######## fpu_rr_scheduler ########
File: src/rtl/fpu_rr_scheduler.sv
// Round-robin front end that shares one fixed-latency fpu between N_REQ requesters.
// One operation in flight: IDLE -> ISSUE -> WAIT -> RESP -> IDLE.
module fpu_rr_scheduler #(
    parameter int N_REQ       = 4,
    parameter int FPU_LATENCY = 8
) (
    input  logic                   clock100KHz,
    input  logic                   reset,
    input  logic [N_REQ-1:0]       req_valid,
    input  logic [32*N_REQ-1:0]    req_op_a,
    input  logic [32*N_REQ-1:0]    req_op_b,
    output logic [N_REQ-1:0]       req_ready,
    output logic [N_REQ-1:0]       rsp_valid,
    input  logic [N_REQ-1:0]       rsp_ready,
    output logic [31:0]            rsp_data,
    output logic [3:0]             rsp_status,
    output logic                   rsp_flag,
    output logic [31:0]            fpu_op_a,
    output logic [31:0]            fpu_op_b,
    output logic                   fpu_start,
    input  logic [31:0]            fpu_data,
    input  logic [3:0]             fpu_status,
    input  logic                   fpu_flags,
    output logic                   busy,
    output logic [2:0]             grant_id,
    output logic [1:0]             fsm_state
);

    // Handshakes: a request transfers on the edge where req_valid[i] and req_ready[i]
    // are both high; a response transfers on the edge where rsp_valid[i] and rsp_ready[i]
    // are both high. Valids are held by their source until the matching ready is seen.

    typedef enum logic [1:0] {
        IDLE  = 2'd0,
        ISSUE = 2'd1,
        WAIT  = 2'd2,
        RESP  = 2'd3
    } state_t;

    localparam int CW = $clog2(FPU_LATENCY + 1);

    state_t          state;
    logic [CW-1:0]   count;
    logic [2:0]      last;

    logic            win_found;
    logic [2:0]      win_idx;
    logic [2:0]      cand;
    logic            cand_valid;
    logic [31:0]     sel_op_a;
    logic [31:0]     sel_op_b;
    logic            rsp_hit;

    // Scan last+1, last+2, ... so the most recently served requester has lowest priority.
    always_comb begin
        win_found  = 1'b0;
        win_idx    = 3'd0;
        cand       = 3'd0;
        cand_valid = 1'b0;
        for (int k = 1; k <= N_REQ; k++) begin
            cand       = 3'((int'(last) + k) % N_REQ);
            cand_valid = 1'b0;
            for (int i = 0; i < N_REQ; i++) begin
                if (cand == 3'(i)) begin
                    cand_valid = req_valid[i];
                end
            end
            if (!win_found && cand_valid) begin
                win_found = 1'b1;
                win_idx   = cand;
            end
        end
    end

    always_comb begin
        sel_op_a = 32'd0;
        sel_op_b = 32'd0;
        rsp_hit  = 1'b0;
        for (int i = 0; i < N_REQ; i++) begin
            if (win_idx == 3'(i)) begin
                sel_op_a = req_op_a[32*i +: 32];
                sel_op_b = req_op_b[32*i +: 32];
            end
            if (grant_id == 3'(i)) begin
                rsp_hit = rsp_ready[i];
            end
        end
    end

    // Only combinational output; suppressed under reset so nothing is accepted in that cycle.
    always_comb begin
        req_ready = '0;
        if (state == IDLE && win_found && !reset) begin
            req_ready = N_REQ'(1) << win_idx;
        end
    end

    assign fsm_state = state;

    always_ff @(posedge clock100KHz) begin
        if (reset) begin
            state      <= IDLE;
            count      <= '0;
            last       <= 3'(N_REQ - 1);
            rsp_valid  <= '0;
            fpu_start  <= 1'b0;
            busy       <= 1'b0;
            rsp_data   <= 32'd0;
            rsp_status <= 4'd0;
            rsp_flag   <= 1'b0;
            fpu_op_a   <= 32'd0;
            fpu_op_b   <= 32'd0;
            grant_id   <= 3'd0;
        end else begin
            case (state)
                IDLE: begin
                    if (win_found) begin
                        fpu_op_a  <= sel_op_a;
                        fpu_op_b  <= sel_op_b;
                        grant_id  <= win_idx;
                        fpu_start <= 1'b1;
                        busy      <= 1'b1;
                        state     <= ISSUE;
                    end
                end
                ISSUE: begin
                    fpu_start <= 1'b0;
                    count     <= CW'(FPU_LATENCY - 1);
                    state     <= WAIT;
                end
                WAIT: begin
                    // The fpu has no done flag: its outputs are valid once the count expires.
                    if (count == '0) begin
                        rsp_data   <= fpu_data;
                        rsp_status <= fpu_status;
                        rsp_flag   <= fpu_flags;
                        rsp_valid  <= N_REQ'(1) << grant_id;
                        state      <= RESP;
                    end else begin
                        count <= count - CW'(1);
                    end
                end
                RESP: begin
                    if (rsp_hit) begin
                        rsp_valid <= '0;
                        last      <= grant_id;
                        busy      <= 1'b0;
                        state     <= IDLE;
                    end
                end
                default: state <= IDLE;
            endcase
        end
    end

endmodule

File: config.mk
export PLATFORM = sky130hd
export DESIGN_NAME = fpu_rr_scheduler
export DESIGN_NICKNAME = d
export VERILOG_FILES = /design/src/rtl/fpu_rr_scheduler.sv
export SDC_FILE = /design/constraint.sdc
export NUM_CORES = 1
export LEC_CHECK = 0
export CAP_MARGIN = 20
export CORE_ASPECT_RATIO = 0.8
export CORE_MARGIN = 8
export CORE_UTILIZATION = 46
export CTS_CLUSTER_DIAMETER = 80
export DETAILED_ROUTE_END_ITERATION = 8
export PLACE_DENSITY = 0.88
export SETUP_SLACK_MARGIN = 0.5
export SKIP_CTS_REPAIR_TIMING = 1
export SKIP_LAST_GASP = 1
export SLEW_MARGIN = 10
export SYNTH_ARGS = -nofsm -noshare
export SYNTH_HDL_FRONTEND = slang
export SYNTH_SLANG_ARGS = --single-unit
File: constraint.sdc
create_clock -name clock100KHz -period 5.48 [get_ports clock100KHz]
set_clock_uncertainty 0.1 [all_clocks]
set_input_delay 1.37 -clock clock100KHz [delete_from_list [all_inputs] [get_ports clock100KHz]]
set_output_delay 1.37 -clock clock100KHz [all_outputs]
set_load 0.02 [all_outputs]
Figure 1. Local utilization (fpu_rr_scheduler).
Drawn at 1.5 px/um. The die is cut into 19 by 16 equal tiles; black is low, pale yellow is high, 0 to 100% covered.
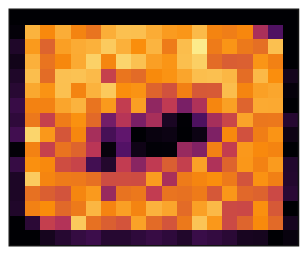
densest ninth of the die: top middle
nearly empty tiles: 13%
fullest tile: 96%
emptiest ninth of the die: middle
fin util: 65.9%
Core Region: 0.0243 mm^2
initial core utilization: 46.8%

==> changes_impl.md <==
## Flow update

- Initial antenna violation count: 6
- GRT Total Usage: 31.1%
- Sum of buffers and inverters on the critical path: 3
- Hold Path Origin: rsp_status[1]
- Post-Syn Area: 0.0114 mm^2
- Cell type with the largest total area: dfxtp_1
- CTS clk-pin slew, worst paths: 0.06 ns
- Number of buffers created by CTS: 17
- Flop count: 117
- Critical Path Stages: 8
- Dpl ws: 0.0165 ns
- Max Cap Viol: 0
- Non-filler cells, final: 2,313
- Port buffer count: 417
- Cells after synthesis: 1,727
- Worst Tran Pin Value: 1.33 ns
- IO Pins: 419
- First-pass GRT wire length: 77,300 um
- Area figure in the yosys stat output: 0.0114 mm^2
- Logic area: 0.00817 mm^2
- Max frequency: 0.208 GHz
- Simple share: 34.1%
- Design internal power: 3.07 mW
- Register share after synthesis: 20.6%
- Die Y: 157 um
- FF-to-FF path depth: 11
- Register share of total power: 20.9%
- Mux frac, synth: 0.637%
- Synth Flop Type: dfxtp_1
- Slowest Stage Delay on Critical Path: 0.57 ns
- Gr ovfl total: 0
- Share of post-route cells with drive strength above 1: 4.97%
- Endpoints failing hold: 0
- Status: complete, no violations
- Post-Place Cells: 2,273
- Placed Area: 0.0153 mm^2
- Synth top cell by count: nand2_1
- Final Critical Period: 4.81 ns
- Post-synthesis net count: 2,041
- Largest cell class by area: multi-input combinational cells
- Number of synthesized register bits: 117
- Critical path origin: req_valid[3]
- Inverters, non-clock: 9
- CP Data Required Time: 4.01 ns
- Dominant comb cell: AND-OR/OR-AND gates
- Avg WL per Cell: 21.6 um
- FP Rows: 51
- Flip-flops with a built-in enable: 0
- Critical R2R Launch: last[0]
- DIE AREA: 0.0301 mm^2
- N_taps: 318
- First-pass DRT Iterations: 6
- Drt drc: 0
- Commonest cells in the synthesized netlist: nand2_1, nand3_1, o221ai_1
- Comb group: 3.60 mW
- Dominant cell area share: 20.6%
- Fa+ha+maj area frac: 1.21%
- Via count: 15.6k
- Slowest CP cell: clkdlybuf4s50_1
- TNS Setup: 0 ns
- Maximum vdd ir drop: 391 uV
- Setup crit start kind: input port
- Final worst slack: 0.674 ns
- Yosys aoi share: 34.7%
- Hold Crit Depth: 2
state kept, by name (all words and copies together), names as in the netlist:
name        count
last            2
rsp_data       32
count           4
fsm_state       2
rsp_flag        1
rsp_valid       4
rsp_status      4
grant_id        2
busy            1
fpu_op_a       32
fpu_start       1
fpu_op_b       32
layer usage:
| layer | up-vias | global-route usage (%) | share of wire [%] |
|---|---|---|---|
| li1 | 7130 | - | - |
| met1 | 7365 | 40.0 | 39 |
| met2 | 991 | 48.0 | 45 |
| met3 | 151 | 8.14 | 12 |
| met4 | 8 | 14.1 | 4.0 |
| met5 | - | 0 | 0.098 |

######## uart_loader ########
Figure 2. A small window of the routed layout (uart_loader).
Region (69, 61) to (94, 86) um. Cells in gray, sequential cells in the stronger gray; small squares are vias.
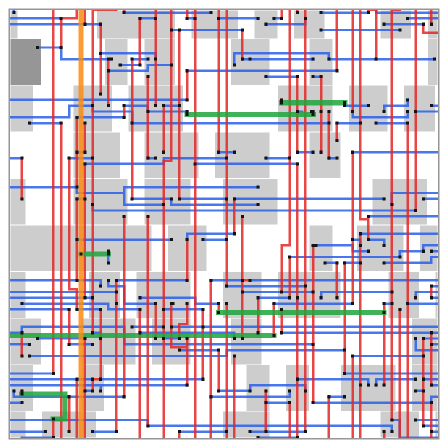
Figure 3. Local utilization (uart_loader).
Drawn at 1.5 px/um. The die is cut into 16 by 15 equal tiles; black is low, pale yellow is high, 0 to 100% covered.
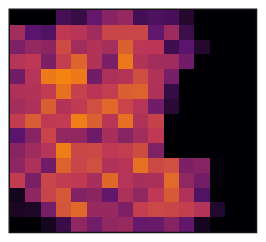
===== config.mk =====
export PLATFORM = sky130hd
export DESIGN_NAME = uart_loader
export DESIGN_NICKNAME = d
export VERILOG_FILES = /design/src/rtl/uart_loader.sv
export SDC_FILE = /design/constraint.sdc
export NUM_CORES = 1
export LEC_CHECK = 0
export CELL_PAD_IN_SITES_DETAIL_PLACEMENT = 1
export CELL_PAD_IN_SITES_GLOBAL_PLACEMENT = 1
export CORE_ASPECT_RATIO = 0.9
export CORE_MARGIN = 2
export CORE_UTILIZATION = 28
export CTS_CLUSTER_DIAMETER = 100
export DETAILED_ROUTE_END_ITERATION = 6
export PLACE_DENSITY = 0.68
export SLEW_MARGIN = 10
export SYNTH_ARGS = -nofsm -noshare
export SYNTH_HDL_FRONTEND = slang
export SYNTH_SLANG_ARGS = --single-unit

===== constraint.sdc =====
create_clock -name clk -period 3.8 [get_ports clk]
set_clock_uncertainty 0.05 [all_clocks]
set_input_delay 0.57 -clock clk [delete_from_list [all_inputs] [get_ports clk]]
set_output_delay 0.57 -clock clk [all_outputs]
set_load 0.1 [all_outputs]

===== src/rtl/uart_loader.sv =====
// uart_loader: receives a framed, checksummed memory image over a UART byte stream and writes it into RAM while holding the CPU in reset.
module uart_loader #(
  parameter int WORDS_MAX = 4096,
  parameter int TIMEOUT = 4000000
) (
  input  logic        clk,
  input  logic        reset,
  input  logic        rx_valid,
  input  logic [7:0]  rx_data,
  output logic        rx_rd,
  output logic [15:0] mem_addr,
  output logic [31:0] mem_d,
  output logic        mem_wr,
  output logic        cpu_hold,
  output logic        done,
  output logic        error
);
  localparam int TW = $clog2(TIMEOUT + 1);
  typedef enum logic [2:0] {SYNC, LEN0, LEN1, DATA, CSUM, DONE, ERR} state_t;
  state_t state, nxt;
  logic rd_q, timed, to;
  logic [15:0] n, idx, len;
  logic [1:0] bcnt;
  logic [7:0] csum;
  logic [31:0] asm_w;
  logic [TW-1:0] tcnt;
  // rd_q blocks the cycle after a pulse so a receiver's valid-drop latency never double-reads
  assign rx_rd = rx_valid && !rd_q && state != DONE;
  assign timed = state inside {LEN0, LEN1, DATA, CSUM};
  assign to = timed && tcnt >= TW'(TIMEOUT);
  assign len = {rx_data, n[7:0]};
  assign cpu_hold = state != DONE;
  assign done = state == DONE;
  assign error = state == ERR;
  always_ff @(posedge clk)
    if (reset) state <= SYNC;
    else state <= nxt;
  always_comb begin
    nxt = state;
    if (to) nxt = ERR;
    else
      case (state)
        SYNC, ERR: nxt = rx_rd && rx_data == 8'hA5 ? LEN0 : state;
        LEN0: nxt = rx_rd ? LEN1 : LEN0;
        LEN1: nxt = !rx_rd ? LEN1 : len == 16'd0 ? CSUM : len > 16'(WORDS_MAX) ? ERR : DATA;
        DATA: nxt = mem_wr && idx == n - 16'd1 ? CSUM : DATA;
        CSUM: nxt = !rx_rd ? CSUM : rx_data == csum ? DONE : ERR;
        default: nxt = state;
      endcase
  end
  always_ff @(posedge clk) begin
    if (reset) begin
      rd_q <= 1'b0;
      n <= '0;
      idx <= '0;
      bcnt <= '0;
      csum <= '0;
      asm_w <= '0;
      tcnt <= '0;
      mem_wr <= 1'b0;
      mem_addr <= '0;
      mem_d <= '0;
    end else begin
      rd_q <= rx_rd;
      mem_wr <= 1'b0;
      tcnt <= rx_rd || !timed ? '0 : tcnt + TW'(1);
      if (nxt == LEN0 && state != LEN0) begin
        csum <= '0;
        idx <= '0;
        bcnt <= '0;
      end
      if (state == LEN0 && rx_rd) n[7:0] <= rx_data;
      if (state == LEN1 && rx_rd) n[15:8] <= rx_data;
      if (state == DATA && rx_rd && !to) begin
        asm_w <= {rx_data, asm_w[31:8]};
        bcnt <= bcnt + 2'd1;
        csum <= csum + rx_data;
        if (bcnt == 2'd3) begin
          mem_wr <= 1'b1;
          mem_d <= {rx_data, asm_w[31:8]};
          mem_addr <= {idx[13:0], 2'b00};
        end
      end
      if (mem_wr) idx <= idx + 16'd1;
    end
  end
endmodule


==> changes_impl.md <==
## Flow update

- Simple share: 22.8%
- Avg WL per Cell: 16.0 um
- Die W: 164 um
- Final Critical Period: 2.94 ns
- Fillcell total: 2,731
- Mapped Avg Cell Area: 8.34 um^2
- Cell variety after synth: 58
- Hold EP: mem_d[0]
- Met1 GRT Util: 19.9%
- CTS root buf: clkbuf_16
- DIE AREA: 0.0242 mm^2
- Synth area leaders: dfxtp_1, nand2_1, mux2i_1
- WL met1: 8590 um
- Area figure in the yosys stat output: 0.00643 mm^2
- Number of buffers created by CTS: 17
- Synth Flop Type: dfxtp_1
- Status: complete, no violations
- Antenna viol nets, final: 0
- Max transition margin: 31.6%
- P_clk: 1.68 mW
- Top cells excl fill/tap: dfxtp_1, nand2_1, nor2_1
- Final worst slack: 0.861 ns
- Comb group: 0.0891 mW
- H-tree levels: 4
- Mux frac, synth: 7.22%
- FF-to-FF path depth: 6
- Share of flip-flops with an asynchronous set or reset: 0%
- Gates resized, CTS repair: 0
- Most numerous logic cell after layout: dfxtp_1
- Register share after synthesis: 43.3%
- Max Buffers Root-to-Sink: 2
- Share of post-route cells with drive strength above 1: 7.95%
- GRT Total Usage: 15.3%
- Hold crit path type: register to register
## Picture notes: Figure 2
| layer | color |
|---|---|
| metal 1 | blue |
| metal 4 | orange |
| metal 3 | green |
| metal 2 | red |
most frequent: nor3_1 (5)
cells with their middle in the window: 45
sequential cells in the window: 0

## Picture notes: Figure 3
fullest tile: 72%
mean over tiles: 31%
densest ninth of the die: left middle
fin util: 35.1%
Core Region: 0.0225 mm^2
initial core utilization: 28.6%

final cells by class:
type,instances,share of cell area [%]
Clock buffer,18,5.56
Clock inverter,14,1.89
Inverter,15,0.713
Multi-Input combinational cell,572,43.3
Sequential cell,139,35.2
Tap cell,297,4.71
Timing Repair Buffer,72,8.59
worst max-delay path by stage:
| stage | slack (ns) | cells past startpoint | to |
|---|---|---|---|
| finish | 0.86 | 6 | csum[4] |
| global route | 0.67 | 6 | csum[4] |
| CTS | 0.91 | 6 | csum[4] |
| detailed placement | 0.71 | 8 | csum[7] |
| global placement | 0.81 | 8 | csum[7] |
| floorplan | -0.0004 | 9 | csum[2] |

######## demux_1to4_buffered ########
`src/rtl/demux_1to4_buffered.sv`:
```
`default_nettype none
// ============================================================================
// Module   : demux_1to4_buffered
// Brief    : 1-to-4 word demultiplexer. One valid/ready producer port routes
//            each word to one of four consumer channels chosen by in_sel.
//            Every channel has its own 2-entry FIFO, so a stalled consumer
//            only back-pressures words addressed to its own channel.
// Revision : 1.0 - initial release
// ============================================================================
module demux_1to4_buffered #(
  parameter int WIDTH = 32,
  parameter int DEPTH = 2
) (
  input  logic             clk,
  input  logic             rst,
  input  logic [WIDTH-1:0] in_data,
  input  logic [1:0]       in_sel,
  input  logic             in_valid,
  output logic             in_ready,
  output logic [WIDTH-1:0] out_data0,
  output logic [WIDTH-1:0] out_data1,
  output logic [WIDTH-1:0] out_data2,
  output logic [WIDTH-1:0] out_data3,
  output logic [3:0]       out_valid,
  input  logic [3:0]       out_ready
);

  // Occupancy threshold at which a channel stops accepting new words.
  localparam logic [1:0] C_FULL = 2'(DEPTH);

  logic [1:0]       w_cnt  [4];
  logic [WIDTH-1:0] w_head [4];
  logic [3:0]       w_push;
  logic [3:0]       w_pop;

  // Per-channel pop strobes, ready toward the selected channel, and the
  // one-hot push strobe. A full channel still accepts when it pops this cycle.
  always_comb begin
    w_pop    = out_valid & out_ready;
    in_ready = !rst && ((w_cnt[in_sel] < C_FULL) || w_pop[in_sel]);
    w_push   = 4'b0000;
    if (in_valid && in_ready) begin
      w_push = 4'b0001 << in_sel;
    end
  end

  generate
    for (genvar g = 0; g < 4; g++) begin : g_ch
      logic [WIDTH-1:0] r_mem [2];
      logic             r_wptr;
      logic             r_rptr;
      logic [1:0]       r_cnt;

      // Channel FIFO: storage, 1-bit wrapping pointers and occupancy count.
      always_ff @(posedge clk) begin
        if (rst) begin
          r_mem[0] <= '0;
          r_mem[1] <= '0;
          r_wptr   <= 1'b0;
          r_rptr   <= 1'b0;
          r_cnt    <= 2'd0;
        end else begin
          if (w_push[g]) begin
            r_mem[r_wptr] <= in_data;
            r_wptr        <= ~r_wptr;
          end
          if (w_pop[g]) begin
            r_rptr <= ~r_rptr;
          end
          case ({w_push[g], w_pop[g]})
            2'b10:   r_cnt <= r_cnt + 2'd1;
            2'b01:   r_cnt <= r_cnt - 2'd1;
            default: r_cnt <= r_cnt;
          endcase
        end
      end

      assign w_cnt[g]     = r_cnt;
      assign w_head[g]    = r_mem[r_rptr];
      assign out_valid[g] = (r_cnt != 2'd0);
    end
  endgenerate

  assign out_data0 = w_head[0];
  assign out_data1 = w_head[1];
  assign out_data2 = w_head[2];
  assign out_data3 = w_head[3];

endmodule
`default_nettype wire

```
`config.mk`:
```
export PLATFORM = sky130hd
export DESIGN_NAME = demux_1to4_buffered
export DESIGN_NICKNAME = d
export VERILOG_FILES = /design/src/rtl/demux_1to4_buffered.sv
export SDC_FILE = /design/constraint.sdc
export NUM_CORES = 1
export LEC_CHECK = 0
export CAP_MARGIN = 10
export CORE_ASPECT_RATIO = 0.7
export CORE_MARGIN = 1.5
export CORE_UTILIZATION = 49
export DETAILED_ROUTE_END_ITERATION = 8
export HOLD_SLACK_MARGIN = 0.12
export PLACE_DENSITY = 0.84
export SLEW_MARGIN = 25
export SYNTH_ARGS = -nofsm -noshare
export SYNTH_HDL_FRONTEND = slang
export SYNTH_SLANG_ARGS = --single-unit
```
`constraint.sdc`:
```
create_clock -name clk -period 2.75 [get_ports clk]
set_input_delay 0.275 -clock clk [delete_from_list [all_inputs] [get_ports clk]]
set_output_delay 0.275 -clock clk [all_outputs]
set_load 0.1 [all_outputs]
```
Figure 4. Local utilization (demux_1to4_buffered).
Drawn at 1.5 px/um. The die is cut into 19 by 13 equal tiles; black is low, pale yellow is high, 0 to 100% covered.
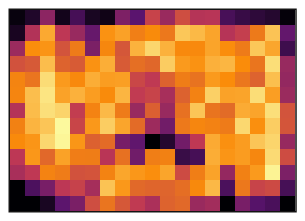
mean over tiles: 61%
nearly empty tiles: 2.8%
tiles over 75% full: 34%
fullest tile: 99%
Core Region: 0.0239 mm^2
initial core utilization: 50.4%
fin util: 66.5%

==> changes_impl.md <==
## Flow update

- Maximum vdd ir drop: 445 uV
- Critical path type: register to primary output
- WL met3: 2330 um
- R2R setup slack: 0.62 ns
- Cell type with the largest total area: edfxtp_1
- Worst Tran Pin Value: 0.696 ns
- Endpoints failing hold: 0
- Share of post-route cells with drive strength above 1: 33.0%
- Switching pwr: 3.61 mW
- Simple share: 14.7%
- Clock-cell share of area: 5.09%
- Register share of total power: 43.2%
- CTS clk-pin slew, worst paths: 0.06 ns
- Fillcell total: 1,688
- Sum of buffers and inverters on the critical path: 1
- CP Data Required Time: 2.48 ns
- Synth warn: 0
- Final worst slack: 0.208 ns
- Status: complete, no violations
- Combinational gates: 509
- Pwr per Cell Area: 710 mW/mm^2
- Comb area share: 22.8%
- Area Growth Syn to Fin: 32.0%
- Design Power: 11.3 mW
- # clk buffers: 38
- Post-synthesis net count: 896
- Avg WL per Cell: 21.6 um
- Top pwr grp: sequential cells
- Drt total wl: 29,500 um
- Worst-path cell chain: o21ai_0, mux4_2, a21oi_2, buf_12
- Late-Pin Clk Latency: 0.53 ns
- FP Rows: 47
- Flop share of the area: 50.9%
- Flip-flops with a built-in enable: 256
- Placed Area: 0.0151 mm^2
- Non-clock buffer share: 18.5%
- Port buffer count: 173
- Hold buffers post-CTS: 0
- CP Data Arrival Time: 2.27 ns
- Hold_ws: 0.175 ns
- GR Util met3: 3.90%
- Post-Syn Area: 0.0120 mm^2
- Comb group: 2.96 mW
- Largest reg by FF count: g_ch.r_mem
- RSZ-0062 raised after global routing: no
- GR peak layer: met2
- Max-slew violations: 0
- Initial antenna violation count: 0
- Area figure in the yosys stat output: 0.0120 mm^2
- Most numerous logic cell after layout: edfxtp_1
- Reg-to-reg endpoint: g_ch[2].r_cnt[1]
- Mapped Avg Cell Area: 14.1 um^2
- Post-CTS setup buffer count: 0
- Routed vias/inst: 5.58
- Antenna viol nets, final: 0
- Post-Place Cells: 1,314
- Setup violators final: 0
[worst min-delay path by stage]
| stage | to | cells past startpoint | start | slack [ns] |
|---|---|---|---|---|
| floorplan | g_ch[1].r_wptr | 2 | g_ch[1].r_wptr | 0.47 |
| global placement | g_ch[1].r_wptr | 2 | g_ch[1].r_wptr | 0.48 |
| detailed placement | register | 2 | g_ch[3].r_rptr | 0.49 |
| CTS | g_ch[2].r_cnt[0] | 2 | rst | 0.17 |
| global route | g_ch[0].r_wptr | 2 | rst | 0.20 |
| finish | g_ch[2].r_cnt[0] | 2 | rst | 0.18 |

######## spi_master_driver ########
File: src/rtl/spi_master_pkg.sv
// rtl/spi_master_pkg.sv - shared types and constants for the SPI master driver
package spi_master_pkg;

  typedef enum logic [1:0] {
    WR_ADDR = 2'b00,
    WR_DATA = 2'b01,
    RD_ADDR = 2'b10,
    RD_DATA = 2'b11
  } spi_op_e;

  typedef enum logic [2:0] {
    S_IDLE,
    S_SEL,
    S_SHIFT,
    S_WAIT,
    S_RECV,
    S_GAP
  } state_e;

  localparam int FRAME_BITS = 10;
  localparam int RX_BITS    = 8;

  function automatic int max_int(input int a, input int b);
    return (a > b) ? a : b;
  endfunction

endpackage

File: src/rtl/spi_master_shifter.sv
// rtl/spi_master_shifter.sv - TX/RX shift registers and the shared phase counter
module spi_master_shifter
  import spi_master_pkg::*;
#(
  parameter int CNT_W = 4
) (
  input  logic                  clk,
  input  logic                  rst_n,
  input  logic                  load_i,
  input  logic [FRAME_BITS-1:0] load_data_i,
  input  logic                  tx_shift_i,
  input  logic                  rx_shift_i,
  input  logic                  cnt_clr_i,
  input  logic                  miso_i,
  output logic                  tx_bit_o,
  output logic [RX_BITS-1:0]    rx_next_o,
  output logic [CNT_W-1:0]      cnt_o
);

  logic [FRAME_BITS-1:0] tx_q;
  // Only seven bits are stored: the eighth arrives on MISO at the capture edge.
  logic [RX_BITS-2:0]    rx_q;
  logic [CNT_W-1:0]      cnt_q;

  always_ff @(posedge clk) begin
    if (!rst_n) begin
      tx_q  <= '0;
      rx_q  <= '0;
      cnt_q <= '0;
    end else begin
      if (load_i) begin
        tx_q <= load_data_i;
      end else if (tx_shift_i) begin
        tx_q <= {tx_q[FRAME_BITS-2:0], 1'b0};
      end
      if (rx_shift_i) begin
        rx_q <= rx_next_o[RX_BITS-2:0];
      end
      cnt_q <= cnt_clr_i ? '0 : cnt_q + CNT_W'(1);
    end
  end

  assign tx_bit_o  = tx_q[FRAME_BITS-1];
  assign rx_next_o = {rx_q, miso_i};
  assign cnt_o     = cnt_q;

endmodule

File: src/rtl/spi_master_driver.sv
// rtl/spi_master_driver.sv - command-driven SPI master, one bit per clk, frame FSM
module spi_master_driver
  import spi_master_pkg::*;
#(
  parameter int RD_WAIT = 2,
  parameter int GAP     = 1
) (
  input  logic       clk,
  input  logic       rst_n,
  input  logic       cmd_valid,
  output logic       cmd_ready,
  input  logic [1:0] cmd_op,
  input  logic [7:0] cmd_data,
  output logic       rsp_valid,
  output logic [7:0] rsp_data,
  output logic       busy,
  output logic       SS_n,
  output logic       MOSI,
  input  logic       MISO
);

  localparam int CNT_MAX = max_int(max_int(FRAME_BITS, RX_BITS), max_int(RD_WAIT, GAP));
  localparam int CNT_W   = $clog2(CNT_MAX + 1);
  localparam logic [CNT_W-1:0] SHIFT_LAST = CNT_W'(FRAME_BITS - 1);
  localparam logic [CNT_W-1:0] WAIT_LAST  = CNT_W'((RD_WAIT > 0) ? RD_WAIT - 1 : 0);
  localparam logic [CNT_W-1:0] RECV_LAST  = CNT_W'(RX_BITS - 1);
  localparam logic [CNT_W-1:0] GAP_LAST   = CNT_W'(GAP - 1);

  state_e             state_q, state_d;
  logic               ready_en_q;
  logic               rd_data_q;
  logic               rsp_valid_q;
  logic [RX_BITS-1:0] rsp_data_q;

  logic               load, tx_shift, rx_shift, capture, cnt_clr;
  logic               tx_bit;
  logic [RX_BITS-1:0] rx_next;
  logic [CNT_W-1:0]   cnt;

  spi_master_shifter #(.CNT_W(CNT_W)) u_shifter (
    .clk        (clk),
    .rst_n      (rst_n),
    .load_i     (load),
    .load_data_i({cmd_op, cmd_data}),
    .tx_shift_i (tx_shift),
    .rx_shift_i (rx_shift),
    .cnt_clr_i  (cnt_clr),
    .miso_i     (MISO),
    .tx_bit_o   (tx_bit),
    .rx_next_o  (rx_next),
    .cnt_o      (cnt)
  );

  always_comb begin
    state_d  = state_q;
    load     = 1'b0;
    tx_shift = 1'b0;
    rx_shift = 1'b0;
    capture  = 1'b0;
    case (state_q)
      S_IDLE: begin
        if (cmd_valid && ready_en_q) begin
          load    = 1'b1;
          state_d = S_SEL;
        end
      end
      S_SEL:   state_d = S_SHIFT;
      S_SHIFT: begin
        tx_shift = 1'b1;
        if (cnt == SHIFT_LAST) begin
          if (!rd_data_q)        state_d = S_GAP;
          else if (RD_WAIT == 0) state_d = S_RECV;
          else                   state_d = S_WAIT;
        end
      end
      S_WAIT: if (cnt == WAIT_LAST) state_d = S_RECV;
      S_RECV: begin
        rx_shift = 1'b1;
        if (cnt == RECV_LAST) begin
          capture = 1'b1;
          state_d = S_GAP;
        end
      end
      S_GAP:   if (cnt == GAP_LAST) state_d = S_IDLE;
      default: state_d = S_IDLE;
    endcase
  end

  // Every phase counts from zero, so the counter restarts on any state change.
  assign cnt_clr = (state_d != state_q);

  always_ff @(posedge clk) begin
    if (!rst_n) begin
      state_q     <= S_IDLE;
      ready_en_q  <= 1'b0;
      rd_data_q   <= 1'b0;
      rsp_valid_q <= 1'b0;
      rsp_data_q  <= '0;
    end else begin
      state_q     <= state_d;
      ready_en_q  <= 1'b1;
      rsp_valid_q <= capture;
      if (load)    rd_data_q  <= (spi_op_e'(cmd_op) == RD_DATA);
      if (capture) rsp_data_q <= rx_next;
    end
  end

  assign cmd_ready = (state_q == S_IDLE) && ready_en_q;
  assign busy      = (state_q != S_IDLE);
  assign SS_n      = (state_q == S_IDLE) || (state_q == S_GAP);
  assign MOSI      = ((state_q == S_SEL) || (state_q == S_SHIFT)) ? tx_bit : 1'b0;
  assign rsp_valid = rsp_valid_q;
  assign rsp_data  = rsp_data_q;

endmodule

File: config.mk
export PLATFORM = sky130hd
export DESIGN_NAME = spi_master_driver
export DESIGN_NICKNAME = d
export VERILOG_FILES = /design/src/rtl/spi_master_pkg.sv /design/src/rtl/spi_master_shifter.sv /design/src/rtl/spi_master_driver.sv
export SDC_FILE = /design/constraint.sdc
export NUM_CORES = 1
export LEC_CHECK = 0
export CAP_MARGIN = 20
export CORE_UTILIZATION = 45
export DETAILED_ROUTE_END_ITERATION = 8
export HOLD_SLACK_MARGIN = 0.02
export PLACE_DENSITY = 0.79
export SLEW_MARGIN = 30
export SYNTH_ARGS = -nofsm -noshare
export SYNTH_HDL_FRONTEND = slang
export SYNTH_HIERARCHICAL = 1
export SYNTH_SLANG_ARGS = --single-unit
File: constraint.sdc
create_clock -name clk -period 2.49 [get_ports clk]
set_input_delay 0.6225 -clock clk [delete_from_list [all_inputs] [get_ports clk]]
set_output_delay 0.6225 -clock clk [all_outputs]
set_load 0.005 [all_outputs]
Figure 5. A small window of the routed layout (spi_master_driver).
Region (19, 19) to (44, 44) um. Cells in gray, sequential cells in the stronger gray; small squares are vias.
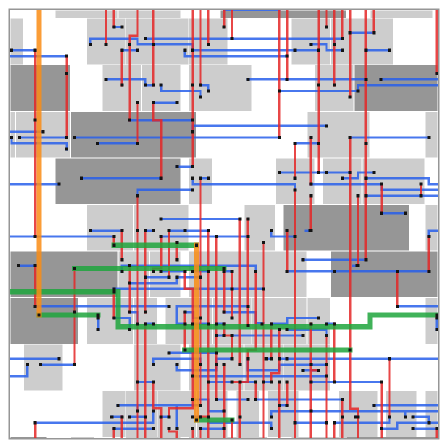
| layer | color |
|---|---|
| metal 3 | green |
| metal 1 | blue |
| metal 4 | orange |
| metal 2 | red |
cells with their middle in the window: 47
netlist names of flops here include: u_shifter/rx_q (4)
most frequent: nor2b_1 (8), dfxtp_1 (7), mux2i_1 (5)
sequential cells in the window: 7

Figure 6. Routed clock nets over the placement (spi_master_driver).
Drawn at 10 px/um.
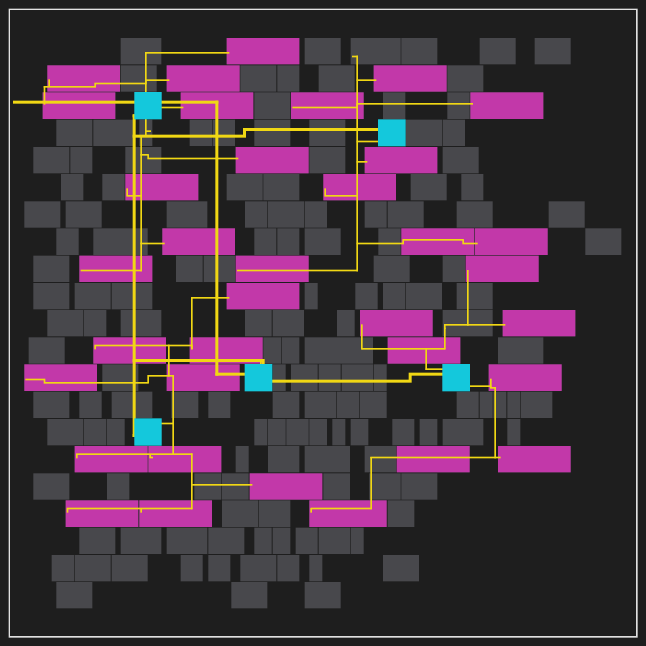
[clock drivers] cyan | count: 5
[flip-flops] magenta | count: 35
[clock wires] yellow | length: 444 um
flops lie: all over the die
routed clock nets: 6
clock share of power: 32.4%
P_clk: 0.350 mW

==> flip-flops by register name, indices dropped and copies added, names as in the netlist <==
name	flops
ready_en_q	1
rsp_valid	1
u_shifter/rx_q	7
rsp_data	8
u_shifter/cnt_o	4
rd_data_q	1
u_shifter/tx_q	10
state_q	3
==> critical path: cells and delay by family (launching register included) <==
family        cells  cell delay, ns
simple gates      2            0.48
buf+inv           1            0.49
flops             1            0.42
==> power by group <==
group	total (mW)	internal, mW	switching [mW]
sequential	0.599	0.580	0.0189
combinational	0.131	0.0789	0.0525
clock	0.350	0.166	0.184
total	1.08	0.825	0.255
==> changes_impl.md <==
## Flow update

- Slowest CP cell: clkdlybuf4s50_1
- Max frequency: 0.425 GHz
- Fin util: 57.8%
- Post-synthesis net count: 174
- Drt total wl: 2980 um
- Fa+ha+maj area frac: 0.757%
- Area Growth Syn to Fin: 19.5%
- Top cells excl fill/tap: dfxtp_1, clkdlybuf4s50_1, nor2b_1, mux2i_1, nand2b_1
- Max Buffers Root-to-Sink: 2
- Post-Syn Area: 0.00165 mm^2
- XOR/XNOR Fraction of Synth Area: 1.59%
- CTS root buf: clkbuf_4
- Routability cong.: 0.896
- # clk buffers: 8
- First-pass DRT Iterations: 4
- Max transition margin: 64.4%
- Share of flip-flops with an asynchronous set or reset: 0%
- Die Y: 62.6 um
- Number of synthesized register bits: 35
- Hold Path Origin: rd_data_q
- Commonest cells in the synthesized netlist: dfxtp_1, mux2i_1, nor2b_1
- FF+latch area: 702 um^2
- Final worst slack: 0.139 ns
- Initial antenna violation count: 0
- Nets: 199
- WL met3: 143 um
- Via count: 1,209
- Design Power: 1.08 mW
- FP Rows: 21
- Synth Flop Type: dfxtp_1
- Hold crit path type: register to register
- FF-to-FF path depth: 6
- CP Data Arrival Time: 1.73 ns
- H-tree levels: 2
- Status: complete, no violations
- Clock-cell share of area: 3.48%
- Antenna viol nets, final: 0
- Most numerous logic cell after layout: dfxtp_1
- Reg-to-reg endpoint: u_shifter/cnt_o[0]
- Cells after synthesis: 159
- Post-CTS setup buffer count: 0
- Cell type with the largest total area: dfxtp_1
- Register share after synthesis: 42.4%
- Crit share post-route: 94.4%
- Fillcell total: 301
- Dominant cell area share: 42.4%
- CTS tree: yes
- Max Cap Viol: 0
- RSZ-0062 raised after global routing: no
- Routed vias/inst: 5.23
- Leakage: 0.795 nW
- Top Metal Used: met4
- Comb area share: 42.4%
- Synth area leaders: dfxtp_1, mux2i_1, mux2_2
- N_taps: 46
- Non-filler cells, final: 231

######## hazard_ctrl ########
Figure 7. The clock network (hazard_ctrl).
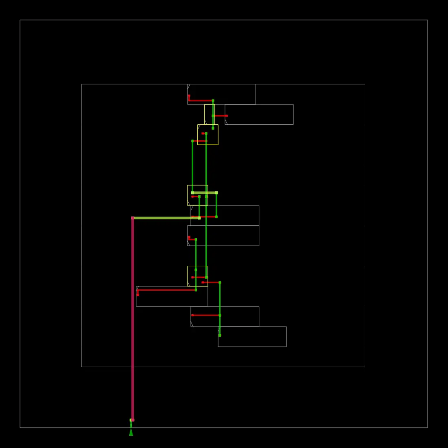
Figure 8. Local utilization (hazard_ctrl).
Drawn at 4 px/um. The die is cut into 11 by 11 equal tiles; black is low, pale yellow is high, 0 to 100% covered.
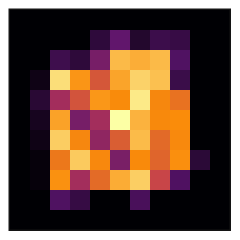
**config.mk**
```make
export PLATFORM = sky130hd
export DESIGN_NAME = hazard_ctrl
export DESIGN_NICKNAME = d
export VERILOG_FILES = /design/src/rtl/hazard_pkg.sv /design/src/rtl/hazard_ctrl_muldiv_seq.sv /design/src/rtl/hazard_ctrl.sv
export SDC_FILE = /design/constraint.sdc
export NUM_CORES = 1
export LEC_CHECK = 0
export CORE_MARGIN = 8
export CORE_UTILIZATION = 35
export DETAILED_ROUTE_END_ITERATION = 8
export GPL_TIMING_DRIVEN = 0
export PLACE_DENSITY_LB_ADDON = 0.1
export SLEW_MARGIN = 20
export SYNTH_ARGS = -nofsm -noshare
export SYNTH_HDL_FRONTEND = slang
export SYNTH_HIERARCHICAL = 1
export SYNTH_SLANG_ARGS = --single-unit
```
**constraint.sdc**
```tcl
create_clock -name clk -period 2.15 [get_ports clk]
set_input_delay 0.43 -clock clk [delete_from_list [all_inputs] [get_ports clk]]
set_output_delay 0.43 -clock clk [all_outputs]
set_load 0.02 [all_outputs]
```
**src/rtl/hazard_pkg.sv**
```systemverilog
// Shared types and constants for the pipeline hazard / mul-div controller.
package hazard_pkg;

  localparam int unsigned CNT_W          = 6;
  localparam int unsigned MUL_CYCLES_DEF = 4;
  localparam int unsigned DIV_CYCLES_DEF = 33;

  typedef enum logic {
    IDLE = 1'b0,
    BUSY = 1'b1
  } state_e;

  // Per-stage enables and NOP-insert controls driven to the pipeline registers.
  typedef struct packed {
    logic pc_en;
    logic if_id_en;
    logic id_ex_en;
    logic ex_mem_en;
    logic if_id_flush;
    logic id_ex_flush;
    logic ex_mem_bubble;
  } pipe_ctrl_t;

  // Held in reset: nothing advances, every stage register is loaded with a NOP.
  localparam pipe_ctrl_t CTRL_RESET = '{
    pc_en: 1'b0, if_id_en: 1'b0, id_ex_en: 1'b0, ex_mem_en: 1'b0,
    if_id_flush: 1'b1, id_ex_flush: 1'b1, ex_mem_bubble: 1'b1};

  // Exception / eret: everything advances, IF/ID/EX contents are killed.
  localparam pipe_ctrl_t CTRL_FLUSH = '{
    pc_en: 1'b1, if_id_en: 1'b1, id_ex_en: 1'b1, ex_mem_en: 1'b1,
    if_id_flush: 1'b1, id_ex_flush: 1'b1, ex_mem_bubble: 1'b1};

  // Mul/div occupying EX: freeze front end, drain bubbles into MEM.
  localparam pipe_ctrl_t CTRL_MULDIV = '{
    pc_en: 1'b0, if_id_en: 1'b0, id_ex_en: 1'b0, ex_mem_en: 1'b1,
    if_id_flush: 1'b0, id_ex_flush: 1'b0, ex_mem_bubble: 1'b1};

  // Taken branch: squash the two wrong-path instructions behind it.
  localparam pipe_ctrl_t CTRL_BRANCH = '{
    pc_en: 1'b1, if_id_en: 1'b1, id_ex_en: 1'b1, ex_mem_en: 1'b1,
    if_id_flush: 1'b1, id_ex_flush: 1'b1, ex_mem_bubble: 1'b0};

  // Load-use: hold IF and ID, send a bubble into EX.
  localparam pipe_ctrl_t CTRL_LOAD_USE = '{
    pc_en: 1'b0, if_id_en: 1'b0, id_ex_en: 1'b1, ex_mem_en: 1'b1,
    if_id_flush: 1'b0, id_ex_flush: 1'b1, ex_mem_bubble: 1'b0};

  localparam pipe_ctrl_t CTRL_RUN = '{
    pc_en: 1'b1, if_id_en: 1'b1, id_ex_en: 1'b1, ex_mem_en: 1'b1,
    if_id_flush: 1'b0, id_ex_flush: 1'b0, ex_mem_bubble: 1'b0};

  // Counter load value on acceptance: the IDLE cycle and the release cycle are
  // not counted, so an N-cycle operation loads N-2.
  function automatic logic [CNT_W-1:0] start_cnt(input logic [CNT_W-1:0] n);
    start_cnt = n - CNT_W'(2);
  endfunction

endpackage

```
**src/rtl/hazard_ctrl_muldiv_seq.sv**
```systemverilog
// Iterative mul/div sequencer: holds EX for N-1 cycles, strobes HI/LO write on release.
module muldiv_seq
  import hazard_pkg::*;
#(
  parameter int unsigned MUL_CYCLES = MUL_CYCLES_DEF,
  parameter int unsigned DIV_CYCLES = DIV_CYCLES_DEF
) (
  input  logic clk,
  input  logic rst_n,
  input  logic start,
  input  logic is_div,
  input  logic abort,
  output logic ms_c,
  output logic hilo_we_c,
  output logic busy
);

  state_e             state_q, state_d;
  logic [CNT_W-1:0]   cnt_q, cnt_d;
  logic [CNT_W-1:0]   n_sel;

  assign n_sel = is_div ? CNT_W'(DIV_CYCLES) : CNT_W'(MUL_CYCLES);

  // State and counter registers.
  always_ff @(posedge clk or negedge rst_n) begin
    if (!rst_n) begin
      state_q <= IDLE;
      cnt_q   <= '0;
    end else begin
      state_q <= state_d;
      cnt_q   <= cnt_d;
    end
  end

  // Next state, counter update, stall request and completion strobe.
  always_comb begin
    state_d   = state_q;
    cnt_d     = cnt_q;
    ms_c      = 1'b0;
    hilo_we_c = 1'b0;

    unique case (state_q)
      IDLE: begin
        if (start) begin
          if (n_sel == CNT_W'(1)) begin
            hilo_we_c = 1'b1;
          end else begin
            ms_c    = 1'b1;
            cnt_d   = start_cnt(n_sel);
            state_d = BUSY;
          end
        end
      end
      BUSY: begin
        if (cnt_q != '0) begin
          ms_c  = 1'b1;
          cnt_d = cnt_q - CNT_W'(1);
        end else begin
          hilo_we_c = 1'b1;
          state_d   = IDLE;
        end
      end
    endcase

    // Exception/eret kills the instruction in EX: no result is written.
    if (abort) begin
      state_d   = IDLE;
      cnt_d     = '0;
      ms_c      = 1'b0;
      hilo_we_c = 1'b0;
    end
  end

  assign busy = (state_q == BUSY);

endmodule

```
**src/rtl/hazard_ctrl.sv**
```systemverilog
// Pipeline hazard controller: priority merge of flush, mul/div, branch and load-use.
module hazard_ctrl
  import hazard_pkg::*;
#(
  parameter int unsigned MUL_CYCLES = MUL_CYCLES_DEF,
  parameter int unsigned DIV_CYCLES = DIV_CYCLES_DEF
) (
  input  logic clk,
  input  logic rst_n,
  input  logic load_use_stall,
  input  logic branch_taken_ex,
  input  logic flush_all,
  input  logic muldiv_start_ex,
  input  logic is_div_ex,
  output logic pc_en,
  output logic if_id_en,
  output logic id_ex_en,
  output logic ex_mem_en,
  output logic if_id_flush,
  output logic id_ex_flush,
  output logic ex_mem_bubble,
  output logic hilo_we,
  output logic muldiv_busy
);

  logic       ms_c;
  logic       seq_hilo_we_c;
  pipe_ctrl_t ctrl_c;

  muldiv_seq #(
    .MUL_CYCLES (MUL_CYCLES),
    .DIV_CYCLES (DIV_CYCLES)
  ) u_seq (
    .clk       (clk),
    .rst_n     (rst_n),
    .start     (muldiv_start_ex),
    .is_div    (is_div_ex),
    .abort     (flush_all),
    .ms_c      (ms_c),
    .hilo_we_c (seq_hilo_we_c),
    .busy      (muldiv_busy)
  );

  // Strict-priority select of the stage controls; reset overrides everything.
  always_comb begin
    ctrl_c = CTRL_RUN;
    if (!rst_n) begin
      ctrl_c = CTRL_RESET;
    end else if (flush_all) begin
      ctrl_c = CTRL_FLUSH;
    end else if (ms_c) begin
      ctrl_c = CTRL_MULDIV;
    end else if (branch_taken_ex) begin
      ctrl_c = CTRL_BRANCH;
    end else if (load_use_stall) begin
      ctrl_c = CTRL_LOAD_USE;
    end
  end

  assign pc_en         = ctrl_c.pc_en;
  assign if_id_en      = ctrl_c.if_id_en;
  assign id_ex_en      = ctrl_c.id_ex_en;
  assign ex_mem_en     = ctrl_c.ex_mem_en;
  assign if_id_flush   = ctrl_c.if_id_flush;
  assign id_ex_flush   = ctrl_c.id_ex_flush;
  assign ex_mem_bubble = ctrl_c.ex_mem_bubble;
  // A single-cycle op seen while held in reset must not write HI/LO.
  assign hilo_we       = rst_n & seq_hilo_we_c;

endmodule

```
==> changes_impl.md <==
## Flow update

- Cell type with the largest total area: dfrtp_1
- Design internal power: 0.341 mW
- Sum of buffers and inverters on the critical path: 2
- Worst-path cell chain: nor4b_4, nand2_4, o21ai_4, nor2_4, a221oi_4, buf_6, buf_6
- Crit share post-route: 103%
- Avg WL per Cell: 12.8 um
- Max FFs per register: 6
- N_taps: 16
- Cells after synthesis: 64
- Mapped Avg Cell Area: 8.27 um^2
- Failing checks: negative setup slack
- Fa+ha+maj area frac: 4.73%
- Max transition margin: 79.9%
- Initial DRC count: 4
- Met2 wire length: 732 um
- Port buffer count: 15
- Hold crit path type: input port to asynchronous set/reset pin
- Dominant cell area share: 33.1%
- Cell variety after synth: 26
- Largest cell class by area: multi-input combinational cells
- Top Metal Used: met4
- Synth top cell by count: nor2_1
- P_seq: 0.163 mW
- Largest net degree at the start of global routing: 12
- Tool warning count: 29
- CP Data Required Time: 1.72 ns
- Post-route cell area: 865 um^2
- Fillcell total: 146
- Flop count: 7
- Flip-flops with a built-in enable: 0
- Critical path type: register to primary output
- Status: complete, but fails checks
- Number of synthesized register bits: 7
- Max Cap Viol: 0
- Slowest Stage Delay on Critical Path: 0.40 ns
- H-tree levels: 1
- Max frequency: 0.452 GHz
- Setup violators final: 2
- Area Growth Syn to Fin: 63.4%
- Max Buffers Root-to-Sink: 2
- Gates resized, CTS repair: 42
- First-pass GRT wire length: 2420 um
- Vias in the first global route: 589
- Drt total wl: 1410 um
- CP most frequent cell: buf_6
- Dpl ws: -0.752 ns
- Dominant comb cell: simple AND/OR/NAND/NOR gates
- RSZ-0062 raised after global routing: yes
- Antenna viol nets, final: 0
- Comb group: 0.239 mW
- Final worst slack: -0.0631 ns
- CP Data Arrival Time: 1.78 ns
- IO Pins: 16
- Register share of total power: 31.4%
- Yosys stat cell total: 64
- Flop share of the area: 20.5%
- Endpoints failing hold: 0
- Inverters, non-clock: 8
- Nets: 104
About Figure 7:
Late-Pin Clk Latency: 0.24 ns
P_clk: 0.117 mW

About Figure 8:
tiles over 75% full: 17%
nearly empty tiles: 49%
emptiest ninth of the die: top left
mean over tiles: 28%
densest ninth of the die: middle
fin util: 59.5%
Core Region: 0.00145 mm^2
initial core utilization: 36.4%

path summary, 6_finish.rpt:
kind	startpoint	end	slack (ns)	cells past startpoint
setup / recovery	u_seq/cnt_q[3]	pc_en	-0.06	7
hold / removal	rst_n	u_seq/cnt_q[0]	0.04	1
setup reg to reg	u_seq/cnt_q[3]	u_seq/cnt_q[1]	0.62	6
hold reg to reg	u_seq/cnt_q[4]	u_seq/cnt_q[4]	0.59	2
max in group asynchronous	rst_n	u_seq/cnt_q[2]	1.90	1
min in group clk	u_seq/cnt_q[4]	u_seq/cnt_q[4]	0.59	2

######## route_line_follower ########
Figure 9. Local utilization (route_line_follower).
Drawn at 3 px/um. The die is cut into 10 by 10 equal tiles; black is low, pale yellow is high, 0 to 100% covered.
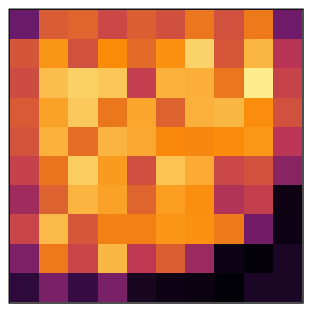
`src/rtl/route_line_follower.sv`:
```
// Line-follower drive controller with a programmable per-node route table and follow/turn/halt FSM.
// Define LOST_LINE_EN to build in the lost-line timeout (otherwise Lost is tied low).
module route_line_follower #(
  parameter int SENS_W       = 12,
  parameter int PWM_W        = 8,
  parameter int LINE_TH      = 600,
  parameter int NODE_TH      = 1000,
  parameter int DEBOUNCE     = 4,
  parameter int ROUTE_DEPTH  = 32,
  parameter int TURN_MIN     = 256,
  parameter int STRAIGHT_PWM = 10,
  parameter int CORR_FAST    = 100,
  parameter int CORR_SLOW    = 5,
  parameter int TURN_FAST    = 100,
  parameter int TURN_SLOW    = 50,
  parameter int LOST_TO      = 64,
  localparam int ADDR_W      = $clog2(ROUTE_DEPTH)
) (
  input  logic              Clk_50,
  input  logic              Rst_n,
  input  logic              Start,
  input  logic [SENS_W-1:0] RightSensor,
  input  logic [SENS_W-1:0] MiddleSensor,
  input  logic [SENS_W-1:0] LeftSensor,
  input  logic              Rt_We,
  input  logic [ADDR_W-1:0] Rt_Addr,
  input  logic [1:0]        Rt_Data,
  output logic [PWM_W-1:0]  R_A_MtrSpeed,
  output logic [PWM_W-1:0]  R_B_MtrSpeed,
  output logic [PWM_W-1:0]  L_A_MtrSpeed,
  output logic [PWM_W-1:0]  L_B_MtrSpeed,
  output logic [ADDR_W:0]   NodeCount,
  output logic              Busy,
  output logic              Stop,
  output logic              Lost
);

  localparam int CNT_W = ADDR_W + 1;
  localparam int DEB_W = $clog2(DEBOUNCE + 1);
  localparam int TT_W  = $clog2(TURN_MIN + 1);

  localparam logic [SENS_W-1:0] LINE_TH_S = SENS_W'(LINE_TH);
  localparam logic [SENS_W-1:0] NODE_TH_S = SENS_W'(NODE_TH);
  localparam logic [DEB_W-1:0]  DEB_LAST  = DEB_W'(DEBOUNCE - 1);
  localparam logic [TT_W-1:0]   TURN_MINV = TT_W'(TURN_MIN);
  localparam logic [CNT_W-1:0]  DEPTH_V   = CNT_W'(ROUTE_DEPTH);

  localparam logic [PWM_W-1:0] D_STRAIGHT  = PWM_W'(STRAIGHT_PWM);
  localparam logic [PWM_W-1:0] D_CORR_FAST = PWM_W'(CORR_FAST);
  localparam logic [PWM_W-1:0] D_CORR_SLOW = PWM_W'(CORR_SLOW);
  localparam logic [PWM_W-1:0] D_TURN_FAST = PWM_W'(TURN_FAST);
  localparam logic [PWM_W-1:0] D_TURN_SLOW = PWM_W'(TURN_SLOW);

  localparam logic [1:0] ACT_PASS  = 2'b00;
  localparam logic [1:0] ACT_LEFT  = 2'b01;
  localparam logic [1:0] ACT_RIGHT = 2'b10;
  localparam logic [1:0] ACT_STOP  = 2'b11;

  typedef enum logic [1:0] {
    ST_IDLE   = 2'd0,
    ST_FOLLOW = 2'd1,
    ST_TURN   = 2'd2,
    ST_HALT   = 2'd3
  } state_t;

  state_t            state_r, state_s;
  logic [1:0]        route_r [ROUTE_DEPTH];
  logic [CNT_W-1:0]  node_count_r, node_count_s, node_inc_s;
  logic [DEB_W-1:0]  deb_cnt_r, deb_cnt_s;
  logic [TT_W-1:0]   turn_tmr_r, turn_tmr_s;
  logic              armed_r, armed_s;
  logic              turn_left_r, turn_left_s;
  logic              lost_r, lost_s;
  logic              node_ev_s, lost_hit_s;
  logic [1:0]        action_s;
  logic [PWM_W-1:0]  r_a_r, r_b_r, l_a_r, l_b_r;
  logic [PWM_W-1:0]  r_a_s, r_b_s, l_a_s, l_b_s;
  logic              busy_r, stop_r;

  logic l_hi_s, r_hi_s, cand_s, sides_low_s;
  assign l_hi_s      = LeftSensor > LINE_TH_S;
  assign r_hi_s      = RightSensor > LINE_TH_S;
  assign cand_s      = (LeftSensor > NODE_TH_S) && (RightSensor > NODE_TH_S);
  assign sides_low_s = (LeftSensor < LINE_TH_S) && (RightSensor < LINE_TH_S);
  assign action_s    = route_r[node_count_r[ADDR_W-1:0]];
  assign node_inc_s  = node_count_r + CNT_W'(1);

  // Node detector: debounce only while following; disarm on event, re-arm once both sides drop
  always_comb begin
    deb_cnt_s = '0;
    node_ev_s = 1'b0;
    armed_s   = armed_r;
    if (state_r == ST_FOLLOW && armed_r && cand_s) begin
      if (deb_cnt_r == DEB_LAST) begin
        node_ev_s = 1'b1;
      end else begin
        deb_cnt_s = deb_cnt_r + DEB_W'(1);
      end
    end else begin
      deb_cnt_s = '0;
    end
    if (node_ev_s) begin
      armed_s = 1'b0;
    end else if (sides_low_s) begin
      armed_s = 1'b1;
    end else begin
      armed_s = armed_r;
    end
  end

`ifdef LOST_LINE_EN
  localparam int LOST_W = $clog2(LOST_TO + 1);
  localparam logic [LOST_W-1:0] LOST_LAST = LOST_W'(LOST_TO - 1);
  logic [LOST_W-1:0] lost_cnt_r, lost_cnt_s;
  logic              all_low_s;
  assign all_low_s = (LeftSensor < LINE_TH_S) && (MiddleSensor < LINE_TH_S) &&
                     (RightSensor < LINE_TH_S);

  // Lost-line timer: counts consecutive all-low cycles in FOLLOW only
  always_comb begin
    lost_cnt_s = '0;
    lost_hit_s = 1'b0;
    if (state_r == ST_FOLLOW && all_low_s) begin
      if (lost_cnt_r == LOST_LAST) begin
        lost_hit_s = 1'b1;
      end else begin
        lost_cnt_s = lost_cnt_r + LOST_W'(1);
      end
    end else begin
      lost_cnt_s = '0;
    end
  end

  // Lost-line timer register
  always_ff @(posedge Clk_50) begin
    if (!Rst_n) begin
      lost_cnt_r <= '0;
    end else begin
      lost_cnt_r <= lost_cnt_s;
    end
  end
`else
  logic unused_mid_s;
  assign unused_mid_s = ^MiddleSensor;
  assign lost_hit_s   = 1'b0;
`endif

  // Next-state, node count, turn direction/timer and lost flag
  always_comb begin
    state_s      = state_r;
    node_count_s = node_count_r;
    turn_left_s  = turn_left_r;
    turn_tmr_s   = turn_tmr_r;
    lost_s       = lost_r;
    case (state_r)
      ST_IDLE, ST_HALT: begin
        if (Start) begin
          state_s      = ST_FOLLOW;
          node_count_s = '0;
          lost_s       = 1'b0;
        end else begin
          state_s = state_r;
        end
      end
      ST_FOLLOW: begin
        if (node_ev_s) begin
          node_count_s = node_inc_s;
          if (action_s == ACT_STOP || node_inc_s == DEPTH_V) begin
            state_s = ST_HALT;
          end else if (action_s == ACT_LEFT || action_s == ACT_RIGHT) begin
            state_s     = ST_TURN;
            turn_left_s = (action_s == ACT_LEFT);
            turn_tmr_s  = '0;
          end else begin
            state_s = ST_FOLLOW;
          end
        end else if (lost_hit_s) begin
          state_s = ST_HALT;
          lost_s  = 1'b1;
        end else begin
          state_s = ST_FOLLOW;
        end
      end
      ST_TURN: begin
        if (turn_tmr_r >= TURN_MINV && sides_low_s) begin
          state_s = ST_FOLLOW;
        end else if (turn_tmr_r < TURN_MINV) begin
          turn_tmr_s = turn_tmr_r + TT_W'(1);
        end else begin
          turn_tmr_s = turn_tmr_r;
        end
      end
      default: begin
        state_s = ST_IDLE;
      end
    endcase
  end

  // Duty selection for the state being entered, from the current sensor sample
  always_comb begin
    r_a_s = '0;
    r_b_s = '0;
    l_a_s = '0;
    l_b_s = '0;
    case (state_s)
      ST_FOLLOW: begin
        if (l_hi_s && !r_hi_s) begin
          l_a_s = D_CORR_FAST;
          r_a_s = D_CORR_SLOW;
        end else if (r_hi_s && !l_hi_s) begin
          r_a_s = D_CORR_FAST;
          l_a_s = D_CORR_SLOW;
        end else begin
          r_a_s = D_STRAIGHT;
          l_a_s = D_STRAIGHT;
        end
      end
      ST_TURN: begin
        if (turn_left_s) begin
          r_a_s = D_TURN_FAST;
          l_b_s = D_TURN_SLOW;
        end else begin
          l_a_s = D_TURN_FAST;
          r_b_s = D_TURN_SLOW;
        end
      end
      default: begin
        r_a_s = '0;
      end
    endcase
  end

  // Control state and registered outputs
  always_ff @(posedge Clk_50) begin
    if (!Rst_n) begin
      state_r      <= ST_IDLE;
      node_count_r <= '0;
      deb_cnt_r    <= '0;
      armed_r      <= 1'b1;
      turn_left_r  <= 1'b0;
      turn_tmr_r   <= '0;
      lost_r       <= 1'b0;
      r_a_r        <= '0;
      r_b_r        <= '0;
      l_a_r        <= '0;
      l_b_r        <= '0;
      busy_r       <= 1'b0;
      stop_r       <= 1'b0;
    end else begin
      state_r      <= state_s;
      node_count_r <= node_count_s;
      deb_cnt_r    <= deb_cnt_s;
      armed_r      <= armed_s;
      turn_left_r  <= turn_left_s;
      turn_tmr_r   <= turn_tmr_s;
      lost_r       <= lost_s;
      r_a_r        <= r_a_s;
      r_b_r        <= r_b_s;
      l_a_r        <= l_a_s;
      l_b_r        <= l_b_s;
      busy_r       <= (state_s == ST_FOLLOW) || (state_s == ST_TURN);
      stop_r       <= (state_s == ST_HALT);
    end
  end

  // Route table: writable only while idle or halted, never reset
  always_ff @(posedge Clk_50) begin
    if (Rt_We && (state_r == ST_IDLE || state_r == ST_HALT)) begin
      route_r[Rt_Addr] <= Rt_Data;
    end
  end

  assign R_A_MtrSpeed = r_a_r;
  assign R_B_MtrSpeed = r_b_r;
  assign L_A_MtrSpeed = l_a_r;
  assign L_B_MtrSpeed = l_b_r;
  assign NodeCount    = node_count_r;
  assign Busy         = busy_r;
  assign Stop         = stop_r;
  assign Lost         = lost_r;

endmodule

```
`config.mk`:
```
export PLATFORM = sky130hd
export DESIGN_NAME = route_line_follower
export DESIGN_NICKNAME = d
export VERILOG_FILES = /design/src/rtl/route_line_follower.sv
export SDC_FILE = /design/constraint.sdc
export NUM_CORES = 1
export LEC_CHECK = 0
export CORE_MARGIN = 2
export CORE_UTILIZATION = 57
export CTS_CLUSTER_DIAMETER = 50
export DETAILED_ROUTE_END_ITERATION = 12
export PLACE_DENSITY = 0.85
export RECOVER_POWER = 50
export SYNTH_ARGS = -nofsm -noshare
export SYNTH_HDL_FRONTEND = slang
export SYNTH_SLANG_ARGS = --single-unit
```
`constraint.sdc`:
```
create_clock -name Clk_50 -period 10 [get_ports Clk_50]
set_clock_uncertainty 0.1 [all_clocks]
set_input_delay 1 -clock Clk_50 [delete_from_list [all_inputs] [get_ports Clk_50]]
set_output_delay 1 -clock Clk_50 [all_outputs]
set_load 0.005 [all_outputs]
```
==> changes_impl.md <==
## Flow update

- Yosys aoi share: 9.68%
- Commonest cells in the synthesized netlist: edfxtp_1, nor2_1, dfxtp_1
- Status: complete, no violations
- Area Growth Syn to Fin: 14.3%
- P_seq: 0.452 mW
- Critical path type: register to register
- Most numerous logic cell after layout: edfxtp_1
- Non-filler cells, final: 572
- Register share after synthesis: 53.9%
- CP Data Required Time: 10.22 ns
- XOR/XNOR Fraction of Synth Area: 0%
- Post-Syn Area: 0.00498 mm^2
- Tool warning count: 45
- Final Critical Period: 5.29 ns
- Dpl ws: 4.77 ns
- H-tree levels: 3
Notes on Figure 9 above:
nearly empty tiles: 2.0%
mean over tiles: 59%
tiles over 75% full: 33%
initial core utilization: 57.9%
fin util: 66.2%
Core Region: 0.00859 mm^2

==> layer usage <==
layer,up-vias,routed length [um]
met5,-,0
met4,0,86
met3,10,527
met2,114,5530
met1,1698,3890
li1,1634,-
==> layout make-up <==
type	instances	area (um^2)	share of cell area [%]
flip-flops and latches	102	2680	47.2
clock buffers	9	124	2.18
inverters	14	52.6	0.924
repair buffers	61	608	10.7
multi-input cells	272	2030	35.7
clock inverters	6	52.6	0.924
well taps	108	135	2.38

######## oserdes_frequency_synthesizer ########
Figure 10. Cells colored by class (oserdes_frequency_synthesizer).
Drawn at 1 px/um. Fill, decap, tap and diode cells in gray.
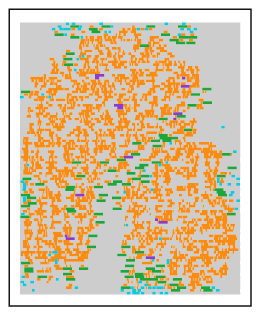
`src/rtl/oserdes_frequency_synthesizer_pkg.sv`:
```
// Shared constants for the OSERDES frequency synthesizer: state encodings and default geometry.
package oserdes_frequency_synthesizer_pkg;

  localparam logic [0:0] ST_IDLE = 1'b0;
  localparam logic [0:0] ST_RUN  = 1'b1;

  localparam int DEF_BIT_DEPTH           = 8;
  localparam int DEF_ACCUMULATOR_WIDTH   = 32;
  localparam int DEF_BURST_COUNTER_WIDTH = 16;

endpackage

```
`src/rtl/oserdes_frequency_synthesizer_phase_word_expander.sv`:
```
// Combinational: expands one word of serial bits (accumulator MSB per bit), cumulative rises and next acc.
// Bit i is serial bit i (transmitted i-th); rises include previous word's last bit -> bit 0.
module phase_word_expander
  import oserdes_frequency_synthesizer_pkg::*;
#(
  parameter int BIT_DEPTH = DEF_BIT_DEPTH,
  parameter int ACC_W     = DEF_ACCUMULATOR_WIDTH,
  parameter int CW        = $clog2(DEF_BIT_DEPTH + 1)
) (
  input  logic [ACC_W-1:0]              i_acc,
  input  logic [ACC_W-1:0]              i_inc,
  input  logic                          i_prev_bit,
  output logic [BIT_DEPTH-1:0]          o_bits,
  output logic [BIT_DEPTH-1:0][CW-1:0]  o_cum_rises,
  output logic [ACC_W-1:0]              o_next_acc
);

  logic [ACC_W-1:0] w_phase;
  logic [CW-1:0]    w_rises;
  logic             w_prev;
  logic             w_bit;

  always_comb begin
    w_phase     = i_acc;
    w_rises     = '0;
    w_prev      = i_prev_bit;
    w_bit       = 1'b0;
    o_bits      = '0;
    o_cum_rises = '0;
    for (int i = 0; i < BIT_DEPTH; i++) begin
      w_phase        = w_phase + i_inc;
      w_bit          = w_phase[ACC_W-1];
      w_rises        = w_rises + CW'(w_bit & ~w_prev);
      o_bits[i]      = w_bit;
      o_cum_rises[i] = w_rises;
      w_prev         = w_bit;
    end
    o_next_acc = w_phase;
  end

endmodule

```
`src/rtl/oserdes_frequency_synthesizer.sv`:
```
// Phase-accumulator square-wave generator emitting BIT_DEPTH-bit OSERDES words (MSB sent first), continuous or N-pulse burst.
// One word per clock, first word one cycle after start; no backpressure. OSERDES_FREQUENCY_SYNTHESIZER_EDGE_COUNT_EN adds edge_count.
module oserdes_frequency_synthesizer
  import oserdes_frequency_synthesizer_pkg::*;
#(
  parameter int BIT_DEPTH           = DEF_BIT_DEPTH,
  parameter int ACCUMULATOR_WIDTH   = DEF_ACCUMULATOR_WIDTH,
  parameter int BURST_COUNTER_WIDTH = DEF_BURST_COUNTER_WIDTH
) (
  input  logic                           clock,
  input  logic                           reset_n,
  input  logic [ACCUMULATOR_WIDTH-1:0]   frequency_word,
  input  logic                           load,
  input  logic                           start,
  input  logic                           stop,
  input  logic [BURST_COUNTER_WIDTH-1:0] burst_length,
  output logic [BIT_DEPTH-1:0]           out,
  output logic                           busy,
  output logic                           done
`ifdef OSERDES_FREQUENCY_SYNTHESIZER_EDGE_COUNT_EN
  ,
  output logic [31:0]                    edge_count
`endif
);

  localparam int CW  = $clog2(BIT_DEPTH + 1);
  localparam int BCW = BURST_COUNTER_WIDTH;
  localparam int TW  = BCW + CW;
  localparam logic [TW-1:0] CNT_MAX = {{CW{1'b0}}, {BCW{1'b1}}};

  logic [0:0]                   r_state;
  logic [ACCUMULATOR_WIDTH-1:0] r_acc;
  logic [ACCUMULATOR_WIDTH-1:0] r_inc;
  logic                         r_prev_bit;
  logic [BCW-1:0]               r_rise_cnt;
  logic [BCW-1:0]               r_burst_len;
  logic [BIT_DEPTH-1:0]         r_out;
  logic                         r_busy;
  logic                         r_done;

  logic [BIT_DEPTH-1:0]          w_bits;
  logic [BIT_DEPTH-1:0][CW-1:0]  w_cum;
  logic [ACCUMULATOR_WIDTH-1:0]  w_next_acc;
  logic [BIT_DEPTH-1:0]          w_word;
  logic [TW-1:0]                 w_total;
  logic [TW-1:0]                 w_total_end;
  logic [BCW-1:0]                w_next_cnt;
  logic                          w_continuous;
  logic                          w_burst_done;

  phase_word_expander #(
    .BIT_DEPTH (BIT_DEPTH),
    .ACC_W     (ACCUMULATOR_WIDTH),
    .CW        (CW)
  ) u_expander (
    .i_acc       (r_acc),
    .i_inc       (r_inc),
    .i_prev_bit  (r_prev_bit),
    .o_bits      (w_bits),
    .o_cum_rises (w_cum),
    .o_next_acc  (w_next_acc)
  );

  // Raw rises are counted; bits from the (N+1)th rise onward are suppressed, so the emitted
  // stream holds exactly N complete pulses.
  always_comb begin
    w_continuous = (r_burst_len == '0);
    w_word       = '0;
    w_total      = '0;
    for (int i = 0; i < BIT_DEPTH; i++) begin
      w_total = TW'(r_rise_cnt) + TW'(w_cum[i]);
      w_word[BIT_DEPTH-1-i] = w_bits[i] & (w_continuous | (w_total <= TW'(r_burst_len)));
    end
    w_total_end  = TW'(r_rise_cnt) + TW'(w_cum[BIT_DEPTH-1]);
    w_next_cnt   = (w_total_end > CNT_MAX) ? {BCW{1'b1}} : w_total_end[BCW-1:0];
    w_burst_done = ~w_continuous & (w_total_end >= TW'(r_burst_len)) & ~w_word[0];
  end

`ifdef OSERDES_FREQUENCY_SYNTHESIZER_EDGE_COUNT_EN
  logic [31:0]   r_edge_count;
  logic [TW-1:0] w_emitted;
  logic [32:0]   w_edge_sum;

  // While bursting, r_rise_cnt never exceeds N, so the difference cannot underflow.
  always_comb begin
    if (w_continuous)
      w_emitted = TW'(w_cum[BIT_DEPTH-1]);
    else if (w_total_end > TW'(r_burst_len))
      w_emitted = TW'(r_burst_len) - TW'(r_rise_cnt);
    else
      w_emitted = w_total_end - TW'(r_rise_cnt);
    w_edge_sum = {1'b0, r_edge_count} + 33'(w_emitted);
  end

  assign edge_count = r_edge_count;
`endif

  always_ff @(posedge clock or negedge reset_n) begin
    if (!reset_n) begin
      r_state     <= ST_IDLE;
      r_acc       <= '0;
      r_inc       <= '0;
      r_prev_bit  <= 1'b0;
      r_rise_cnt  <= '0;
      r_burst_len <= '0;
      r_out       <= '0;
      r_busy      <= 1'b0;
      r_done      <= 1'b0;
`ifdef OSERDES_FREQUENCY_SYNTHESIZER_EDGE_COUNT_EN
      r_edge_count <= '0;
`endif
    end else begin
      // Busy still high while already idle means the last word was a completed burst.
      r_done <= (r_state == ST_IDLE) & r_busy;
      if (r_state == ST_IDLE) begin
        r_out  <= '0;
        r_busy <= 1'b0;
        if (start && !stop) begin
          r_state     <= ST_RUN;
          r_acc       <= '0;
          r_inc       <= frequency_word;
          r_prev_bit  <= 1'b0;
          r_rise_cnt  <= '0;
          r_burst_len <= burst_length;
`ifdef OSERDES_FREQUENCY_SYNTHESIZER_EDGE_COUNT_EN
          r_edge_count <= '0;
`endif
        end
      end else if (stop) begin
        r_state <= ST_IDLE;
        r_out   <= '0;
        r_busy  <= 1'b0;
      end else begin
        r_out      <= w_word;
        r_busy     <= 1'b1;
        r_acc      <= w_next_acc;
        r_prev_bit <= w_bits[BIT_DEPTH-1];
        r_rise_cnt <= w_next_cnt;
        if (load)
          r_inc <= frequency_word;
        if (w_burst_done)
          r_state <= ST_IDLE;
`ifdef OSERDES_FREQUENCY_SYNTHESIZER_EDGE_COUNT_EN
        r_edge_count <= w_edge_sum[32] ? 32'hFFFF_FFFF : w_edge_sum[31:0];
`endif
      end
    end
  end

  assign out  = r_out;
  assign busy = r_busy;
  assign done = r_done;

endmodule

```
`config.mk`:
```
export PLATFORM = sky130hd
export DESIGN_NAME = oserdes_frequency_synthesizer
export DESIGN_NICKNAME = d
export VERILOG_FILES = /design/src/rtl/oserdes_frequency_synthesizer_pkg.sv /design/src/rtl/oserdes_frequency_synthesizer_phase_word_expander.sv /design/src/rtl/oserdes_frequency_synthesizer.sv
export SDC_FILE = /design/constraint.sdc
export NUM_CORES = 1
export LEC_CHECK = 0
export ABC_AREA = 0
export CAP_MARGIN = 25
export CORE_ASPECT_RATIO = 1.25
export CORE_MARGIN = 10
export CORE_UTILIZATION = 35
export DETAILED_ROUTE_END_ITERATION = 6
export GPL_ROUTABILITY_DRIVEN = 1
export PLACE_DENSITY_LB_ADDON = 0.2
export SYNTH_ARGS = -nofsm -noshare
export SYNTH_HDL_FRONTEND = slang
export SYNTH_SLANG_ARGS = --single-unit
export TNS_END_PERCENT = 30
```
`constraint.sdc`:
```
create_clock -name clock -period 17.8 [get_ports clock]
set_clock_uncertainty 0.2 [all_clocks]
set_input_delay 3.56 -clock clock [delete_from_list [all_inputs] [get_ports clock]]
set_output_delay 3.56 -clock clock [all_outputs]
set_load 0.1 [all_outputs]
```
==> changes_impl.md <==
## Flow update

- Logic area: 0.0180 mm^2
- CP Data Arrival Time: 16.74 ns
- Via count: 19.9k
- Post-Place Cells: 3,467
- Inverters, non-clock: 120
- Die W: 240 um
- CTS clk-pin slew, worst paths: 0.11 ns
- Max Buffers Root-to-Sink: 2
- Late-Pin Clk Latency: 0.42 ns
- Number of buffers created by CTS: 9
- Top cells excl fill/tap: ha_1, a21oi_1, nand2_1
- CP Data Required Time: 17.92 ns
- Sum of buffers and inverters on the critical path: 1
- Fa+ha+maj area frac: 26.3%
- Port buffer count: 62
- Area figure in the yosys stat output: 0.0212 mm^2
- Reg-to-reg endpoint: out[0]
- Drt total wl: 73,000 um
- Initial core utilization: 35.5%
- Number of synthesized register bits: 107
- Drt drc: 0
- Final Critical Period: 16.63 ns
- Largest net degree at the start of global routing: 50
- First-pass DRT Iterations: 5
- Status: complete, no violations
Notes on Figure 10 above:
| class | color | cells |
|---|---|---|
| combinational and other logic | orange | 2,507 |
| clock drivers and dummy loads | purple | 15 |
| other buffers and delay cells | cyan | 95 |
| flops | green | 107 |
post-route cell area: 0.0233 mm^2
Core Region: 0.0598 mm^2
fin util: 38.9%
FP Rows: 100

-- flip-flops by register name (all words and copies together) (netlist names) --
signal and count:
r_state 1, busy 1, r_acc 32, out 8, r_inc 32, done 1
r_burst_len 16, r_rise_cnt 16
-- routing by layer --
layer / share of wire (%) / GRT usage (%) / vias up
met4: 4.4 / 9.35 / 0
met3: 3.3 / 2.10 / 149
met2: 50 / 36.9 / 403
met5: 0 / 0 / -
li1: - / - / 9855
met1: 42 / 23.6 / 9533

######## bitty_instr_rx_flat ########
Figure 11. The clock network (bitty_instr_rx_flat).
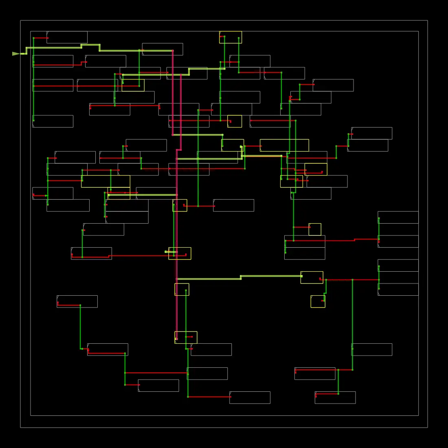
Figure 12. Local utilization (bitty_instr_rx_flat).
Drawn at 3 px/um. The die is cut into 9 by 9 equal tiles; black is low, pale yellow is high, 0 to 100% covered.
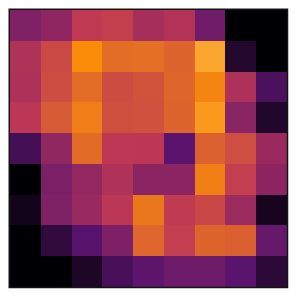
### src/rtl/bitty_pkg.sv
// bitty_pkg: shared types and widths for the Bitty serial instruction loader
package bitty_pkg;
  typedef enum logic [1:0] {IDLE, START, DATA, STOP} rx_state_t;
  localparam int INSTR_W = 16;
  localparam int BYTE_W = 8;
  localparam int CLKS_PER_BIT_DEF = 5208;
endpackage

### src/rtl/bitty_instr_rx_if.sv
// bitty_instr_rx_if: valid/ready instruction word handoff to the Bitty core
interface bitty_instr_rx_if;
  import bitty_pkg::*;
  logic [INSTR_W-1:0] word_o;
  logic word_valid_o;
  logic word_ready_i;
  modport master (output word_o, word_valid_o, input word_ready_i);
  modport slave (input word_o, word_valid_o, output word_ready_i);
endinterface

### src/rtl/bitty_uart_rx_byte.sv
// bitty_uart_rx_byte: 8N1 receiver with synchroniser, byte FSM and bit timer
module bitty_uart_rx_byte import bitty_pkg::*; #(
  parameter int CLKS_PER_BIT = CLKS_PER_BIT_DEF,
  parameter int CNT_W = 13
) (
  input  logic              clk,
  input  logic              rst_n,
  input  logic              ena,
  input  logic              rx_i,
  output logic [BYTE_W-1:0] byte_o,
  output logic              byte_stb,
  output logic              ferr_stb
);
  localparam logic [CNT_W-1:0] HALF = CNT_W'(CLKS_PER_BIT / 2 - 1);
  localparam logic [CNT_W-1:0] FULL = CNT_W'(CLKS_PER_BIT - 1);
  rx_state_t state, state_n;
  logic [CNT_W-1:0] cnt, cnt_n;
  logic [2:0] bitc, bit_n;
  logic [BYTE_W-1:0] sh, sh_n;
  logic s1, rx, prev;
  always_ff @(posedge clk or negedge rst_n)
    if (!rst_n) begin
      s1 <= 1'b1;
      rx <= 1'b1;
      prev <= 1'b1;
      state <= IDLE;
      cnt <= '0;
      bitc <= '0;
      sh <= '0;
    end else begin
      s1 <= rx_i;
      rx <= s1;
      prev <= rx;
      state <= state_n;
      cnt <= cnt_n;
      bitc <= bit_n;
      sh <= sh_n;
    end
  // Stop-bit strobes are combinational so the top registers them one cycle after the sample
  always_comb begin
    state_n = state;
    cnt_n = cnt == '0 ? cnt : cnt - 1'b1;
    bit_n = bitc;
    sh_n = sh;
    byte_stb = 1'b0;
    ferr_stb = 1'b0;
    if (!ena) begin
      state_n = IDLE;
      cnt_n = '0;
      bit_n = '0;
    end else
      case (state)
        IDLE: if (prev && !rx) begin
          state_n = START;
          cnt_n = HALF;
        end
        START: if (cnt == '0) begin
          state_n = rx ? IDLE : DATA;
          cnt_n = FULL;
          bit_n = '0;
        end
        DATA: if (cnt == '0) begin
          sh_n = {rx, sh[BYTE_W-1:1]};
          cnt_n = FULL;
          bit_n = bitc + 3'd1;
          state_n = bitc == 3'd7 ? STOP : DATA;
        end
        default: if (cnt == '0) begin
          state_n = IDLE;
          byte_stb = rx;
          ferr_stb = !rx;
        end
      endcase
  end
  assign byte_o = sh;
endmodule

### src/rtl/bitty_instr_rx.sv
// bitty_instr_rx: pairs UART bytes low-first into 16-bit words behind a one-entry valid/ready register
module bitty_instr_rx import bitty_pkg::*; #(
  parameter int CLKS_PER_BIT = CLKS_PER_BIT_DEF,
  parameter int CNT_W = 13
) (
  input  logic              clk,
  input  logic              rst_n,
  input  logic              ena,
  input  logic              rx_i,
  bitty_instr_rx_if.master  bus,
  output logic              frame_err_o,
  output logic              overrun_o
);
  logic [BYTE_W-1:0] rx_byte, lo;
  logic [INSTR_W-1:0] word;
  logic byte_stb, ferr_stb, phase, valid, done;
  bitty_uart_rx_byte #(.CLKS_PER_BIT(CLKS_PER_BIT), .CNT_W(CNT_W)) u_rx (
    .clk(clk),
    .rst_n(rst_n),
    .ena(ena),
    .rx_i(rx_i),
    .byte_o(rx_byte),
    .byte_stb(byte_stb),
    .ferr_stb(ferr_stb)
  );
  assign done = byte_stb & phase;
  always_ff @(posedge clk or negedge rst_n)
    if (!rst_n) begin
      phase <= 1'b0;
      lo <= '0;
      word <= '0;
      valid <= 1'b0;
      frame_err_o <= 1'b0;
      overrun_o <= 1'b0;
    end else begin
      frame_err_o <= ferr_stb;
      phase <= !ena || ferr_stb ? 1'b0 : phase ^ byte_stb;
      if (byte_stb && !phase) lo <= rx_byte;
      if (done && (!valid || bus.word_ready_i)) begin
        word <= {rx_byte, lo};
        valid <= 1'b1;
      end else if (valid && bus.word_ready_i) valid <= 1'b0;
      if (done && valid && !bus.word_ready_i) overrun_o <= 1'b1;
    end
  assign bus.word_o = word;
  assign bus.word_valid_o = valid;
endmodule

### src/flat_wrapper.sv
// flat-port wrapper written by rule: the top's interface ports become plain ports
module bitty_instr_rx_flat import bitty_pkg::*;
#(
  parameter int CLKS_PER_BIT = CLKS_PER_BIT_DEF,
  parameter int CNT_W = 13
)
  (clk, rst_n, ena, rx_i, frame_err_o, overrun_o, bus_word_o, bus_word_valid_o, bus_word_ready_i);
  bitty_instr_rx_if bus_i ();
  input  logic clk;
  input  logic rst_n;
  input  logic ena;
  input  logic rx_i;
  output logic frame_err_o;
  output logic overrun_o;
  output wire logic [$bits(bus_i.word_o)-1:0] bus_word_o;
  output wire logic [$bits(bus_i.word_valid_o)-1:0] bus_word_valid_o;
  input wire logic [$bits(bus_i.word_ready_i)-1:0] bus_word_ready_i;
  assign bus_word_o = bus_i.word_o;
  assign bus_word_valid_o = bus_i.word_valid_o;
  assign bus_i.word_ready_i = bus_word_ready_i;
  bitty_instr_rx #(.CLKS_PER_BIT(CLKS_PER_BIT), .CNT_W(CNT_W)) u_core (.clk(clk), .rst_n(rst_n), .ena(ena), .rx_i(rx_i), .bus(bus_i), .frame_err_o(frame_err_o), .overrun_o(overrun_o));
endmodule
### config.mk
export PLATFORM = sky130hd
export DESIGN_NAME = bitty_instr_rx_flat
export DESIGN_NICKNAME = d
export VERILOG_FILES = /design/src/rtl/bitty_pkg.sv /design/src/rtl/bitty_instr_rx_if.sv /design/src/rtl/bitty_uart_rx_byte.sv /design/src/rtl/bitty_instr_rx.sv /design/src/flat_wrapper.sv
export SDC_FILE = /design/constraint.sdc
export NUM_CORES = 1
export LEC_CHECK = 0
export ABC_CLOCK_PERIOD_IN_PS = 2500
export CELL_PAD_IN_SITES_DETAIL_PLACEMENT = 1
export CELL_PAD_IN_SITES_GLOBAL_PLACEMENT = 1
export CORE_MARGIN = 2
export CORE_UTILIZATION = 35
export CTS_BUF_LIST = sky130_fd_sc_hd__clkbuf_8
export CTS_CLUSTER_DIAMETER = 100
export CTS_CLUSTER_SIZE = 30
export DETAILED_ROUTE_END_ITERATION = 7
export PLACE_DENSITY = 0.62
export SLEW_MARGIN = 20
export SYNTH_ARGS = -nofsm -noshare
export SYNTH_HDL_FRONTEND = slang
export SYNTH_SLANG_ARGS = --single-unit
### constraint.sdc
create_clock -name clk -period 2.5 [get_ports clk]
set_input_delay 0.25 -clock clk [delete_from_list [all_inputs] [get_ports clk]]
set_output_delay 0.25 -clock clk [all_outputs]
set_load 0.02 [all_outputs]
==> changes_impl.md <==
## Flow update

- Status: complete, no violations
- Largest net degree at the start of global routing: 32
- Post-Syn Area: 0.00272 mm^2
- Setup violators final: 0
- Late-Pin Clk Latency: 0.34 ns
- Most numerous logic cell after layout: dfrtp_1
- Flop count: 57
- Avg WL per Cell: 16.5 um
- N_taps: 102
- Synth top cell by count: dfrtp_1
- Met1 GRT Util: 22.5%
- R2R setup slack: 0.08 ns
- Comb pwr share: 44.0%
- Switching pwr: 1.40 mW
- Max transition margin: 56.1%
- Gates resized, CTS repair: 3
- First-pass DRT Iterations: 4
- Share of flip-flops with an asynchronous set or reset: 100%
- Setup crit start kind: register
- Sw frac: 37.1%
- Dominant comb cell: multiplexers
- Critical R2R Launch: u_core.u_rx.cnt[1]
- Mux frac, synth: 14.9%
- CP Data Arrival Time: 2.66 ns
- Drt drc: 0
- FF-to-FF path depth: 7
- Die W: 92.2 um
- Final Critical Period: 2.42 ns
- Slowest CP cell: or4_4
- Post-route cell area: 0.00363 mm^2
- Initial antenna violation count: 0
- Cells after synthesis: 230
- Mapped Avg Cell Area: 11.8 um^2
- Via count: 2,014
- FF+latch area: 0.00143 mm^2
- DIE AREA: 0.00850 mm^2
- Critical path origin: u_core.u_rx.cnt[1]
- Cell variety after synth: 44
## Picture notes: Figure 11
CTS Sinks: 57
P_clk: 0.993 mW
# clk buffers: 9
number of buffers created by CTS: 9
Worst Skew: 0.0101 ns

## Picture notes: Figure 12
tiles over 75% full: 2.5%
fullest tile: 81%
densest ninth of the die: top middle
nearly empty tiles: 8.6%
mean over tiles: 41%
Core Region: 0.00765 mm^2
fin util: 47.4%
initial core utilization: 35.6%

[registers in the layout, summed over array words and instances (netlist names)]
| signal | count |
|---|---|
| u_core.u_rx.prev | 1 |
| u_core.frame_err_o | 1 |
| u_core.u_rx.bitc | 3 |
| u_core.u_rx.s1 | 1 |
| u_core.u_rx.rx | 1 |
| u_core.u_rx.cnt | 13 |
| u_core.lo | 8 |
| u_core.phase | 1 |
| u_core.u_rx.byte_o | 8 |
| u_core.bus.word_o | 16 |
| u_core.overrun_o | 1 |
| u_core.bus.word_valid_o | 1 |
| u_core.u_rx.state | 2 |

######## seq_shifter ########
Figure 13. The clock network (seq_shifter).
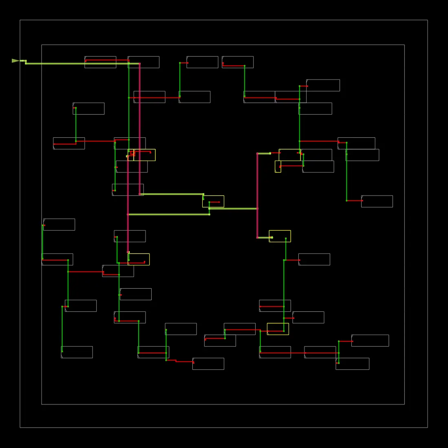
Figure 14. A small window of the routed layout (seq_shifter).
Region (35, 35) to (60, 60) um. Cells in gray, sequential cells in the stronger gray; small squares are vias.
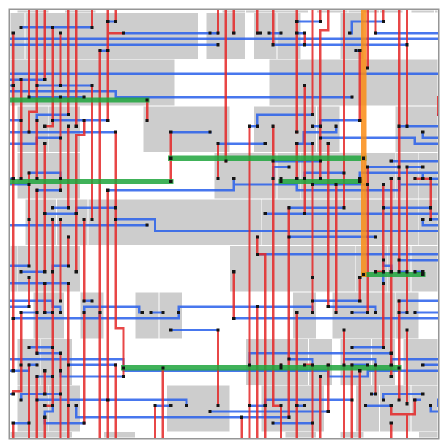
## config.mk

```make
export PLATFORM = sky130hd
export DESIGN_NAME = seq_shifter
export DESIGN_NICKNAME = d
export VERILOG_FILES = /design/src/rtl/seq_shifter.sv
export SDC_FILE = /design/constraint.sdc
export NUM_CORES = 1
export LEC_CHECK = 0
export ABC_AREA = 1
export ABC_CLOCK_PERIOD_IN_PS = 1600
export CAP_MARGIN = 10
export CELL_PAD_IN_SITES_DETAIL_PLACEMENT = 0
export CELL_PAD_IN_SITES_GLOBAL_PLACEMENT = 1
export CORE_MARGIN = 5
export CORE_UTILIZATION = 32
export CTS_CLUSTER_DIAMETER = 60
export DETAILED_ROUTE_END_ITERATION = 6
export GPL_ROUTABILITY_DRIVEN = 0
export PLACE_DENSITY_LB_ADDON = 0.1
export SETUP_SLACK_MARGIN = 0.3
export SLEW_MARGIN = 5
export SYNTH_ARGS = -nofsm -noshare
export SYNTH_HDL_FRONTEND = slang
export SYNTH_SLANG_ARGS = --single-unit
```

## constraint.sdc

```tcl
create_clock -name clk -period 1.6 [get_ports clk]
set_input_delay 0.48 -clock clk [delete_from_list [all_inputs] [get_ports clk]]
set_output_delay 0.48 -clock clk [all_outputs]
set_load 0.02 [all_outputs]
```

## src/rtl/seq_shifter.sv

```systemverilog
// Multi-cycle barrel-free shifter: rotates or logically shifts a 16-bit operand
// by up to 15 places, stepping two bits per clock, and pulses done with the result.
module seq_shifter (
  input  logic        clk,
  input  logic        rst,
  input  logic        start,
  input  logic [15:0] in,
  input  logic [1:0]  op,
  input  logic [3:0]  cnt,
  output logic [15:0] out,
  output logic        busy,
  output logic        done
);

  typedef enum logic [1:0] {
    IDLE  = 2'd0,
    SHIFT = 2'd1,
    DONE  = 2'd2
  } state_t;

  state_t      state, state_nx;
  logic [15:0] work;
  logic [15:0] stepped;
  logic [3:0]  rem;
  logic [3:0]  rem_nx;
  logic [1:0]  op_q;

  // One step moves two places, or one when only a single place remains.
  function automatic logic [15:0] step(input logic [15:0] v,
                                       input logic [1:0]  o,
                                       input logic        two);
    logic [15:0] r;
    r = v;
    case (o)
      2'b00:   r = two ? {v[13:0], v[15:14]} : {v[14:0], v[15]};
      2'b01:   r = two ? {v[13:0], 2'b00}    : {v[14:0], 1'b0};
      2'b10:   r = two ? {v[1:0], v[15:2]}   : {v[0], v[15:1]};
      default: r = two ? {2'b00, v[15:2]}    : {1'b0, v[15:1]};
    endcase
    return r;
  endfunction

  always_comb begin
    stepped = step(work, op_q, rem >= 4'd2);
    rem_nx  = (rem >= 4'd2) ? rem - 4'd2 : 4'd0;
  end

  always_ff @(posedge clk) begin
    if (rst) state <= IDLE;
    else     state <= state_nx;
  end

  always_comb begin
    state_nx = state;
    case (state)
      IDLE:    if (start) state_nx = (cnt == 4'd0) ? DONE : SHIFT;
      SHIFT:   if (rem_nx == 4'd0) state_nx = DONE;
      DONE:    state_nx = IDLE;
      default: state_nx = IDLE;
    endcase
  end

  // out only moves on DONE entry, so it holds steady through every SHIFT cycle.
  always_ff @(posedge clk) begin
    if (rst) begin
      work <= 16'd0;
      rem  <= 4'd0;
      op_q <= 2'd0;
      out  <= 16'd0;
    end else begin
      case (state)
        IDLE: begin
          if (start) begin
            work <= in;
            op_q <= op;
            rem  <= cnt;
            if (cnt == 4'd0) out <= in;
          end
        end
        SHIFT: begin
          work <= stepped;
          rem  <= rem_nx;
          if (rem_nx == 4'd0) out <= stepped;
        end
        default: ;
      endcase
    end
  end

  assign busy = (state != IDLE);
  assign done = (state == DONE);

endmodule

```

==> changes_impl.md <==
## Flow update

- Status: complete, no violations
- Initial DRC count: 177
- Hpwl dp: 4940 um
- Combinational gates: 276
- CP Data Arrival Time: 1.76 ns
- Yosys aoi share: 9.72%
- GRT Total Usage: 18.1%
- Post-Syn Area: 0.00234 mm^2
- WL met1: 3690 um
- Comb pwr share: 50.1%
- Crit share post-route: 94.9%
- Top Metal Used: met4
- Critical path type: register to register
- GR Util met3: 3.31%
- Flop count: 40
- Flop share of the area: 22.0%
- Worst-path cell chain: inv_2, ha_4, nand2_2, nand2_2, nand2_2, nand3_2, nand2_4, nand2_8, buf_16, nand2_2, nand2_2, nor2_2
- Non-clock buffer share: 25.1%
- Commonest cells in the synthesized netlist: nand2_1, nand3_1, nor2_1
- Hold_ws: 0.508 ns
- Via count: 2,723
- WL met3: 326 um
- Most numerous logic cell after layout: nand2_1
- Sw frac: 39.3%
- FP Rows: 31
- Initial antenna violation count: 0
- Worst Path Max Fanout: 8
- Antenna viol nets, final: 0
- Share of post-route cells with drive strength above 1: 34.9%
- Design internal power: 2.37 mW
- DIE AREA: 0.00913 mm^2
- Critical path origin: rem[2]
- Cell variety after synth: 23
- Maximum vdd ir drop: 429 uV
- Leakage: 1.84 nW
- Max Buffers Root-to-Sink: 2
- Met1 GRT Util: 22.8%
- Post-Place Cells: 536
- Slowest CP cell: dfxtp_2
- Mapped Avg Cell Area: 5.93 um^2
- Die Y: 95.6 um
- Mux frac, synth: 0%
- Biggest regs: out (16), work (16), rem (4)
- TNS Setup: 0 ns
- CTS clk-pin slew, worst paths: 0.08 ns
- Initial core utilization: 32.7%
## Picture notes: Figure 13
Worst Skew: 0.00394 ns
number of buffers created by CTS: 5
Late-Pin Clk Latency: 0.29 ns

## Picture notes: Figure 14
| layer | color |
|---|---|
| metal 2 | red |
| metal 4 | orange |
| metal 3 | green |
| metal 1 | blue |
sequential cells in the window: 0
cells with their middle in the window: 49
most frequent: nand3_1 (13), nand2_1 (11), nand3_2 (9)

## how the worst min path moves through the flow
stage | cells after the start | to | slack [ns]
2_1_floorplan | 2 | op_q[0] | 0.51
3_3_place_gp | 4 | out[0] | 0.50
3_5_place_dp | 4 | out[0] | 0.50
4_1_cts | 4 | out[0] | 0.51
5_1_grt | 4 | out[12] | 0.54
6_report | 4 | out[0] | 0.51
## worst max-delay path, delay by kind of cell (launching register included)
kind | cells | cell delay, ns
AND/OR/NAND/NOR | 9 | 0.69
buffers and inverters | 2 | 0.24
flip-flops | 1 | 0.36
adder cells (fa/ha/maj) | 1 | 0.16

######## gtfraw_wrapper_syncer_pulse_pacer ########
Figure 15. A small window of the routed layout (gtfraw_wrapper_syncer_pulse_pacer).
Region (18, 18) to (43, 43) um. Cells in gray, sequential cells in the stronger gray; small squares are vias.
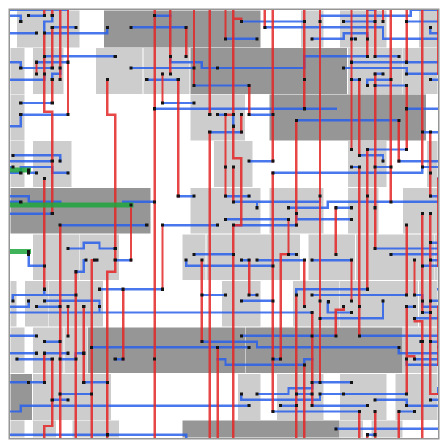
Figure 16. Routed clock nets over the placement (gtfraw_wrapper_syncer_pulse_pacer).
Drawn at 10 px/um.
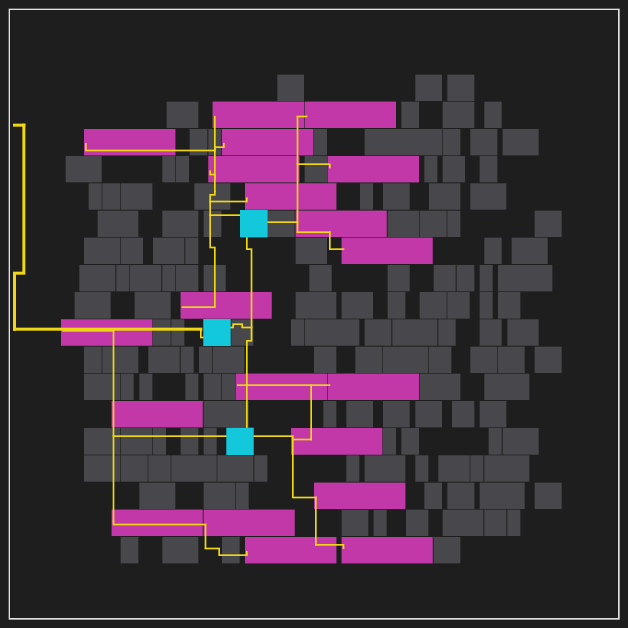
**config.mk**
```make
export PLATFORM = sky130hd
export DESIGN_NAME = gtfraw_wrapper_syncer_pulse_pacer
export DESIGN_NICKNAME = d
export VERILOG_FILES = /design/src/rtl/gtfraw_wrapper_syncer_pulse_pacer_pkg.sv /design/src/rtl/gtfraw_wrapper_syncer_pulse_pacer.sv
export SDC_FILE = /design/constraint.sdc
export NUM_CORES = 1
export LEC_CHECK = 0
export CAP_MARGIN = 20
export CORE_MARGIN = 5
export CORE_UTILIZATION = 52
export DETAILED_ROUTE_END_ITERATION = 10
export HOLD_SLACK_MARGIN = 0.08
export PLACE_DENSITY_LB_ADDON = 0.1
export SLEW_MARGIN = 40
export SYNTH_ARGS = -nofsm -noshare
export SYNTH_HDL_FRONTEND = slang
export SYNTH_SLANG_ARGS = --single-unit
```
**constraint.sdc**
```tcl
create_clock -name clkin -period 3.5 [get_ports clkin]
set_input_delay 1.05 -clock clkin [delete_from_list [all_inputs] [get_ports clkin]]
set_output_delay 1.05 -clock clkin [all_outputs]
set_load 0.1 [all_outputs]
```
**src/rtl/gtfraw_wrapper_syncer_pulse_pacer_pkg.sv**
```systemverilog
// gtfraw_wrapper_syncer_pulse_pacer_pkg: shared FSM encoding and default holdoff clamp
package gtfraw_wrapper_syncer_pulse_pacer_pkg;
  typedef enum logic {IDLE = 1'b0, HOLD = 1'b1} state_t;
  localparam int MIN_HOLDOFF_DEF = 2;
endpackage

```
**src/rtl/gtfraw_wrapper_syncer_pulse_pacer.sv**
```systemverilog
// gtfraw_wrapper_syncer_pulse_pacer: counts event strobes and replays them as pulses spaced by a holdoff
module gtfraw_wrapper_syncer_pulse_pacer
  import gtfraw_wrapper_syncer_pulse_pacer_pkg::*;
#(
  parameter int CNT_W = 8,
  parameter int HOLD_W = 8,
  parameter int MIN_HOLDOFF = MIN_HOLDOFF_DEF
) (
  input  logic              clkin,
  input  logic              clkout_reset_in_sync,
  input  logic              event_in,
  input  logic [HOLD_W-1:0] holdoff_cycles,
  input  logic              clear,
  output logic              pulse_out,
  output logic [CNT_W-1:0]  pending_cnt,
  output logic              overflow,
  output logic              busy
);
  localparam logic [HOLD_W-1:0] MIN_H = HOLD_W'(MIN_HOLDOFF);
  localparam logic [CNT_W-1:0] CNT_MAX = '1;
  state_t state, state_nxt;
  logic [HOLD_W-1:0] hold_cnt, hold_nxt, h_eff;
  logic [CNT_W-1:0] pend_nxt;
  logic issue, ovf_nxt, busy_nxt, sat_inc;
  always_comb begin
    state_nxt = issue ? HOLD : (state == HOLD && hold_cnt == HOLD_W'(1)) ? IDLE : state;
  end
  always_comb begin
    issue = state == IDLE && pending_cnt != '0;
    busy_nxt = state_nxt != IDLE || pend_nxt != '0;
  end
  // an issue absorbs a same-cycle event, so only a lone event can overflow
  always_comb begin
    h_eff = holdoff_cycles > MIN_H ? holdoff_cycles : MIN_H;
    hold_nxt = issue ? h_eff : state == HOLD ? hold_cnt - HOLD_W'(1) : hold_cnt;
    sat_inc = event_in && !issue && pending_cnt == CNT_MAX;
    pend_nxt = clear ? '0 :
               (event_in && !issue && !sat_inc) ? pending_cnt + CNT_W'(1) :
               (!event_in && issue) ? pending_cnt - CNT_W'(1) : pending_cnt;
    ovf_nxt = !clear && (overflow || sat_inc);
  end
  always_ff @(posedge clkin or negedge clkout_reset_in_sync)
    if (!clkout_reset_in_sync) begin
      pending_cnt <= '0;
      overflow <= 1'b0;
    end else begin
      pending_cnt <= pend_nxt;
      overflow <= ovf_nxt;
    end
  always_ff @(posedge clkin or negedge clkout_reset_in_sync)
    if (!clkout_reset_in_sync) hold_cnt <= '0;
    else hold_cnt <= hold_nxt;
  always_ff @(posedge clkin or negedge clkout_reset_in_sync)
    if (!clkout_reset_in_sync) begin
      state <= IDLE;
      pulse_out <= 1'b0;
      busy <= 1'b0;
    end else begin
      state <= state_nxt;
      pulse_out <= issue;
      busy <= busy_nxt;
    end
endmodule
```
==> changes_impl.md <==
## Flow update

- Met1 GRT Util: 23.1%
- Placed Area: 0.00155 mm^2
- Slowest CP cell: or4_4
- WL met3: 116 um
- Final worst slack: 0.205 ns
- Synth area leaders: dfrtp_1, mux2i_1, ha_1
- Switching pwr: 0.292 mW
- First-pass DRT Iterations: 4
- Number of buffers created by CTS: 3
- Setup crit start kind: input port
- Mapped Avg Cell Area: 9.32 um^2
- Vias in the first global route: 1,138
- Flip-flops with a built-in enable: 0
- Routed vias/inst: 5.69
- Post-Syn Area: 0.00134 mm^2
- First-pass GRT wire length: 5040 um
- DIE AREA: 0.00370 mm^2
- Comb area share: 49.8%
- Top cells excl fill/tap: dfrtp_1, nor2_1, buf_4
- CTS root buf: clkbuf_4
- Die Y: 60.8 um
- Post-route cell area: 0.00157 mm^2
- Maximum vdd ir drop: 335 uV
- Via count: 1,104
- Avg WL per Cell: 14.7 um
- P_seq: 0.357 mW
- Crit share post-route: 94.2%
- Status: complete, no violations
- Max frequency: 0.303 GHz
- Synth Flop Type: dfrtp_1
- Worst setup EP type: register
- CP Data Arrival Time: 3.46 ns
- Share of flip-flops with an asynchronous set or reset: 100%
- Hold Path Origin: overflow
- Top Metal Used: met4
- WL met1: 1310 um
- Max-slew violations: 0
- Worst Path Max Fanout: 2
- Fin util: 63.4%
- Reg-to-reg endpoint: busy
- M2 GR Usage: 30.4%
## Picture notes: Figure 15
| layer | color |
|---|---|
| metal 3 | green |
| metal 1 | blue |
| metal 2 | red |
cells with their middle in the window: 42
most frequent: dfrtp_1 (6), nand2_1 (3), nor2_1 (3)
netlist names of flops here include: pending_cnt (3)
sequential cells in the window: 6

## Picture notes: Figure 16
[clock drivers] cyan | count: 3
[flip-flops] magenta | count: 20
[clock wires] yellow | length: 235 um
routed clock nets: 4
Late-Pin Clk Latency: 0.29 ns
clock share of power: 13.8%
Worst Skew: 0.00150 ns
P_clk: 0.104 mW

==> cells by family after synthesis <==
family / count (synthesis) / share of synthesized area, %
xor gates and xnor gates: 8 / 5.22
AOI/OAI and AO/OA: 30 / 14.8
adders and majority gates: 5 / 4.66
and+or+nand+nor: 54 / 22.8
buffers and inverters: 14 / 4.47
DFF: 20 / 37.3
muxes: 13 / 10.7
==> through the flow <==
step                std cells  total power, mW
floorplan                 144            0.578
global placement          191            0.645
detailed placement        191            0.653
CTS                       194            0.758
global route              194            0.823
finish                    194            0.751

######## mem_arbiter ########
## config.mk

```make
export PLATFORM = sky130hd
export DESIGN_NAME = mem_arbiter
export DESIGN_NICKNAME = d
export VERILOG_FILES = /design/src/rtl/mem_arbiter.sv
export SDC_FILE = /design/constraint.sdc
export NUM_CORES = 1
export LEC_CHECK = 0
export CAP_MARGIN = 15
export CORE_ASPECT_RATIO = 1.25
export CORE_MARGIN = 8
export CORE_UTILIZATION = 40
export DETAILED_ROUTE_END_ITERATION = 12
export PLACE_DENSITY = 0.91
export SYNTH_ARGS = -nofsm -noshare
export SYNTH_HDL_FRONTEND = slang
export SYNTH_SLANG_ARGS = --single-unit
```

## constraint.sdc

```tcl
create_clock -name clk -period 4.16 [get_ports clk]
set_input_delay 0.832 -clock clk [delete_from_list [all_inputs] [get_ports clk]]
set_output_delay 0.832 -clock clk [all_outputs]
set_load 0.02 [all_outputs]
```

## src/rtl/mem_arbiter.sv

```systemverilog
// mem_arbiter: round-robin CPU/DMA arbiter for a shared single-port memory with fixed-length accesses
module mem_arbiter #(
  parameter int WAIT_CYCLES = 2
) (
  input  logic        clk,
  input  logic        rst,
  input  logic        cpu_req,
  input  logic        dma_req,
  input  logic        cpu_we,
  input  logic        dma_we,
  input  logic [31:0] cpu_addr,
  input  logic [31:0] dma_addr,
  input  logic [31:0] cpu_wdata,
  input  logic [31:0] dma_wdata,
  output logic [31:0] cpu_rdata,
  output logic [31:0] dma_rdata,
  output logic        cpu_ready,
  output logic        dma_ready,
  output logic [31:0] mem_addr,
  output logic [31:0] mem_wdata,
  input  logic [31:0] mem_rdata,
  output logic        mem_re,
  output logic        mem_we,
  output logic [1:0]  grant,
  output logic [1:0]  state
);
  typedef enum logic [1:0] {IDLE = 2'b00, ACCESS = 2'b01, DONE = 2'b10} state_t;
  state_t      r_state;
  logic [3:0]  r_cnt;
  logic        r_owner, r_last, r_we, r_mem_re, r_mem_we, r_cpu_ready, r_dma_ready;
  logic [31:0] r_addr, r_wdata, r_cpu_rdata, r_dma_rdata;
  logic [1:0]  r_grant;
  logic        w_pick_dma, w_we;
  // r_last/r_owner: 0 = CPU, 1 = DMA; on a tie the one not served last wins
  assign w_pick_dma = dma_req & (~cpu_req | ~r_last);
  assign w_we       = w_pick_dma ? dma_we : cpu_we;
  always_ff @(posedge clk) begin
    if (rst) begin
      r_state     <= IDLE;
      r_cnt       <= '0;
      r_owner     <= 1'b0;
      r_last      <= 1'b1;
      r_we        <= 1'b0;
      r_addr      <= '0;
      r_wdata     <= '0;
      r_cpu_rdata <= '0;
      r_dma_rdata <= '0;
      r_grant     <= 2'b00;
      r_mem_re    <= 1'b0;
      r_mem_we    <= 1'b0;
      r_cpu_ready <= 1'b0;
      r_dma_ready <= 1'b0;
    end else begin
      r_cpu_ready <= 1'b0;
      r_dma_ready <= 1'b0;
      case (r_state)
        IDLE: if (cpu_req | dma_req) begin
          r_state  <= ACCESS;
          r_cnt    <= '0;
          r_owner  <= w_pick_dma;
          r_grant  <= w_pick_dma ? 2'b10 : 2'b01;
          r_addr   <= w_pick_dma ? dma_addr : cpu_addr;
          r_wdata  <= w_pick_dma ? dma_wdata : cpu_wdata;
          r_we     <= w_we;
          r_mem_re <= ~w_we;
          r_mem_we <= w_we;
        end
        ACCESS: if (r_cnt == 4'(WAIT_CYCLES - 1)) begin
          r_state     <= DONE;
          r_mem_re    <= 1'b0;
          r_mem_we    <= 1'b0;
          r_cpu_ready <= ~r_owner;
          r_dma_ready <= r_owner;
          if (!r_we && !r_owner) r_cpu_rdata <= mem_rdata;
          if (!r_we && r_owner) r_dma_rdata <= mem_rdata;
        end else r_cnt <= r_cnt + 4'd1;
        DONE: begin
          r_state <= IDLE;
          r_grant <= 2'b00;
          r_last  <= r_owner;
        end
        default: begin
          r_state  <= IDLE;
          r_grant  <= 2'b00;
          r_mem_re <= 1'b0;
          r_mem_we <= 1'b0;
        end
      endcase
    end
  end
  assign cpu_rdata = r_cpu_rdata;
  assign dma_rdata = r_dma_rdata;
  assign cpu_ready = r_cpu_ready;
  assign dma_ready = r_dma_ready;
  assign mem_addr  = r_addr;
  assign mem_wdata = r_wdata;
  assign mem_re    = r_mem_re;
  assign mem_we    = r_mem_we;
  assign grant     = r_grant;
  assign state     = r_state;
endmodule

```

Figure 17. Local utilization (mem_arbiter).
Drawn at 2 px/um. The die is cut into 12 by 15 equal tiles; black is low, pale yellow is high, 0 to 100% covered.
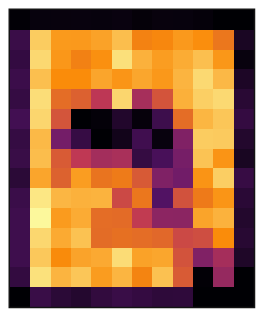
nearly empty tiles: 8.3%
fullest tile: 99%
tiles over 75% full: 37%
mean over tiles: 50%
Core Region: 0.0138 mm^2
fin util: 67.4%

==> changes_impl.md <==
## Flow update

- First-pass GRT wire length: 28,600 um
- M2 GR Usage: 35.0%
- Slowest Stage Delay on Critical Path: 0.68 ns
- Max Cap Viol: 0
- Drt drc: 0
- Buffers excl. clock: 311
- Max transition margin: 47.8%
- Status: complete, no violations
- Initial DRC count: 387
- Die Y: 148 um
- Fillcell total: 1,082
- Critical R2R Launch: r_cnt[0]
- Combinational gates: 439
- P_seq: 1.51 mW
- Register share of total power: 39.9%
- Flip-flops with a built-in enable: 0
- Hold EP: mem_addr[28]
- Number of buffers created by CTS: 17
- Post-CTS setup buffer count: 0
- Comb area share: 26.8%
Figure 18. Routed clock nets over the placement (mem_arbiter).
Drawn at 4 px/um.
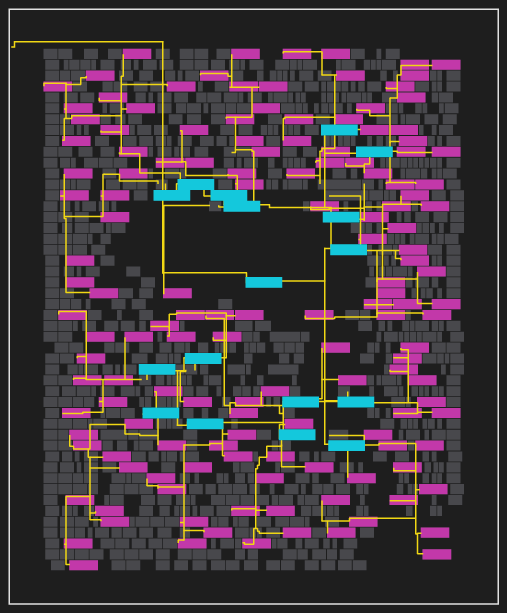
[flip-flops] magenta | count: 143
[clock drivers] cyan | count: 17
[clock wires] yellow | length: 1,690 um
flops lie: all over the die
P_clk: 1.53 mW
Late-Pin Clk Latency: 0.41 ns

==> cell usage after synthesis, drive strengths merged (3+ instances only) <==
cell / instances / area [um^2]
clkbuf: 24 / 90.1
and2: 3 / 18.8
a22oi: 14 / 105
mux2i: 52 / 521
a211oi: 51 / 383
nand2: 143 / 537
a21oi: 81 / 405
nor2: 61 / 229
nor3: 4 / 20.0
inv: 4 / 15.0
dfxtp: 143 / 2860
buf: 28 / 180
==> critical path: cells and delay by family <==
family / cells / cell delay, ns
mux: 1 / 0.19
buf+inv: 2 / 1.24
compound gates: 2 / 0.80

######## biriscv_v_writeback ########
Figure 19. Local utilization (biriscv_v_writeback).
Drawn at 1.5 px/um. The die is cut into 20 by 20 equal tiles; black is low, pale yellow is high, 0 to 100% covered.
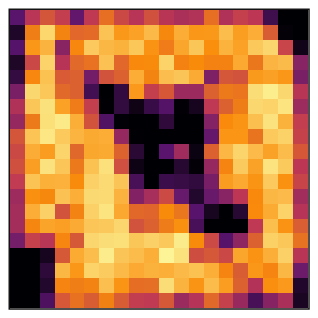
Figure 20. Routed clock nets over the placement (biriscv_v_writeback).
Drawn at 3 px/um.
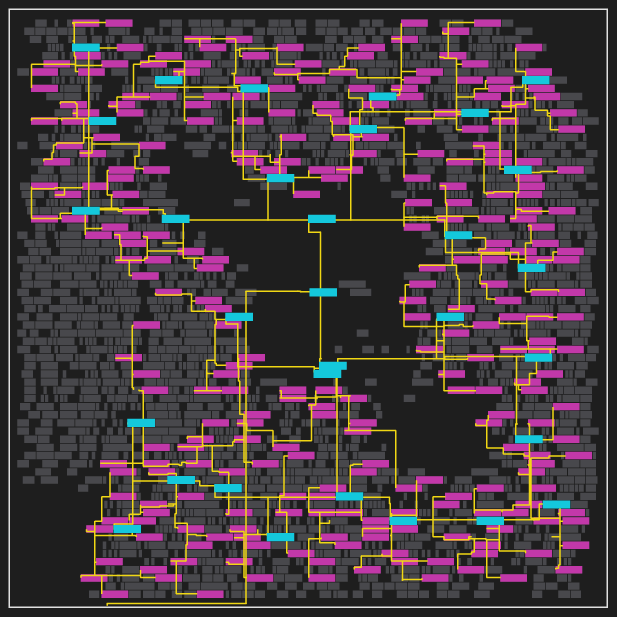
Figure 21. Cells colored by class (biriscv_v_writeback).
Drawn at 2 px/um. Fill, decap, tap and diode cells in gray.
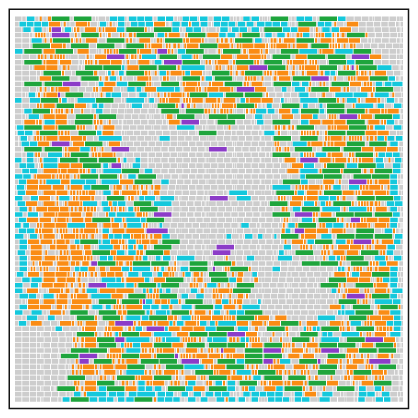
<file path="src/rtl/biriscv_v_writeback_pkg.sv">
// Shared vector definitions for the writeback stage: default widths,
// the queue occupancy states and the {vd, value, elem_en} entry layout.
package biriscv_v_writeback_pkg;

  localparam int VLEN_DEF = 128;
  localparam int ELEN_DEF = 32;
  localparam int NE_DEF   = VLEN_DEF / ELEN_DEF;
  localparam int VD_W     = 5;

  typedef enum logic [1:0] {
    EMPTY = 2'd0,
    ONE   = 2'd1,
    FULL  = 2'd2
  } wb_count_e;

  // Entry is packed MSB-first as {vd_idx, value, elem_en}.
  function automatic int entry_width(input int vlen, input int elen);
    return VD_W + vlen + (vlen / elen);
  endfunction

endpackage

</file>
<file path="src/rtl/biriscv_v_wb_fifo.sv">
// Two-deep result queue; owns pointer and occupancy logic and exposes each
// slot's tag so the parent can build its pending-register bitmap.
module biriscv_v_wb_fifo
  import biriscv_v_writeback_pkg::*;
#(
  parameter int WIDTH = 8,
  parameter int TAG_W = 5
) (
  input  logic             clk_i,
  input  logic             rst_ni,
  input  logic             flush_i,
  input  logic             push_i,
  input  logic             pop_i,
  input  logic [WIDTH-1:0] data_i,
  output logic [WIDTH-1:0] head_o,
  output wb_count_e        count_o,
  output logic [1:0]       slot_valid_o,
  output logic [TAG_W-1:0] slot0_tag_o,
  output logic [TAG_W-1:0] slot1_tag_o
);

  wb_count_e        count_q, count_d;
  logic             wr_ptr_q, rd_ptr_q;
  logic [WIDTH-1:0] mem_q [2];
  logic             push_w, pop_w;

  assign pop_w  = pop_i & (count_q != EMPTY);
  assign push_w = push_i & ((count_q != FULL) | pop_w);

  always_comb begin
    count_d = count_q;
    if (flush_i) begin
      count_d = EMPTY;
    end else begin
      case ({push_w, pop_w})
        2'b10:   count_d = (count_q == EMPTY) ? ONE : FULL;
        2'b01:   count_d = (count_q == FULL) ? ONE : EMPTY;
        default: count_d = count_q;
      endcase
    end
  end

  always_ff @(posedge clk_i or negedge rst_ni) begin
    if (!rst_ni) begin
      count_q  <= EMPTY;
      wr_ptr_q <= 1'b0;
      rd_ptr_q <= 1'b0;
      mem_q[0] <= '0;
      mem_q[1] <= '0;
    end else begin
      count_q <= count_d;
      if (flush_i) begin
        wr_ptr_q <= 1'b0;
        rd_ptr_q <= 1'b0;
      end else begin
        if (push_w) begin
          mem_q[wr_ptr_q] <= data_i;
          wr_ptr_q        <= ~wr_ptr_q;
        end
        if (pop_w) begin
          rd_ptr_q <= ~rd_ptr_q;
        end
      end
    end
  end

  always_comb begin
    slot_valid_o = 2'b00;
    case (count_q)
      FULL:    slot_valid_o = 2'b11;
      ONE:     slot_valid_o = rd_ptr_q ? 2'b10 : 2'b01;
      default: slot_valid_o = 2'b00;
    endcase
  end

  assign head_o      = (count_q != EMPTY) ? mem_q[rd_ptr_q] : '0;
  assign count_o     = count_q;
  assign slot0_tag_o = mem_q[0][WIDTH-1 -: TAG_W];
  assign slot1_tag_o = mem_q[1][WIDTH-1 -: TAG_W];

endmodule

</file>
<file path="src/rtl/biriscv_v_writeback.sv">
// Vector writeback stage: queues ALU results, drains them into the vector
// register file in order, and reports retirement and pending destinations.
module biriscv_v_writeback
  import biriscv_v_writeback_pkg::*;
#(
  parameter  int VLEN = VLEN_DEF,
  parameter  int ELEN = ELEN_DEF,
  localparam int NE   = VLEN / ELEN
) (
  input  logic            clk_i,
  input  logic            rst_ni,
  input  logic            result_valid_i,
  output logic            result_ready_o,
  input  logic [4:0]      result_vd_idx_i,
  input  logic [VLEN-1:0] result_value_i,
  input  logic [NE-1:0]   result_elem_en_i,
  input  logic            hold_i,
  input  logic            flush_i,
  output logic            vrf_wr_en_o,
  input  logic            vrf_wr_ready_i,
  output logic [4:0]      vrf_wr_idx_o,
  output logic [VLEN-1:0] vrf_wr_data_o,
  output logic [NE-1:0]   vrf_wr_elem_en_o,
  output logic [31:0]     pending_vd_o,
  output logic            complete_o
);

  localparam int EW = entry_width(VLEN, ELEN);

  wb_count_e       count_w;
  logic [EW-1:0]   head_w;
  logic [1:0]      slot_valid_w;
  logic [VD_W-1:0] slot0_vd_w, slot1_vd_w;
  logic            pop_w, push_w, accept_w, zero_accept_w;
  logic [1:0]      cmp_cnt_q, cmp_cnt_d;
  logic [2:0]      cmp_sum_w;

  assign vrf_wr_en_o    = (count_w != EMPTY) & ~hold_i & ~flush_i;
  assign pop_w          = vrf_wr_en_o & vrf_wr_ready_i;
  assign result_ready_o = rst_ni & ~flush_i & ~hold_i & ((count_w != FULL) | pop_w);
  assign accept_w       = result_valid_i & result_ready_o;
  assign push_w         = accept_w & (|result_elem_en_i);
  assign zero_accept_w  = accept_w & ~(|result_elem_en_i);

  biriscv_v_wb_fifo #(
    .WIDTH (EW),
    .TAG_W (VD_W)
  ) u_fifo (
    .clk_i        (clk_i),
    .rst_ni       (rst_ni),
    .flush_i      (flush_i),
    .push_i       (push_w),
    .pop_i        (pop_w),
    .data_i       ({result_vd_idx_i, result_value_i, result_elem_en_i}),
    .head_o       (head_w),
    .count_o      (count_w),
    .slot_valid_o (slot_valid_w),
    .slot0_tag_o  (slot0_vd_w),
    .slot1_tag_o  (slot1_vd_w)
  );

  assign {vrf_wr_idx_o, vrf_wr_data_o, vrf_wr_elem_en_o} = head_w;

  always_comb begin
    pending_vd_o = '0;
    if (slot_valid_w[0]) pending_vd_o[slot0_vd_w] = 1'b1;
    if (slot_valid_w[1]) pending_vd_o[slot1_vd_w] = 1'b1;
    if (push_w)          pending_vd_o[result_vd_idx_i] = 1'b1;
  end

  // A pop and a zero-enable accept can coincide, so retirements are counted
  // and drained one pulse per cycle; the count saturates at its 2-bit limit.
  always_comb begin
    cmp_sum_w = {1'b0, cmp_cnt_q} - {2'b00, |cmp_cnt_q}
              + {2'b00, pop_w} + {2'b00, zero_accept_w};
    cmp_cnt_d = (cmp_sum_w > 3'd3) ? 2'd3 : cmp_sum_w[1:0];
  end

  always_ff @(posedge clk_i or negedge rst_ni) begin
    if (!rst_ni) cmp_cnt_q <= 2'd0;
    else         cmp_cnt_q <= cmp_cnt_d;
  end

  assign complete_o = |cmp_cnt_q;

endmodule

</file>
<file path="config.mk">
export PLATFORM = sky130hd
export DESIGN_NAME = biriscv_v_writeback
export DESIGN_NICKNAME = d
export VERILOG_FILES = /design/src/rtl/biriscv_v_writeback_pkg.sv /design/src/rtl/biriscv_v_wb_fifo.sv /design/src/rtl/biriscv_v_writeback.sv
export SDC_FILE = /design/constraint.sdc
export NUM_CORES = 1
export LEC_CHECK = 0
export ABC_AREA = 1
export ABC_CLOCK_PERIOD_IN_PS = 2270
export CORE_MARGIN = 2
export CORE_UTILIZATION = 35
export CTS_CLUSTER_SIZE = 12
export DETAILED_ROUTE_END_ITERATION = 12
export GPL_TIMING_DRIVEN = 0
export PLACE_DENSITY = 0.7
export SYNTH_ARGS = -nofsm -noshare
export SYNTH_HDL_FRONTEND = slang
export SYNTH_SLANG_ARGS = --single-unit
</file>
<file path="constraint.sdc">
create_clock -name clk_i -period 2.27 [get_ports clk_i]
set_input_delay 0.681 -clock clk_i [delete_from_list [all_inputs] [get_ports clk_i]]
set_output_delay 0.681 -clock clk_i [all_outputs]
set_load 0.05 [all_outputs]
</file>
==> changes_impl.md <==
## Flow update

- RSZ-0062 raised after global routing: yes
- Cell variety after synth: 27
- Failing checks: negative setup slack
- Critical path origin: u_fifo.count_o[1]
- Logic area: 0.00887 mm^2
- Status: complete, but fails checks
- Worst Path Max Fanout: 8
- Worst setup EP type: primary output
- Commonest cells in the synthesized netlist: nand2_1, o21ai_0, dfrtp_1
- Comb group: 8.46 mW
- Final worst slack: -0.764 ns
- P_seq: 7.12 mW
- Max frequency: 0.330 GHz
- FF+latch area: 0.00701 mm^2
- Number of buffers created by CTS: 31
- Setup violators final: 173
## Picture notes: Figure 19
emptiest ninth of the die: middle
nearly empty tiles: 8.5%
fullest tile: 98%
fin util: 64.5%
Core Region: 0.0375 mm^2

## Picture notes: Figure 20
[flip-flops] magenta | count: 280
[clock drivers] cyan | count: 31
[clock wires] yellow | length: 3,760 um
routed clock nets: 32
flops lie: all over the die
Late-Pin Clk Latency: 0.55 ns
Worst Skew: 0.00936 ns
clock share of power: 24.2%
P_clk: 4.97 mW

## Picture notes: Figure 21
| class | color | cells |
|---|---|---|
| flops | green | 280 |
| clock drivers and dummy loads | purple | 50 |
| combinational and other logic | orange | 1,307 |
| other buffers and delay cells | cyan | 501 |
flop share of the area: 29.0%
FP Rows: 71
post-route cell area: 0.0242 mm^2

metal layers:
metal | part of all wire (%) | up-vias
li1 | - | 6297
met1 | 41 | 6817
met2 | 50 | 451
met3 | 5.9 | 107
met4 | 2.7 | 2
met5 | 0.025 | -
critical path: stages, from the launching register on:
cell and delay, ns:
dfrtp_1 0.41, buf_4 0.15, ha_4 0.15, buf_4 0.16, nand2_4 0.08, nand4_4 0.12
inv_8 0.14, nand3_4 0.09, buf_12 0.18, o21ai_4 0.16, buf_8 0.17

######## la_aoi_pipe ########
**src/rtl/la_aoi_pkg.sv**
```systemverilog
// Shared constants and the per-lane AND-OR(-INVERT) evaluation for la_aoi_pipe.
package la_aoi_pkg;

  localparam int unsigned LA_AOI_MAX_STAGES = 4;
  // Widest AND/OR group a single lane supports; callers pad unused bits.
  localparam int unsigned LA_AOI_MAX_IN = 64;

  // Callers pad unused a bits with 1 and unused b bits with 0, so padding never changes the result.
  function automatic logic la_aoi_lane(
    input logic [LA_AOI_MAX_IN-1:0] a_slice,
    input logic [LA_AOI_MAX_IN-1:0] b_slice,
    input logic                     inv
  );
    logic f;
    f = (&a_slice) | (|b_slice);
    return inv ? ~f : f;
  endfunction

endpackage

```
**src/rtl/la_pipe_stage.sv**
```systemverilog
// One valid/ready register slice: loads when empty or when downstream is ready.
module la_pipe_stage
  import la_aoi_pkg::*;
#(
  parameter int DW = 1
) (
  input  logic          clk,
  input  logic          rst,
  input  logic          i_valid,
  input  logic [DW-1:0] i_data,
  input  logic          i_rdy,
  output logic          o_en_c,
  output logic          o_valid,
  output logic [DW-1:0] o_data
);

  logic          r_v;
  logic [DW-1:0] r_d;

  // An empty slice always accepts, so bubbles collapse.
  assign o_en_c = ~r_v | i_rdy;

  // Valid/data register; reset clears both so z is never X after reset.
  always_ff @(posedge clk) begin
    if (rst) begin
      r_v <= 1'b0;
      r_d <= '0;
    end else if (o_en_c) begin
      r_v <= i_valid;
      r_d <= i_data;
    end
  end

  assign o_valid = r_v;
  assign o_data  = r_d;

endmodule

```
**src/rtl/la_aoi_pipe.sv**
```systemverilog
// Pipelined WIDTH-lane And-Or-Invert gate with valid/ready backpressure.
module la_aoi_pipe
  import la_aoi_pkg::*;
#(
  parameter     PROP   = "DEFAULT",
  parameter int WIDTH  = 8,
  parameter int AN     = 3,
  parameter int BN     = 1,
  parameter int STAGES = 1,
  parameter int INV    = 1
) (
  input  logic                clk,
  input  logic                rst,
  input  logic                in_valid,
  output logic                in_ready,
  input  logic [WIDTH*AN-1:0] a,
  input  logic [WIDTH*BN-1:0] b,
  output logic                out_valid,
  input  logic                out_ready,
  output logic [WIDTH-1:0]    z
);

  // Elaboration-time parameter checks.
  if (STAGES < 0 || STAGES > int'(LA_AOI_MAX_STAGES)) begin : g_err_stages
    $error("la_aoi_pipe %s: STAGES=%0d outside 0..%0d", PROP, STAGES, LA_AOI_MAX_STAGES);
  end
  if (WIDTH < 1 || AN < 1 || BN < 1) begin : g_err_dims
    $error("la_aoi_pipe %s: WIDTH, AN and BN must be >= 1", PROP);
  end
  if (AN > int'(LA_AOI_MAX_IN) || BN > int'(LA_AOI_MAX_IN)) begin : g_err_fanin
    $error("la_aoi_pipe %s: AN/BN exceed %0d", PROP, LA_AOI_MAX_IN);
  end

  logic [WIDTH-1:0] w_f;

  // Lane evaluation on operands; only results get registered.
  for (genvar i = 0; i < WIDTH; i++) begin : g_lane
    logic [LA_AOI_MAX_IN-1:0] w_a_pad;
    logic [LA_AOI_MAX_IN-1:0] w_b_pad;

    // Pad AND group with ones and OR group with zeros.
    always_comb begin
      w_a_pad         = '1;
      w_b_pad         = '0;
      w_a_pad[AN-1:0] = a[i*AN +: AN];
      w_b_pad[BN-1:0] = b[i*BN +: BN];
    end

    assign w_f[i] = la_aoi_lane(w_a_pad, w_b_pad, 1'(INV));
  end

  if (STAGES == 0) begin : g_comb
    // Pure combinational path; clk and rst have no effect.
    logic w_unused;
    assign w_unused  = clk ^ rst;
    assign z         = w_f;
    assign out_valid = in_valid;
    assign in_ready  = out_ready;
  end else begin : g_pipe
    logic             w_v   [STAGES];
    logic [WIDTH-1:0] w_d   [STAGES];
    logic             w_en  [STAGES];

    for (genvar s = 0; s < STAGES; s++) begin : g_stage
      logic             w_up_valid;
      logic [WIDTH-1:0] w_up_data;
      logic             w_dn_rdy;

      if (s == 0) begin : g_head
        assign w_up_valid = in_valid;
        assign w_up_data  = w_f;
      end else begin : g_mid
        assign w_up_valid = w_v[s-1];
        assign w_up_data  = w_d[s-1];
      end

      if (s == STAGES - 1) begin : g_tail
        assign w_dn_rdy = out_ready;
      end else begin : g_inner
        assign w_dn_rdy = w_en[s+1];
      end

      la_pipe_stage #(
        .DW (WIDTH)
      ) u_stage (
        .clk     (clk),
        .rst     (rst),
        .i_valid (w_up_valid),
        .i_data  (w_up_data),
        .i_rdy   (w_dn_rdy),
        .o_en_c  (w_en[s]),
        .o_valid (w_v[s]),
        .o_data  (w_d[s])
      );
    end

    // No beat is taken while reset is asserted.
    assign in_ready  = w_en[0] & ~rst;
    assign out_valid = w_v[STAGES-1];
    assign z         = w_d[STAGES-1];
  end

endmodule

```
**config.mk**
```make
export PLATFORM = sky130hd
export DESIGN_NAME = la_aoi_pipe
export DESIGN_NICKNAME = d
export VERILOG_FILES = /design/src/rtl/la_aoi_pkg.sv /design/src/rtl/la_pipe_stage.sv /design/src/rtl/la_aoi_pipe.sv
export SDC_FILE = /design/constraint.sdc
export NUM_CORES = 1
export LEC_CHECK = 0
export CAP_MARGIN = 15
export CORE_MARGIN = 4
export CORE_UTILIZATION = 33
export CTS_BUF_LIST = sky130_fd_sc_hd__clkbuf_8
export CTS_CLUSTER_SIZE = 25
export DETAILED_ROUTE_END_ITERATION = 6
export PLACE_DENSITY = 0.95
export SLEW_MARGIN = 25
export SYNTH_ARGS = -nofsm -noshare
export SYNTH_HDL_FRONTEND = slang
export SYNTH_SLANG_ARGS = --single-unit
export TNS_END_PERCENT = 50
```
**constraint.sdc**
```tcl
create_clock -name clk -period 2.8 [get_ports clk]
set_input_delay 0.56 -clock clk [delete_from_list [all_inputs] [get_ports clk]]
set_output_delay 0.56 -clock clk [all_outputs]
set_load 0.005 [all_outputs]
```
Figure 22. A small window of the routed layout (la_aoi_pipe).
Region (11, 11) to (36, 36) um. Cells in gray, sequential cells in the stronger gray; small squares are vias.
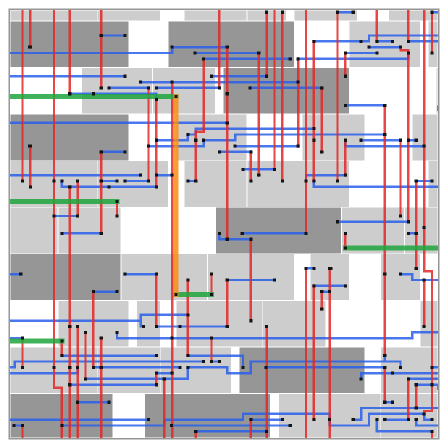
| layer | color |
|---|---|
| metal 4 | orange |
| metal 2 | red |
| metal 3 | green |
| metal 1 | blue |
cells with their middle in the window: 36
sequential cells in the window: 9
most frequent: dfxtp_1 (9), clkdlybuf4s50_1 (7), nand4bb_1 (6)
netlist names of flops here include: g_pipe.g_stage.u_stage.o_data (8), g_pipe.g_stage.u_stage.o_valid (1)

==> changes_impl.md <==
## Flow update

- Synth warn: 0
- Synth Flop Type: dfxtp_1
- Routed vias/inst: 5.27
- Initial antenna violation count: 0
- Core Region: 0.00135 mm^2
- Post-route cell area: 0.00101 mm^2
- Comb pwr share: 25.8%
- Register share after synthesis: 37.0%
- Status: complete, no violations
- First-pass DRT Iterations: 2
- Worst Tran Pin Value: 0.312 ns
- Routability cong.: 0.589
- Met1 GRT Util: 13.1%
- Yosys aoi share: 28.8%
- Cells after synthesis: 38
- Hold Path Origin: g_pipe.g_stage[0].u_stage.o_data[4]
- Slowest CP cell: clkdlybuf4s50_1
- Dominant comb cell: simple AND/OR/NAND/NOR gates
- Max-slew violations: 0
- Flip-flops with a built-in enable: 0
- Via count: 543
- Largest cell class by area: non-clock buffers
- R2R setup slack: 1.63 ns
- Switching pwr: 0.0790 mW
- Drt drc: 0
- Drt total wl: 1480 um
- Commonest cells in the synthesized netlist: dfxtp_1, and3_1, o41ai_2
- Max Cap Viol: 0
- Comb group: 0.0997 mW
- Hold buffers post-CTS: 0
- Maximum vdd ir drop: 420 uV
- DIE AREA: 0.00215 mm^2
- Top cells excl fill/tap: clkdlybuf4s50_1, dfxtp_1, and3_1, o41ai_2, nand4bb_1
Figure 23. Local utilization (la_aoi_pipe).
Drawn at 6 px/um. The die is cut into 9 by 9 equal tiles; black is low, pale yellow is high, 0 to 100% covered.
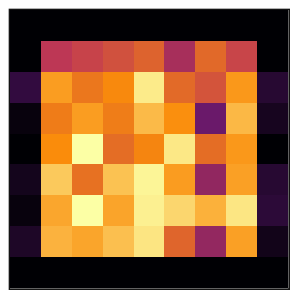
mean over tiles: 46%
fullest tile: 100%
nearly empty tiles: 27%
tiles over 75% full: 35%
initial core utilization: 36.1%
fin util: 74.6%

state kept, by name, summed over array words and instances (netlist names):
register / count
g_pipe.g_stage.u_stage.o_data: 8
g_pipe.g_stage.u_stage.o_valid: 1
through the flow:
step                      power, mW  utilization, %  worst slack (ns)
final                         0.386            74.6             0.540
after floorplan               0.171               -              1.35
after detailed placement      0.246            71.3             0.527
after global routing          0.399            74.6             0.470
after global placement        0.243            71.3             0.579
after CTS                     0.389            74.6             0.521
critical path: cells and delay by family:
family        cells  cell delay (ns)
simple gates      2             0.15
buf+inv           2             0.99


==> layout pictures side by side <==
A small window of the routed layout.
image #1
Region (48, 62) to (73, 87) um. Cells in gray, sequential cells in the stronger gray; small squares are vias.
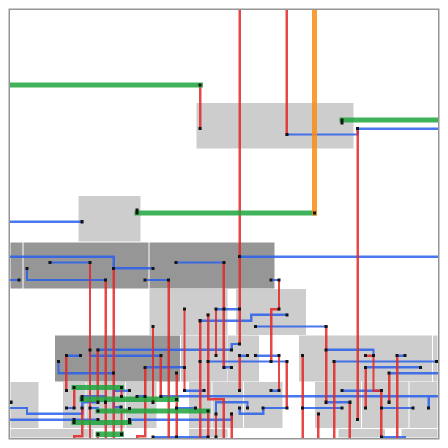
image #2
Region (36, 36) to (61, 61) um. Cells in gray, sequential cells in the stronger gray; small squares are vias.
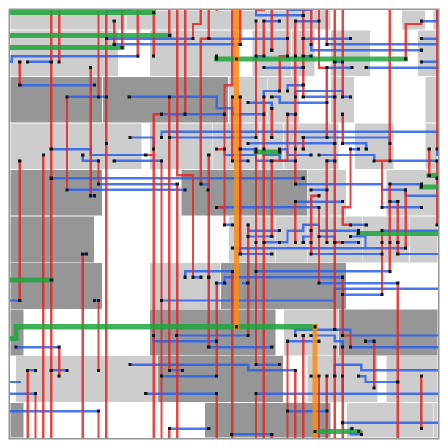
image #3
Region (83, 55) to (108, 80) um. Cells in gray, sequential cells in the stronger gray; small squares are vias.
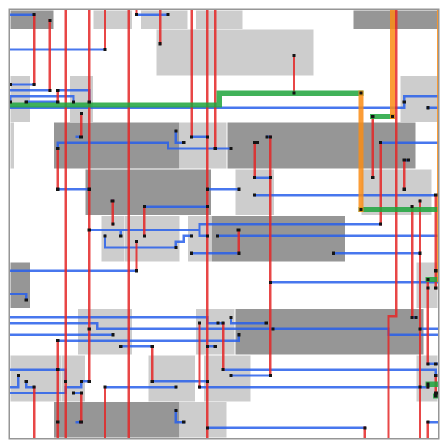
image #4
Region (34, 34) to (59, 59) um. Cells in gray, sequential cells in the stronger gray; small squares are vias.
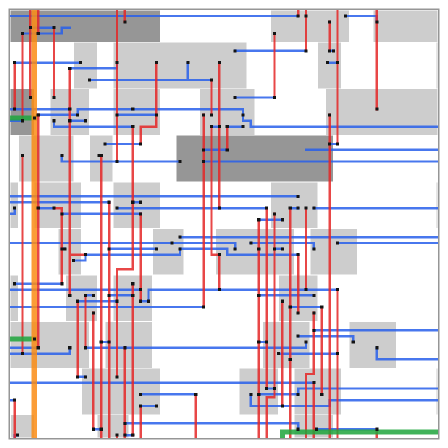
image #5
Region (15, 15) to (40, 40) um. Cells in gray, sequential cells in the stronger gray; small squares are vias.
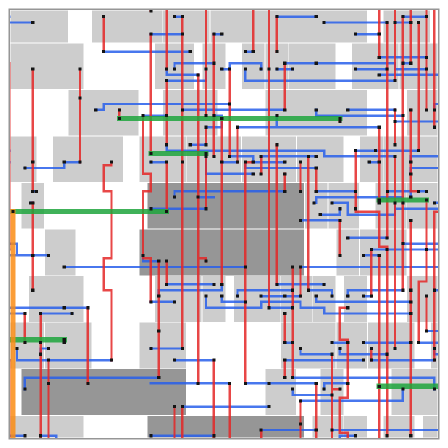
image #6
Region (108, 135) to (133, 160) um. Cells in gray, sequential cells in the stronger gray; small squares are vias.
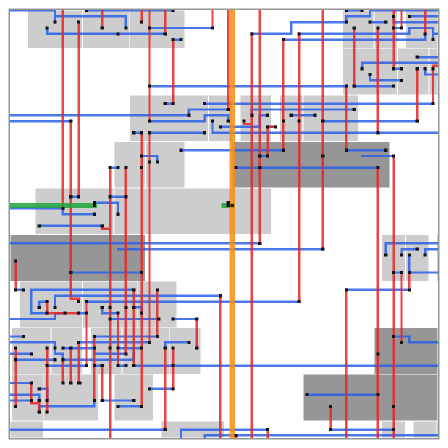
route_line_follower -> image #2
oserdes_frequency_synthesizer -> image #6
mem_arbiter -> image #1
demux_1to4_buffered -> image #3
bitty_instr_rx_flat -> image #4
hazard_ctrl -> image #5

Key to image #5:
| layer | color |
|---|---|
| metal 4 | orange |
| metal 3 | green |
| metal 2 | red |
| metal 1 | blue |
netlist names of flops here include: u_seq/cnt_q (2), u_seq/busy (1)
sequential cells in the window: 3
cells with their middle in the window: 51
most frequent: buf_4 (8), nor2_1 (5), a21oi_1 (4)


==> notes/layouts.md <==
Pictures saved along the way, in no particular order.

Cells colored by class.
picture 1
Drawn at 2 px/um. Fill, decap, tap and diode cells in gray.
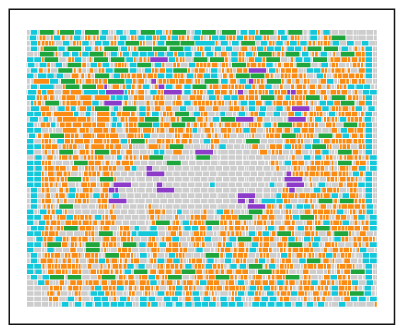
picture 2
Drawn at 4 px/um. Fill, decap, tap and diode cells in gray.
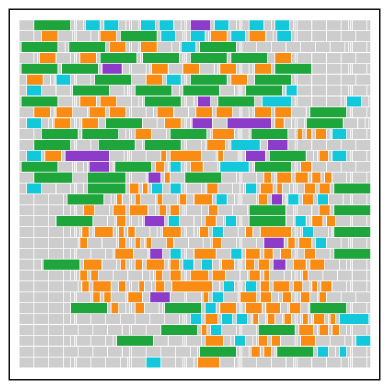
picture 3
Drawn at 6 px/um. Fill, decap, tap and diode cells in gray.
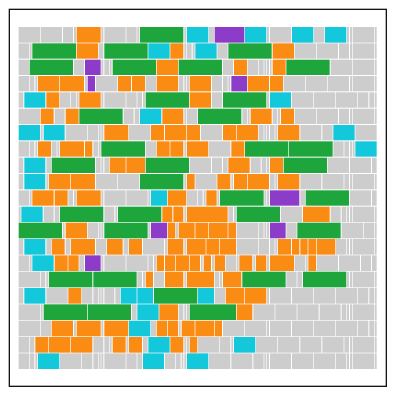
picture 4
Drawn at 2 px/um. Fill, decap, tap and diode cells in gray.
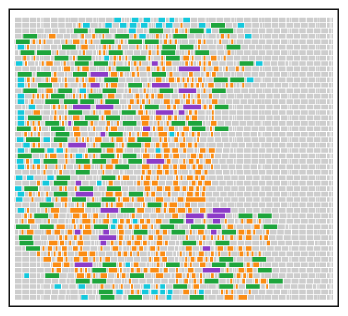
picture 5
Drawn at 4 px/um. Fill, decap, tap and diode cells in gray.
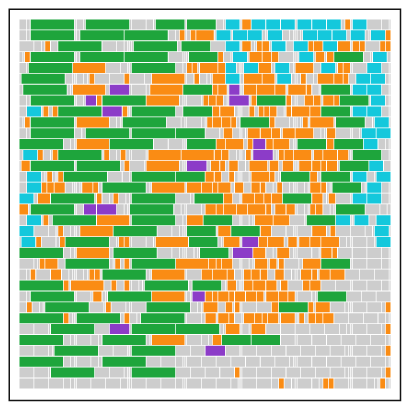
picture 6
Drawn at 6 px/um. Fill, decap, tap and diode cells in gray.
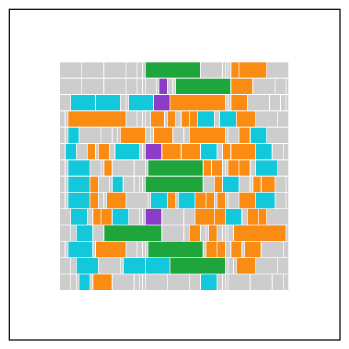
For fpu_rr_scheduler, see picture 1.
For uart_loader, see picture 4.
For hazard_ctrl, see picture 6.
For bitty_instr_rx_flat, see picture 2.
For spi_master_driver, see picture 3.
For route_line_follower, see picture 5.
- most cells: picture 1

No activity file was given, so power comes from the tool's default toggle rates.
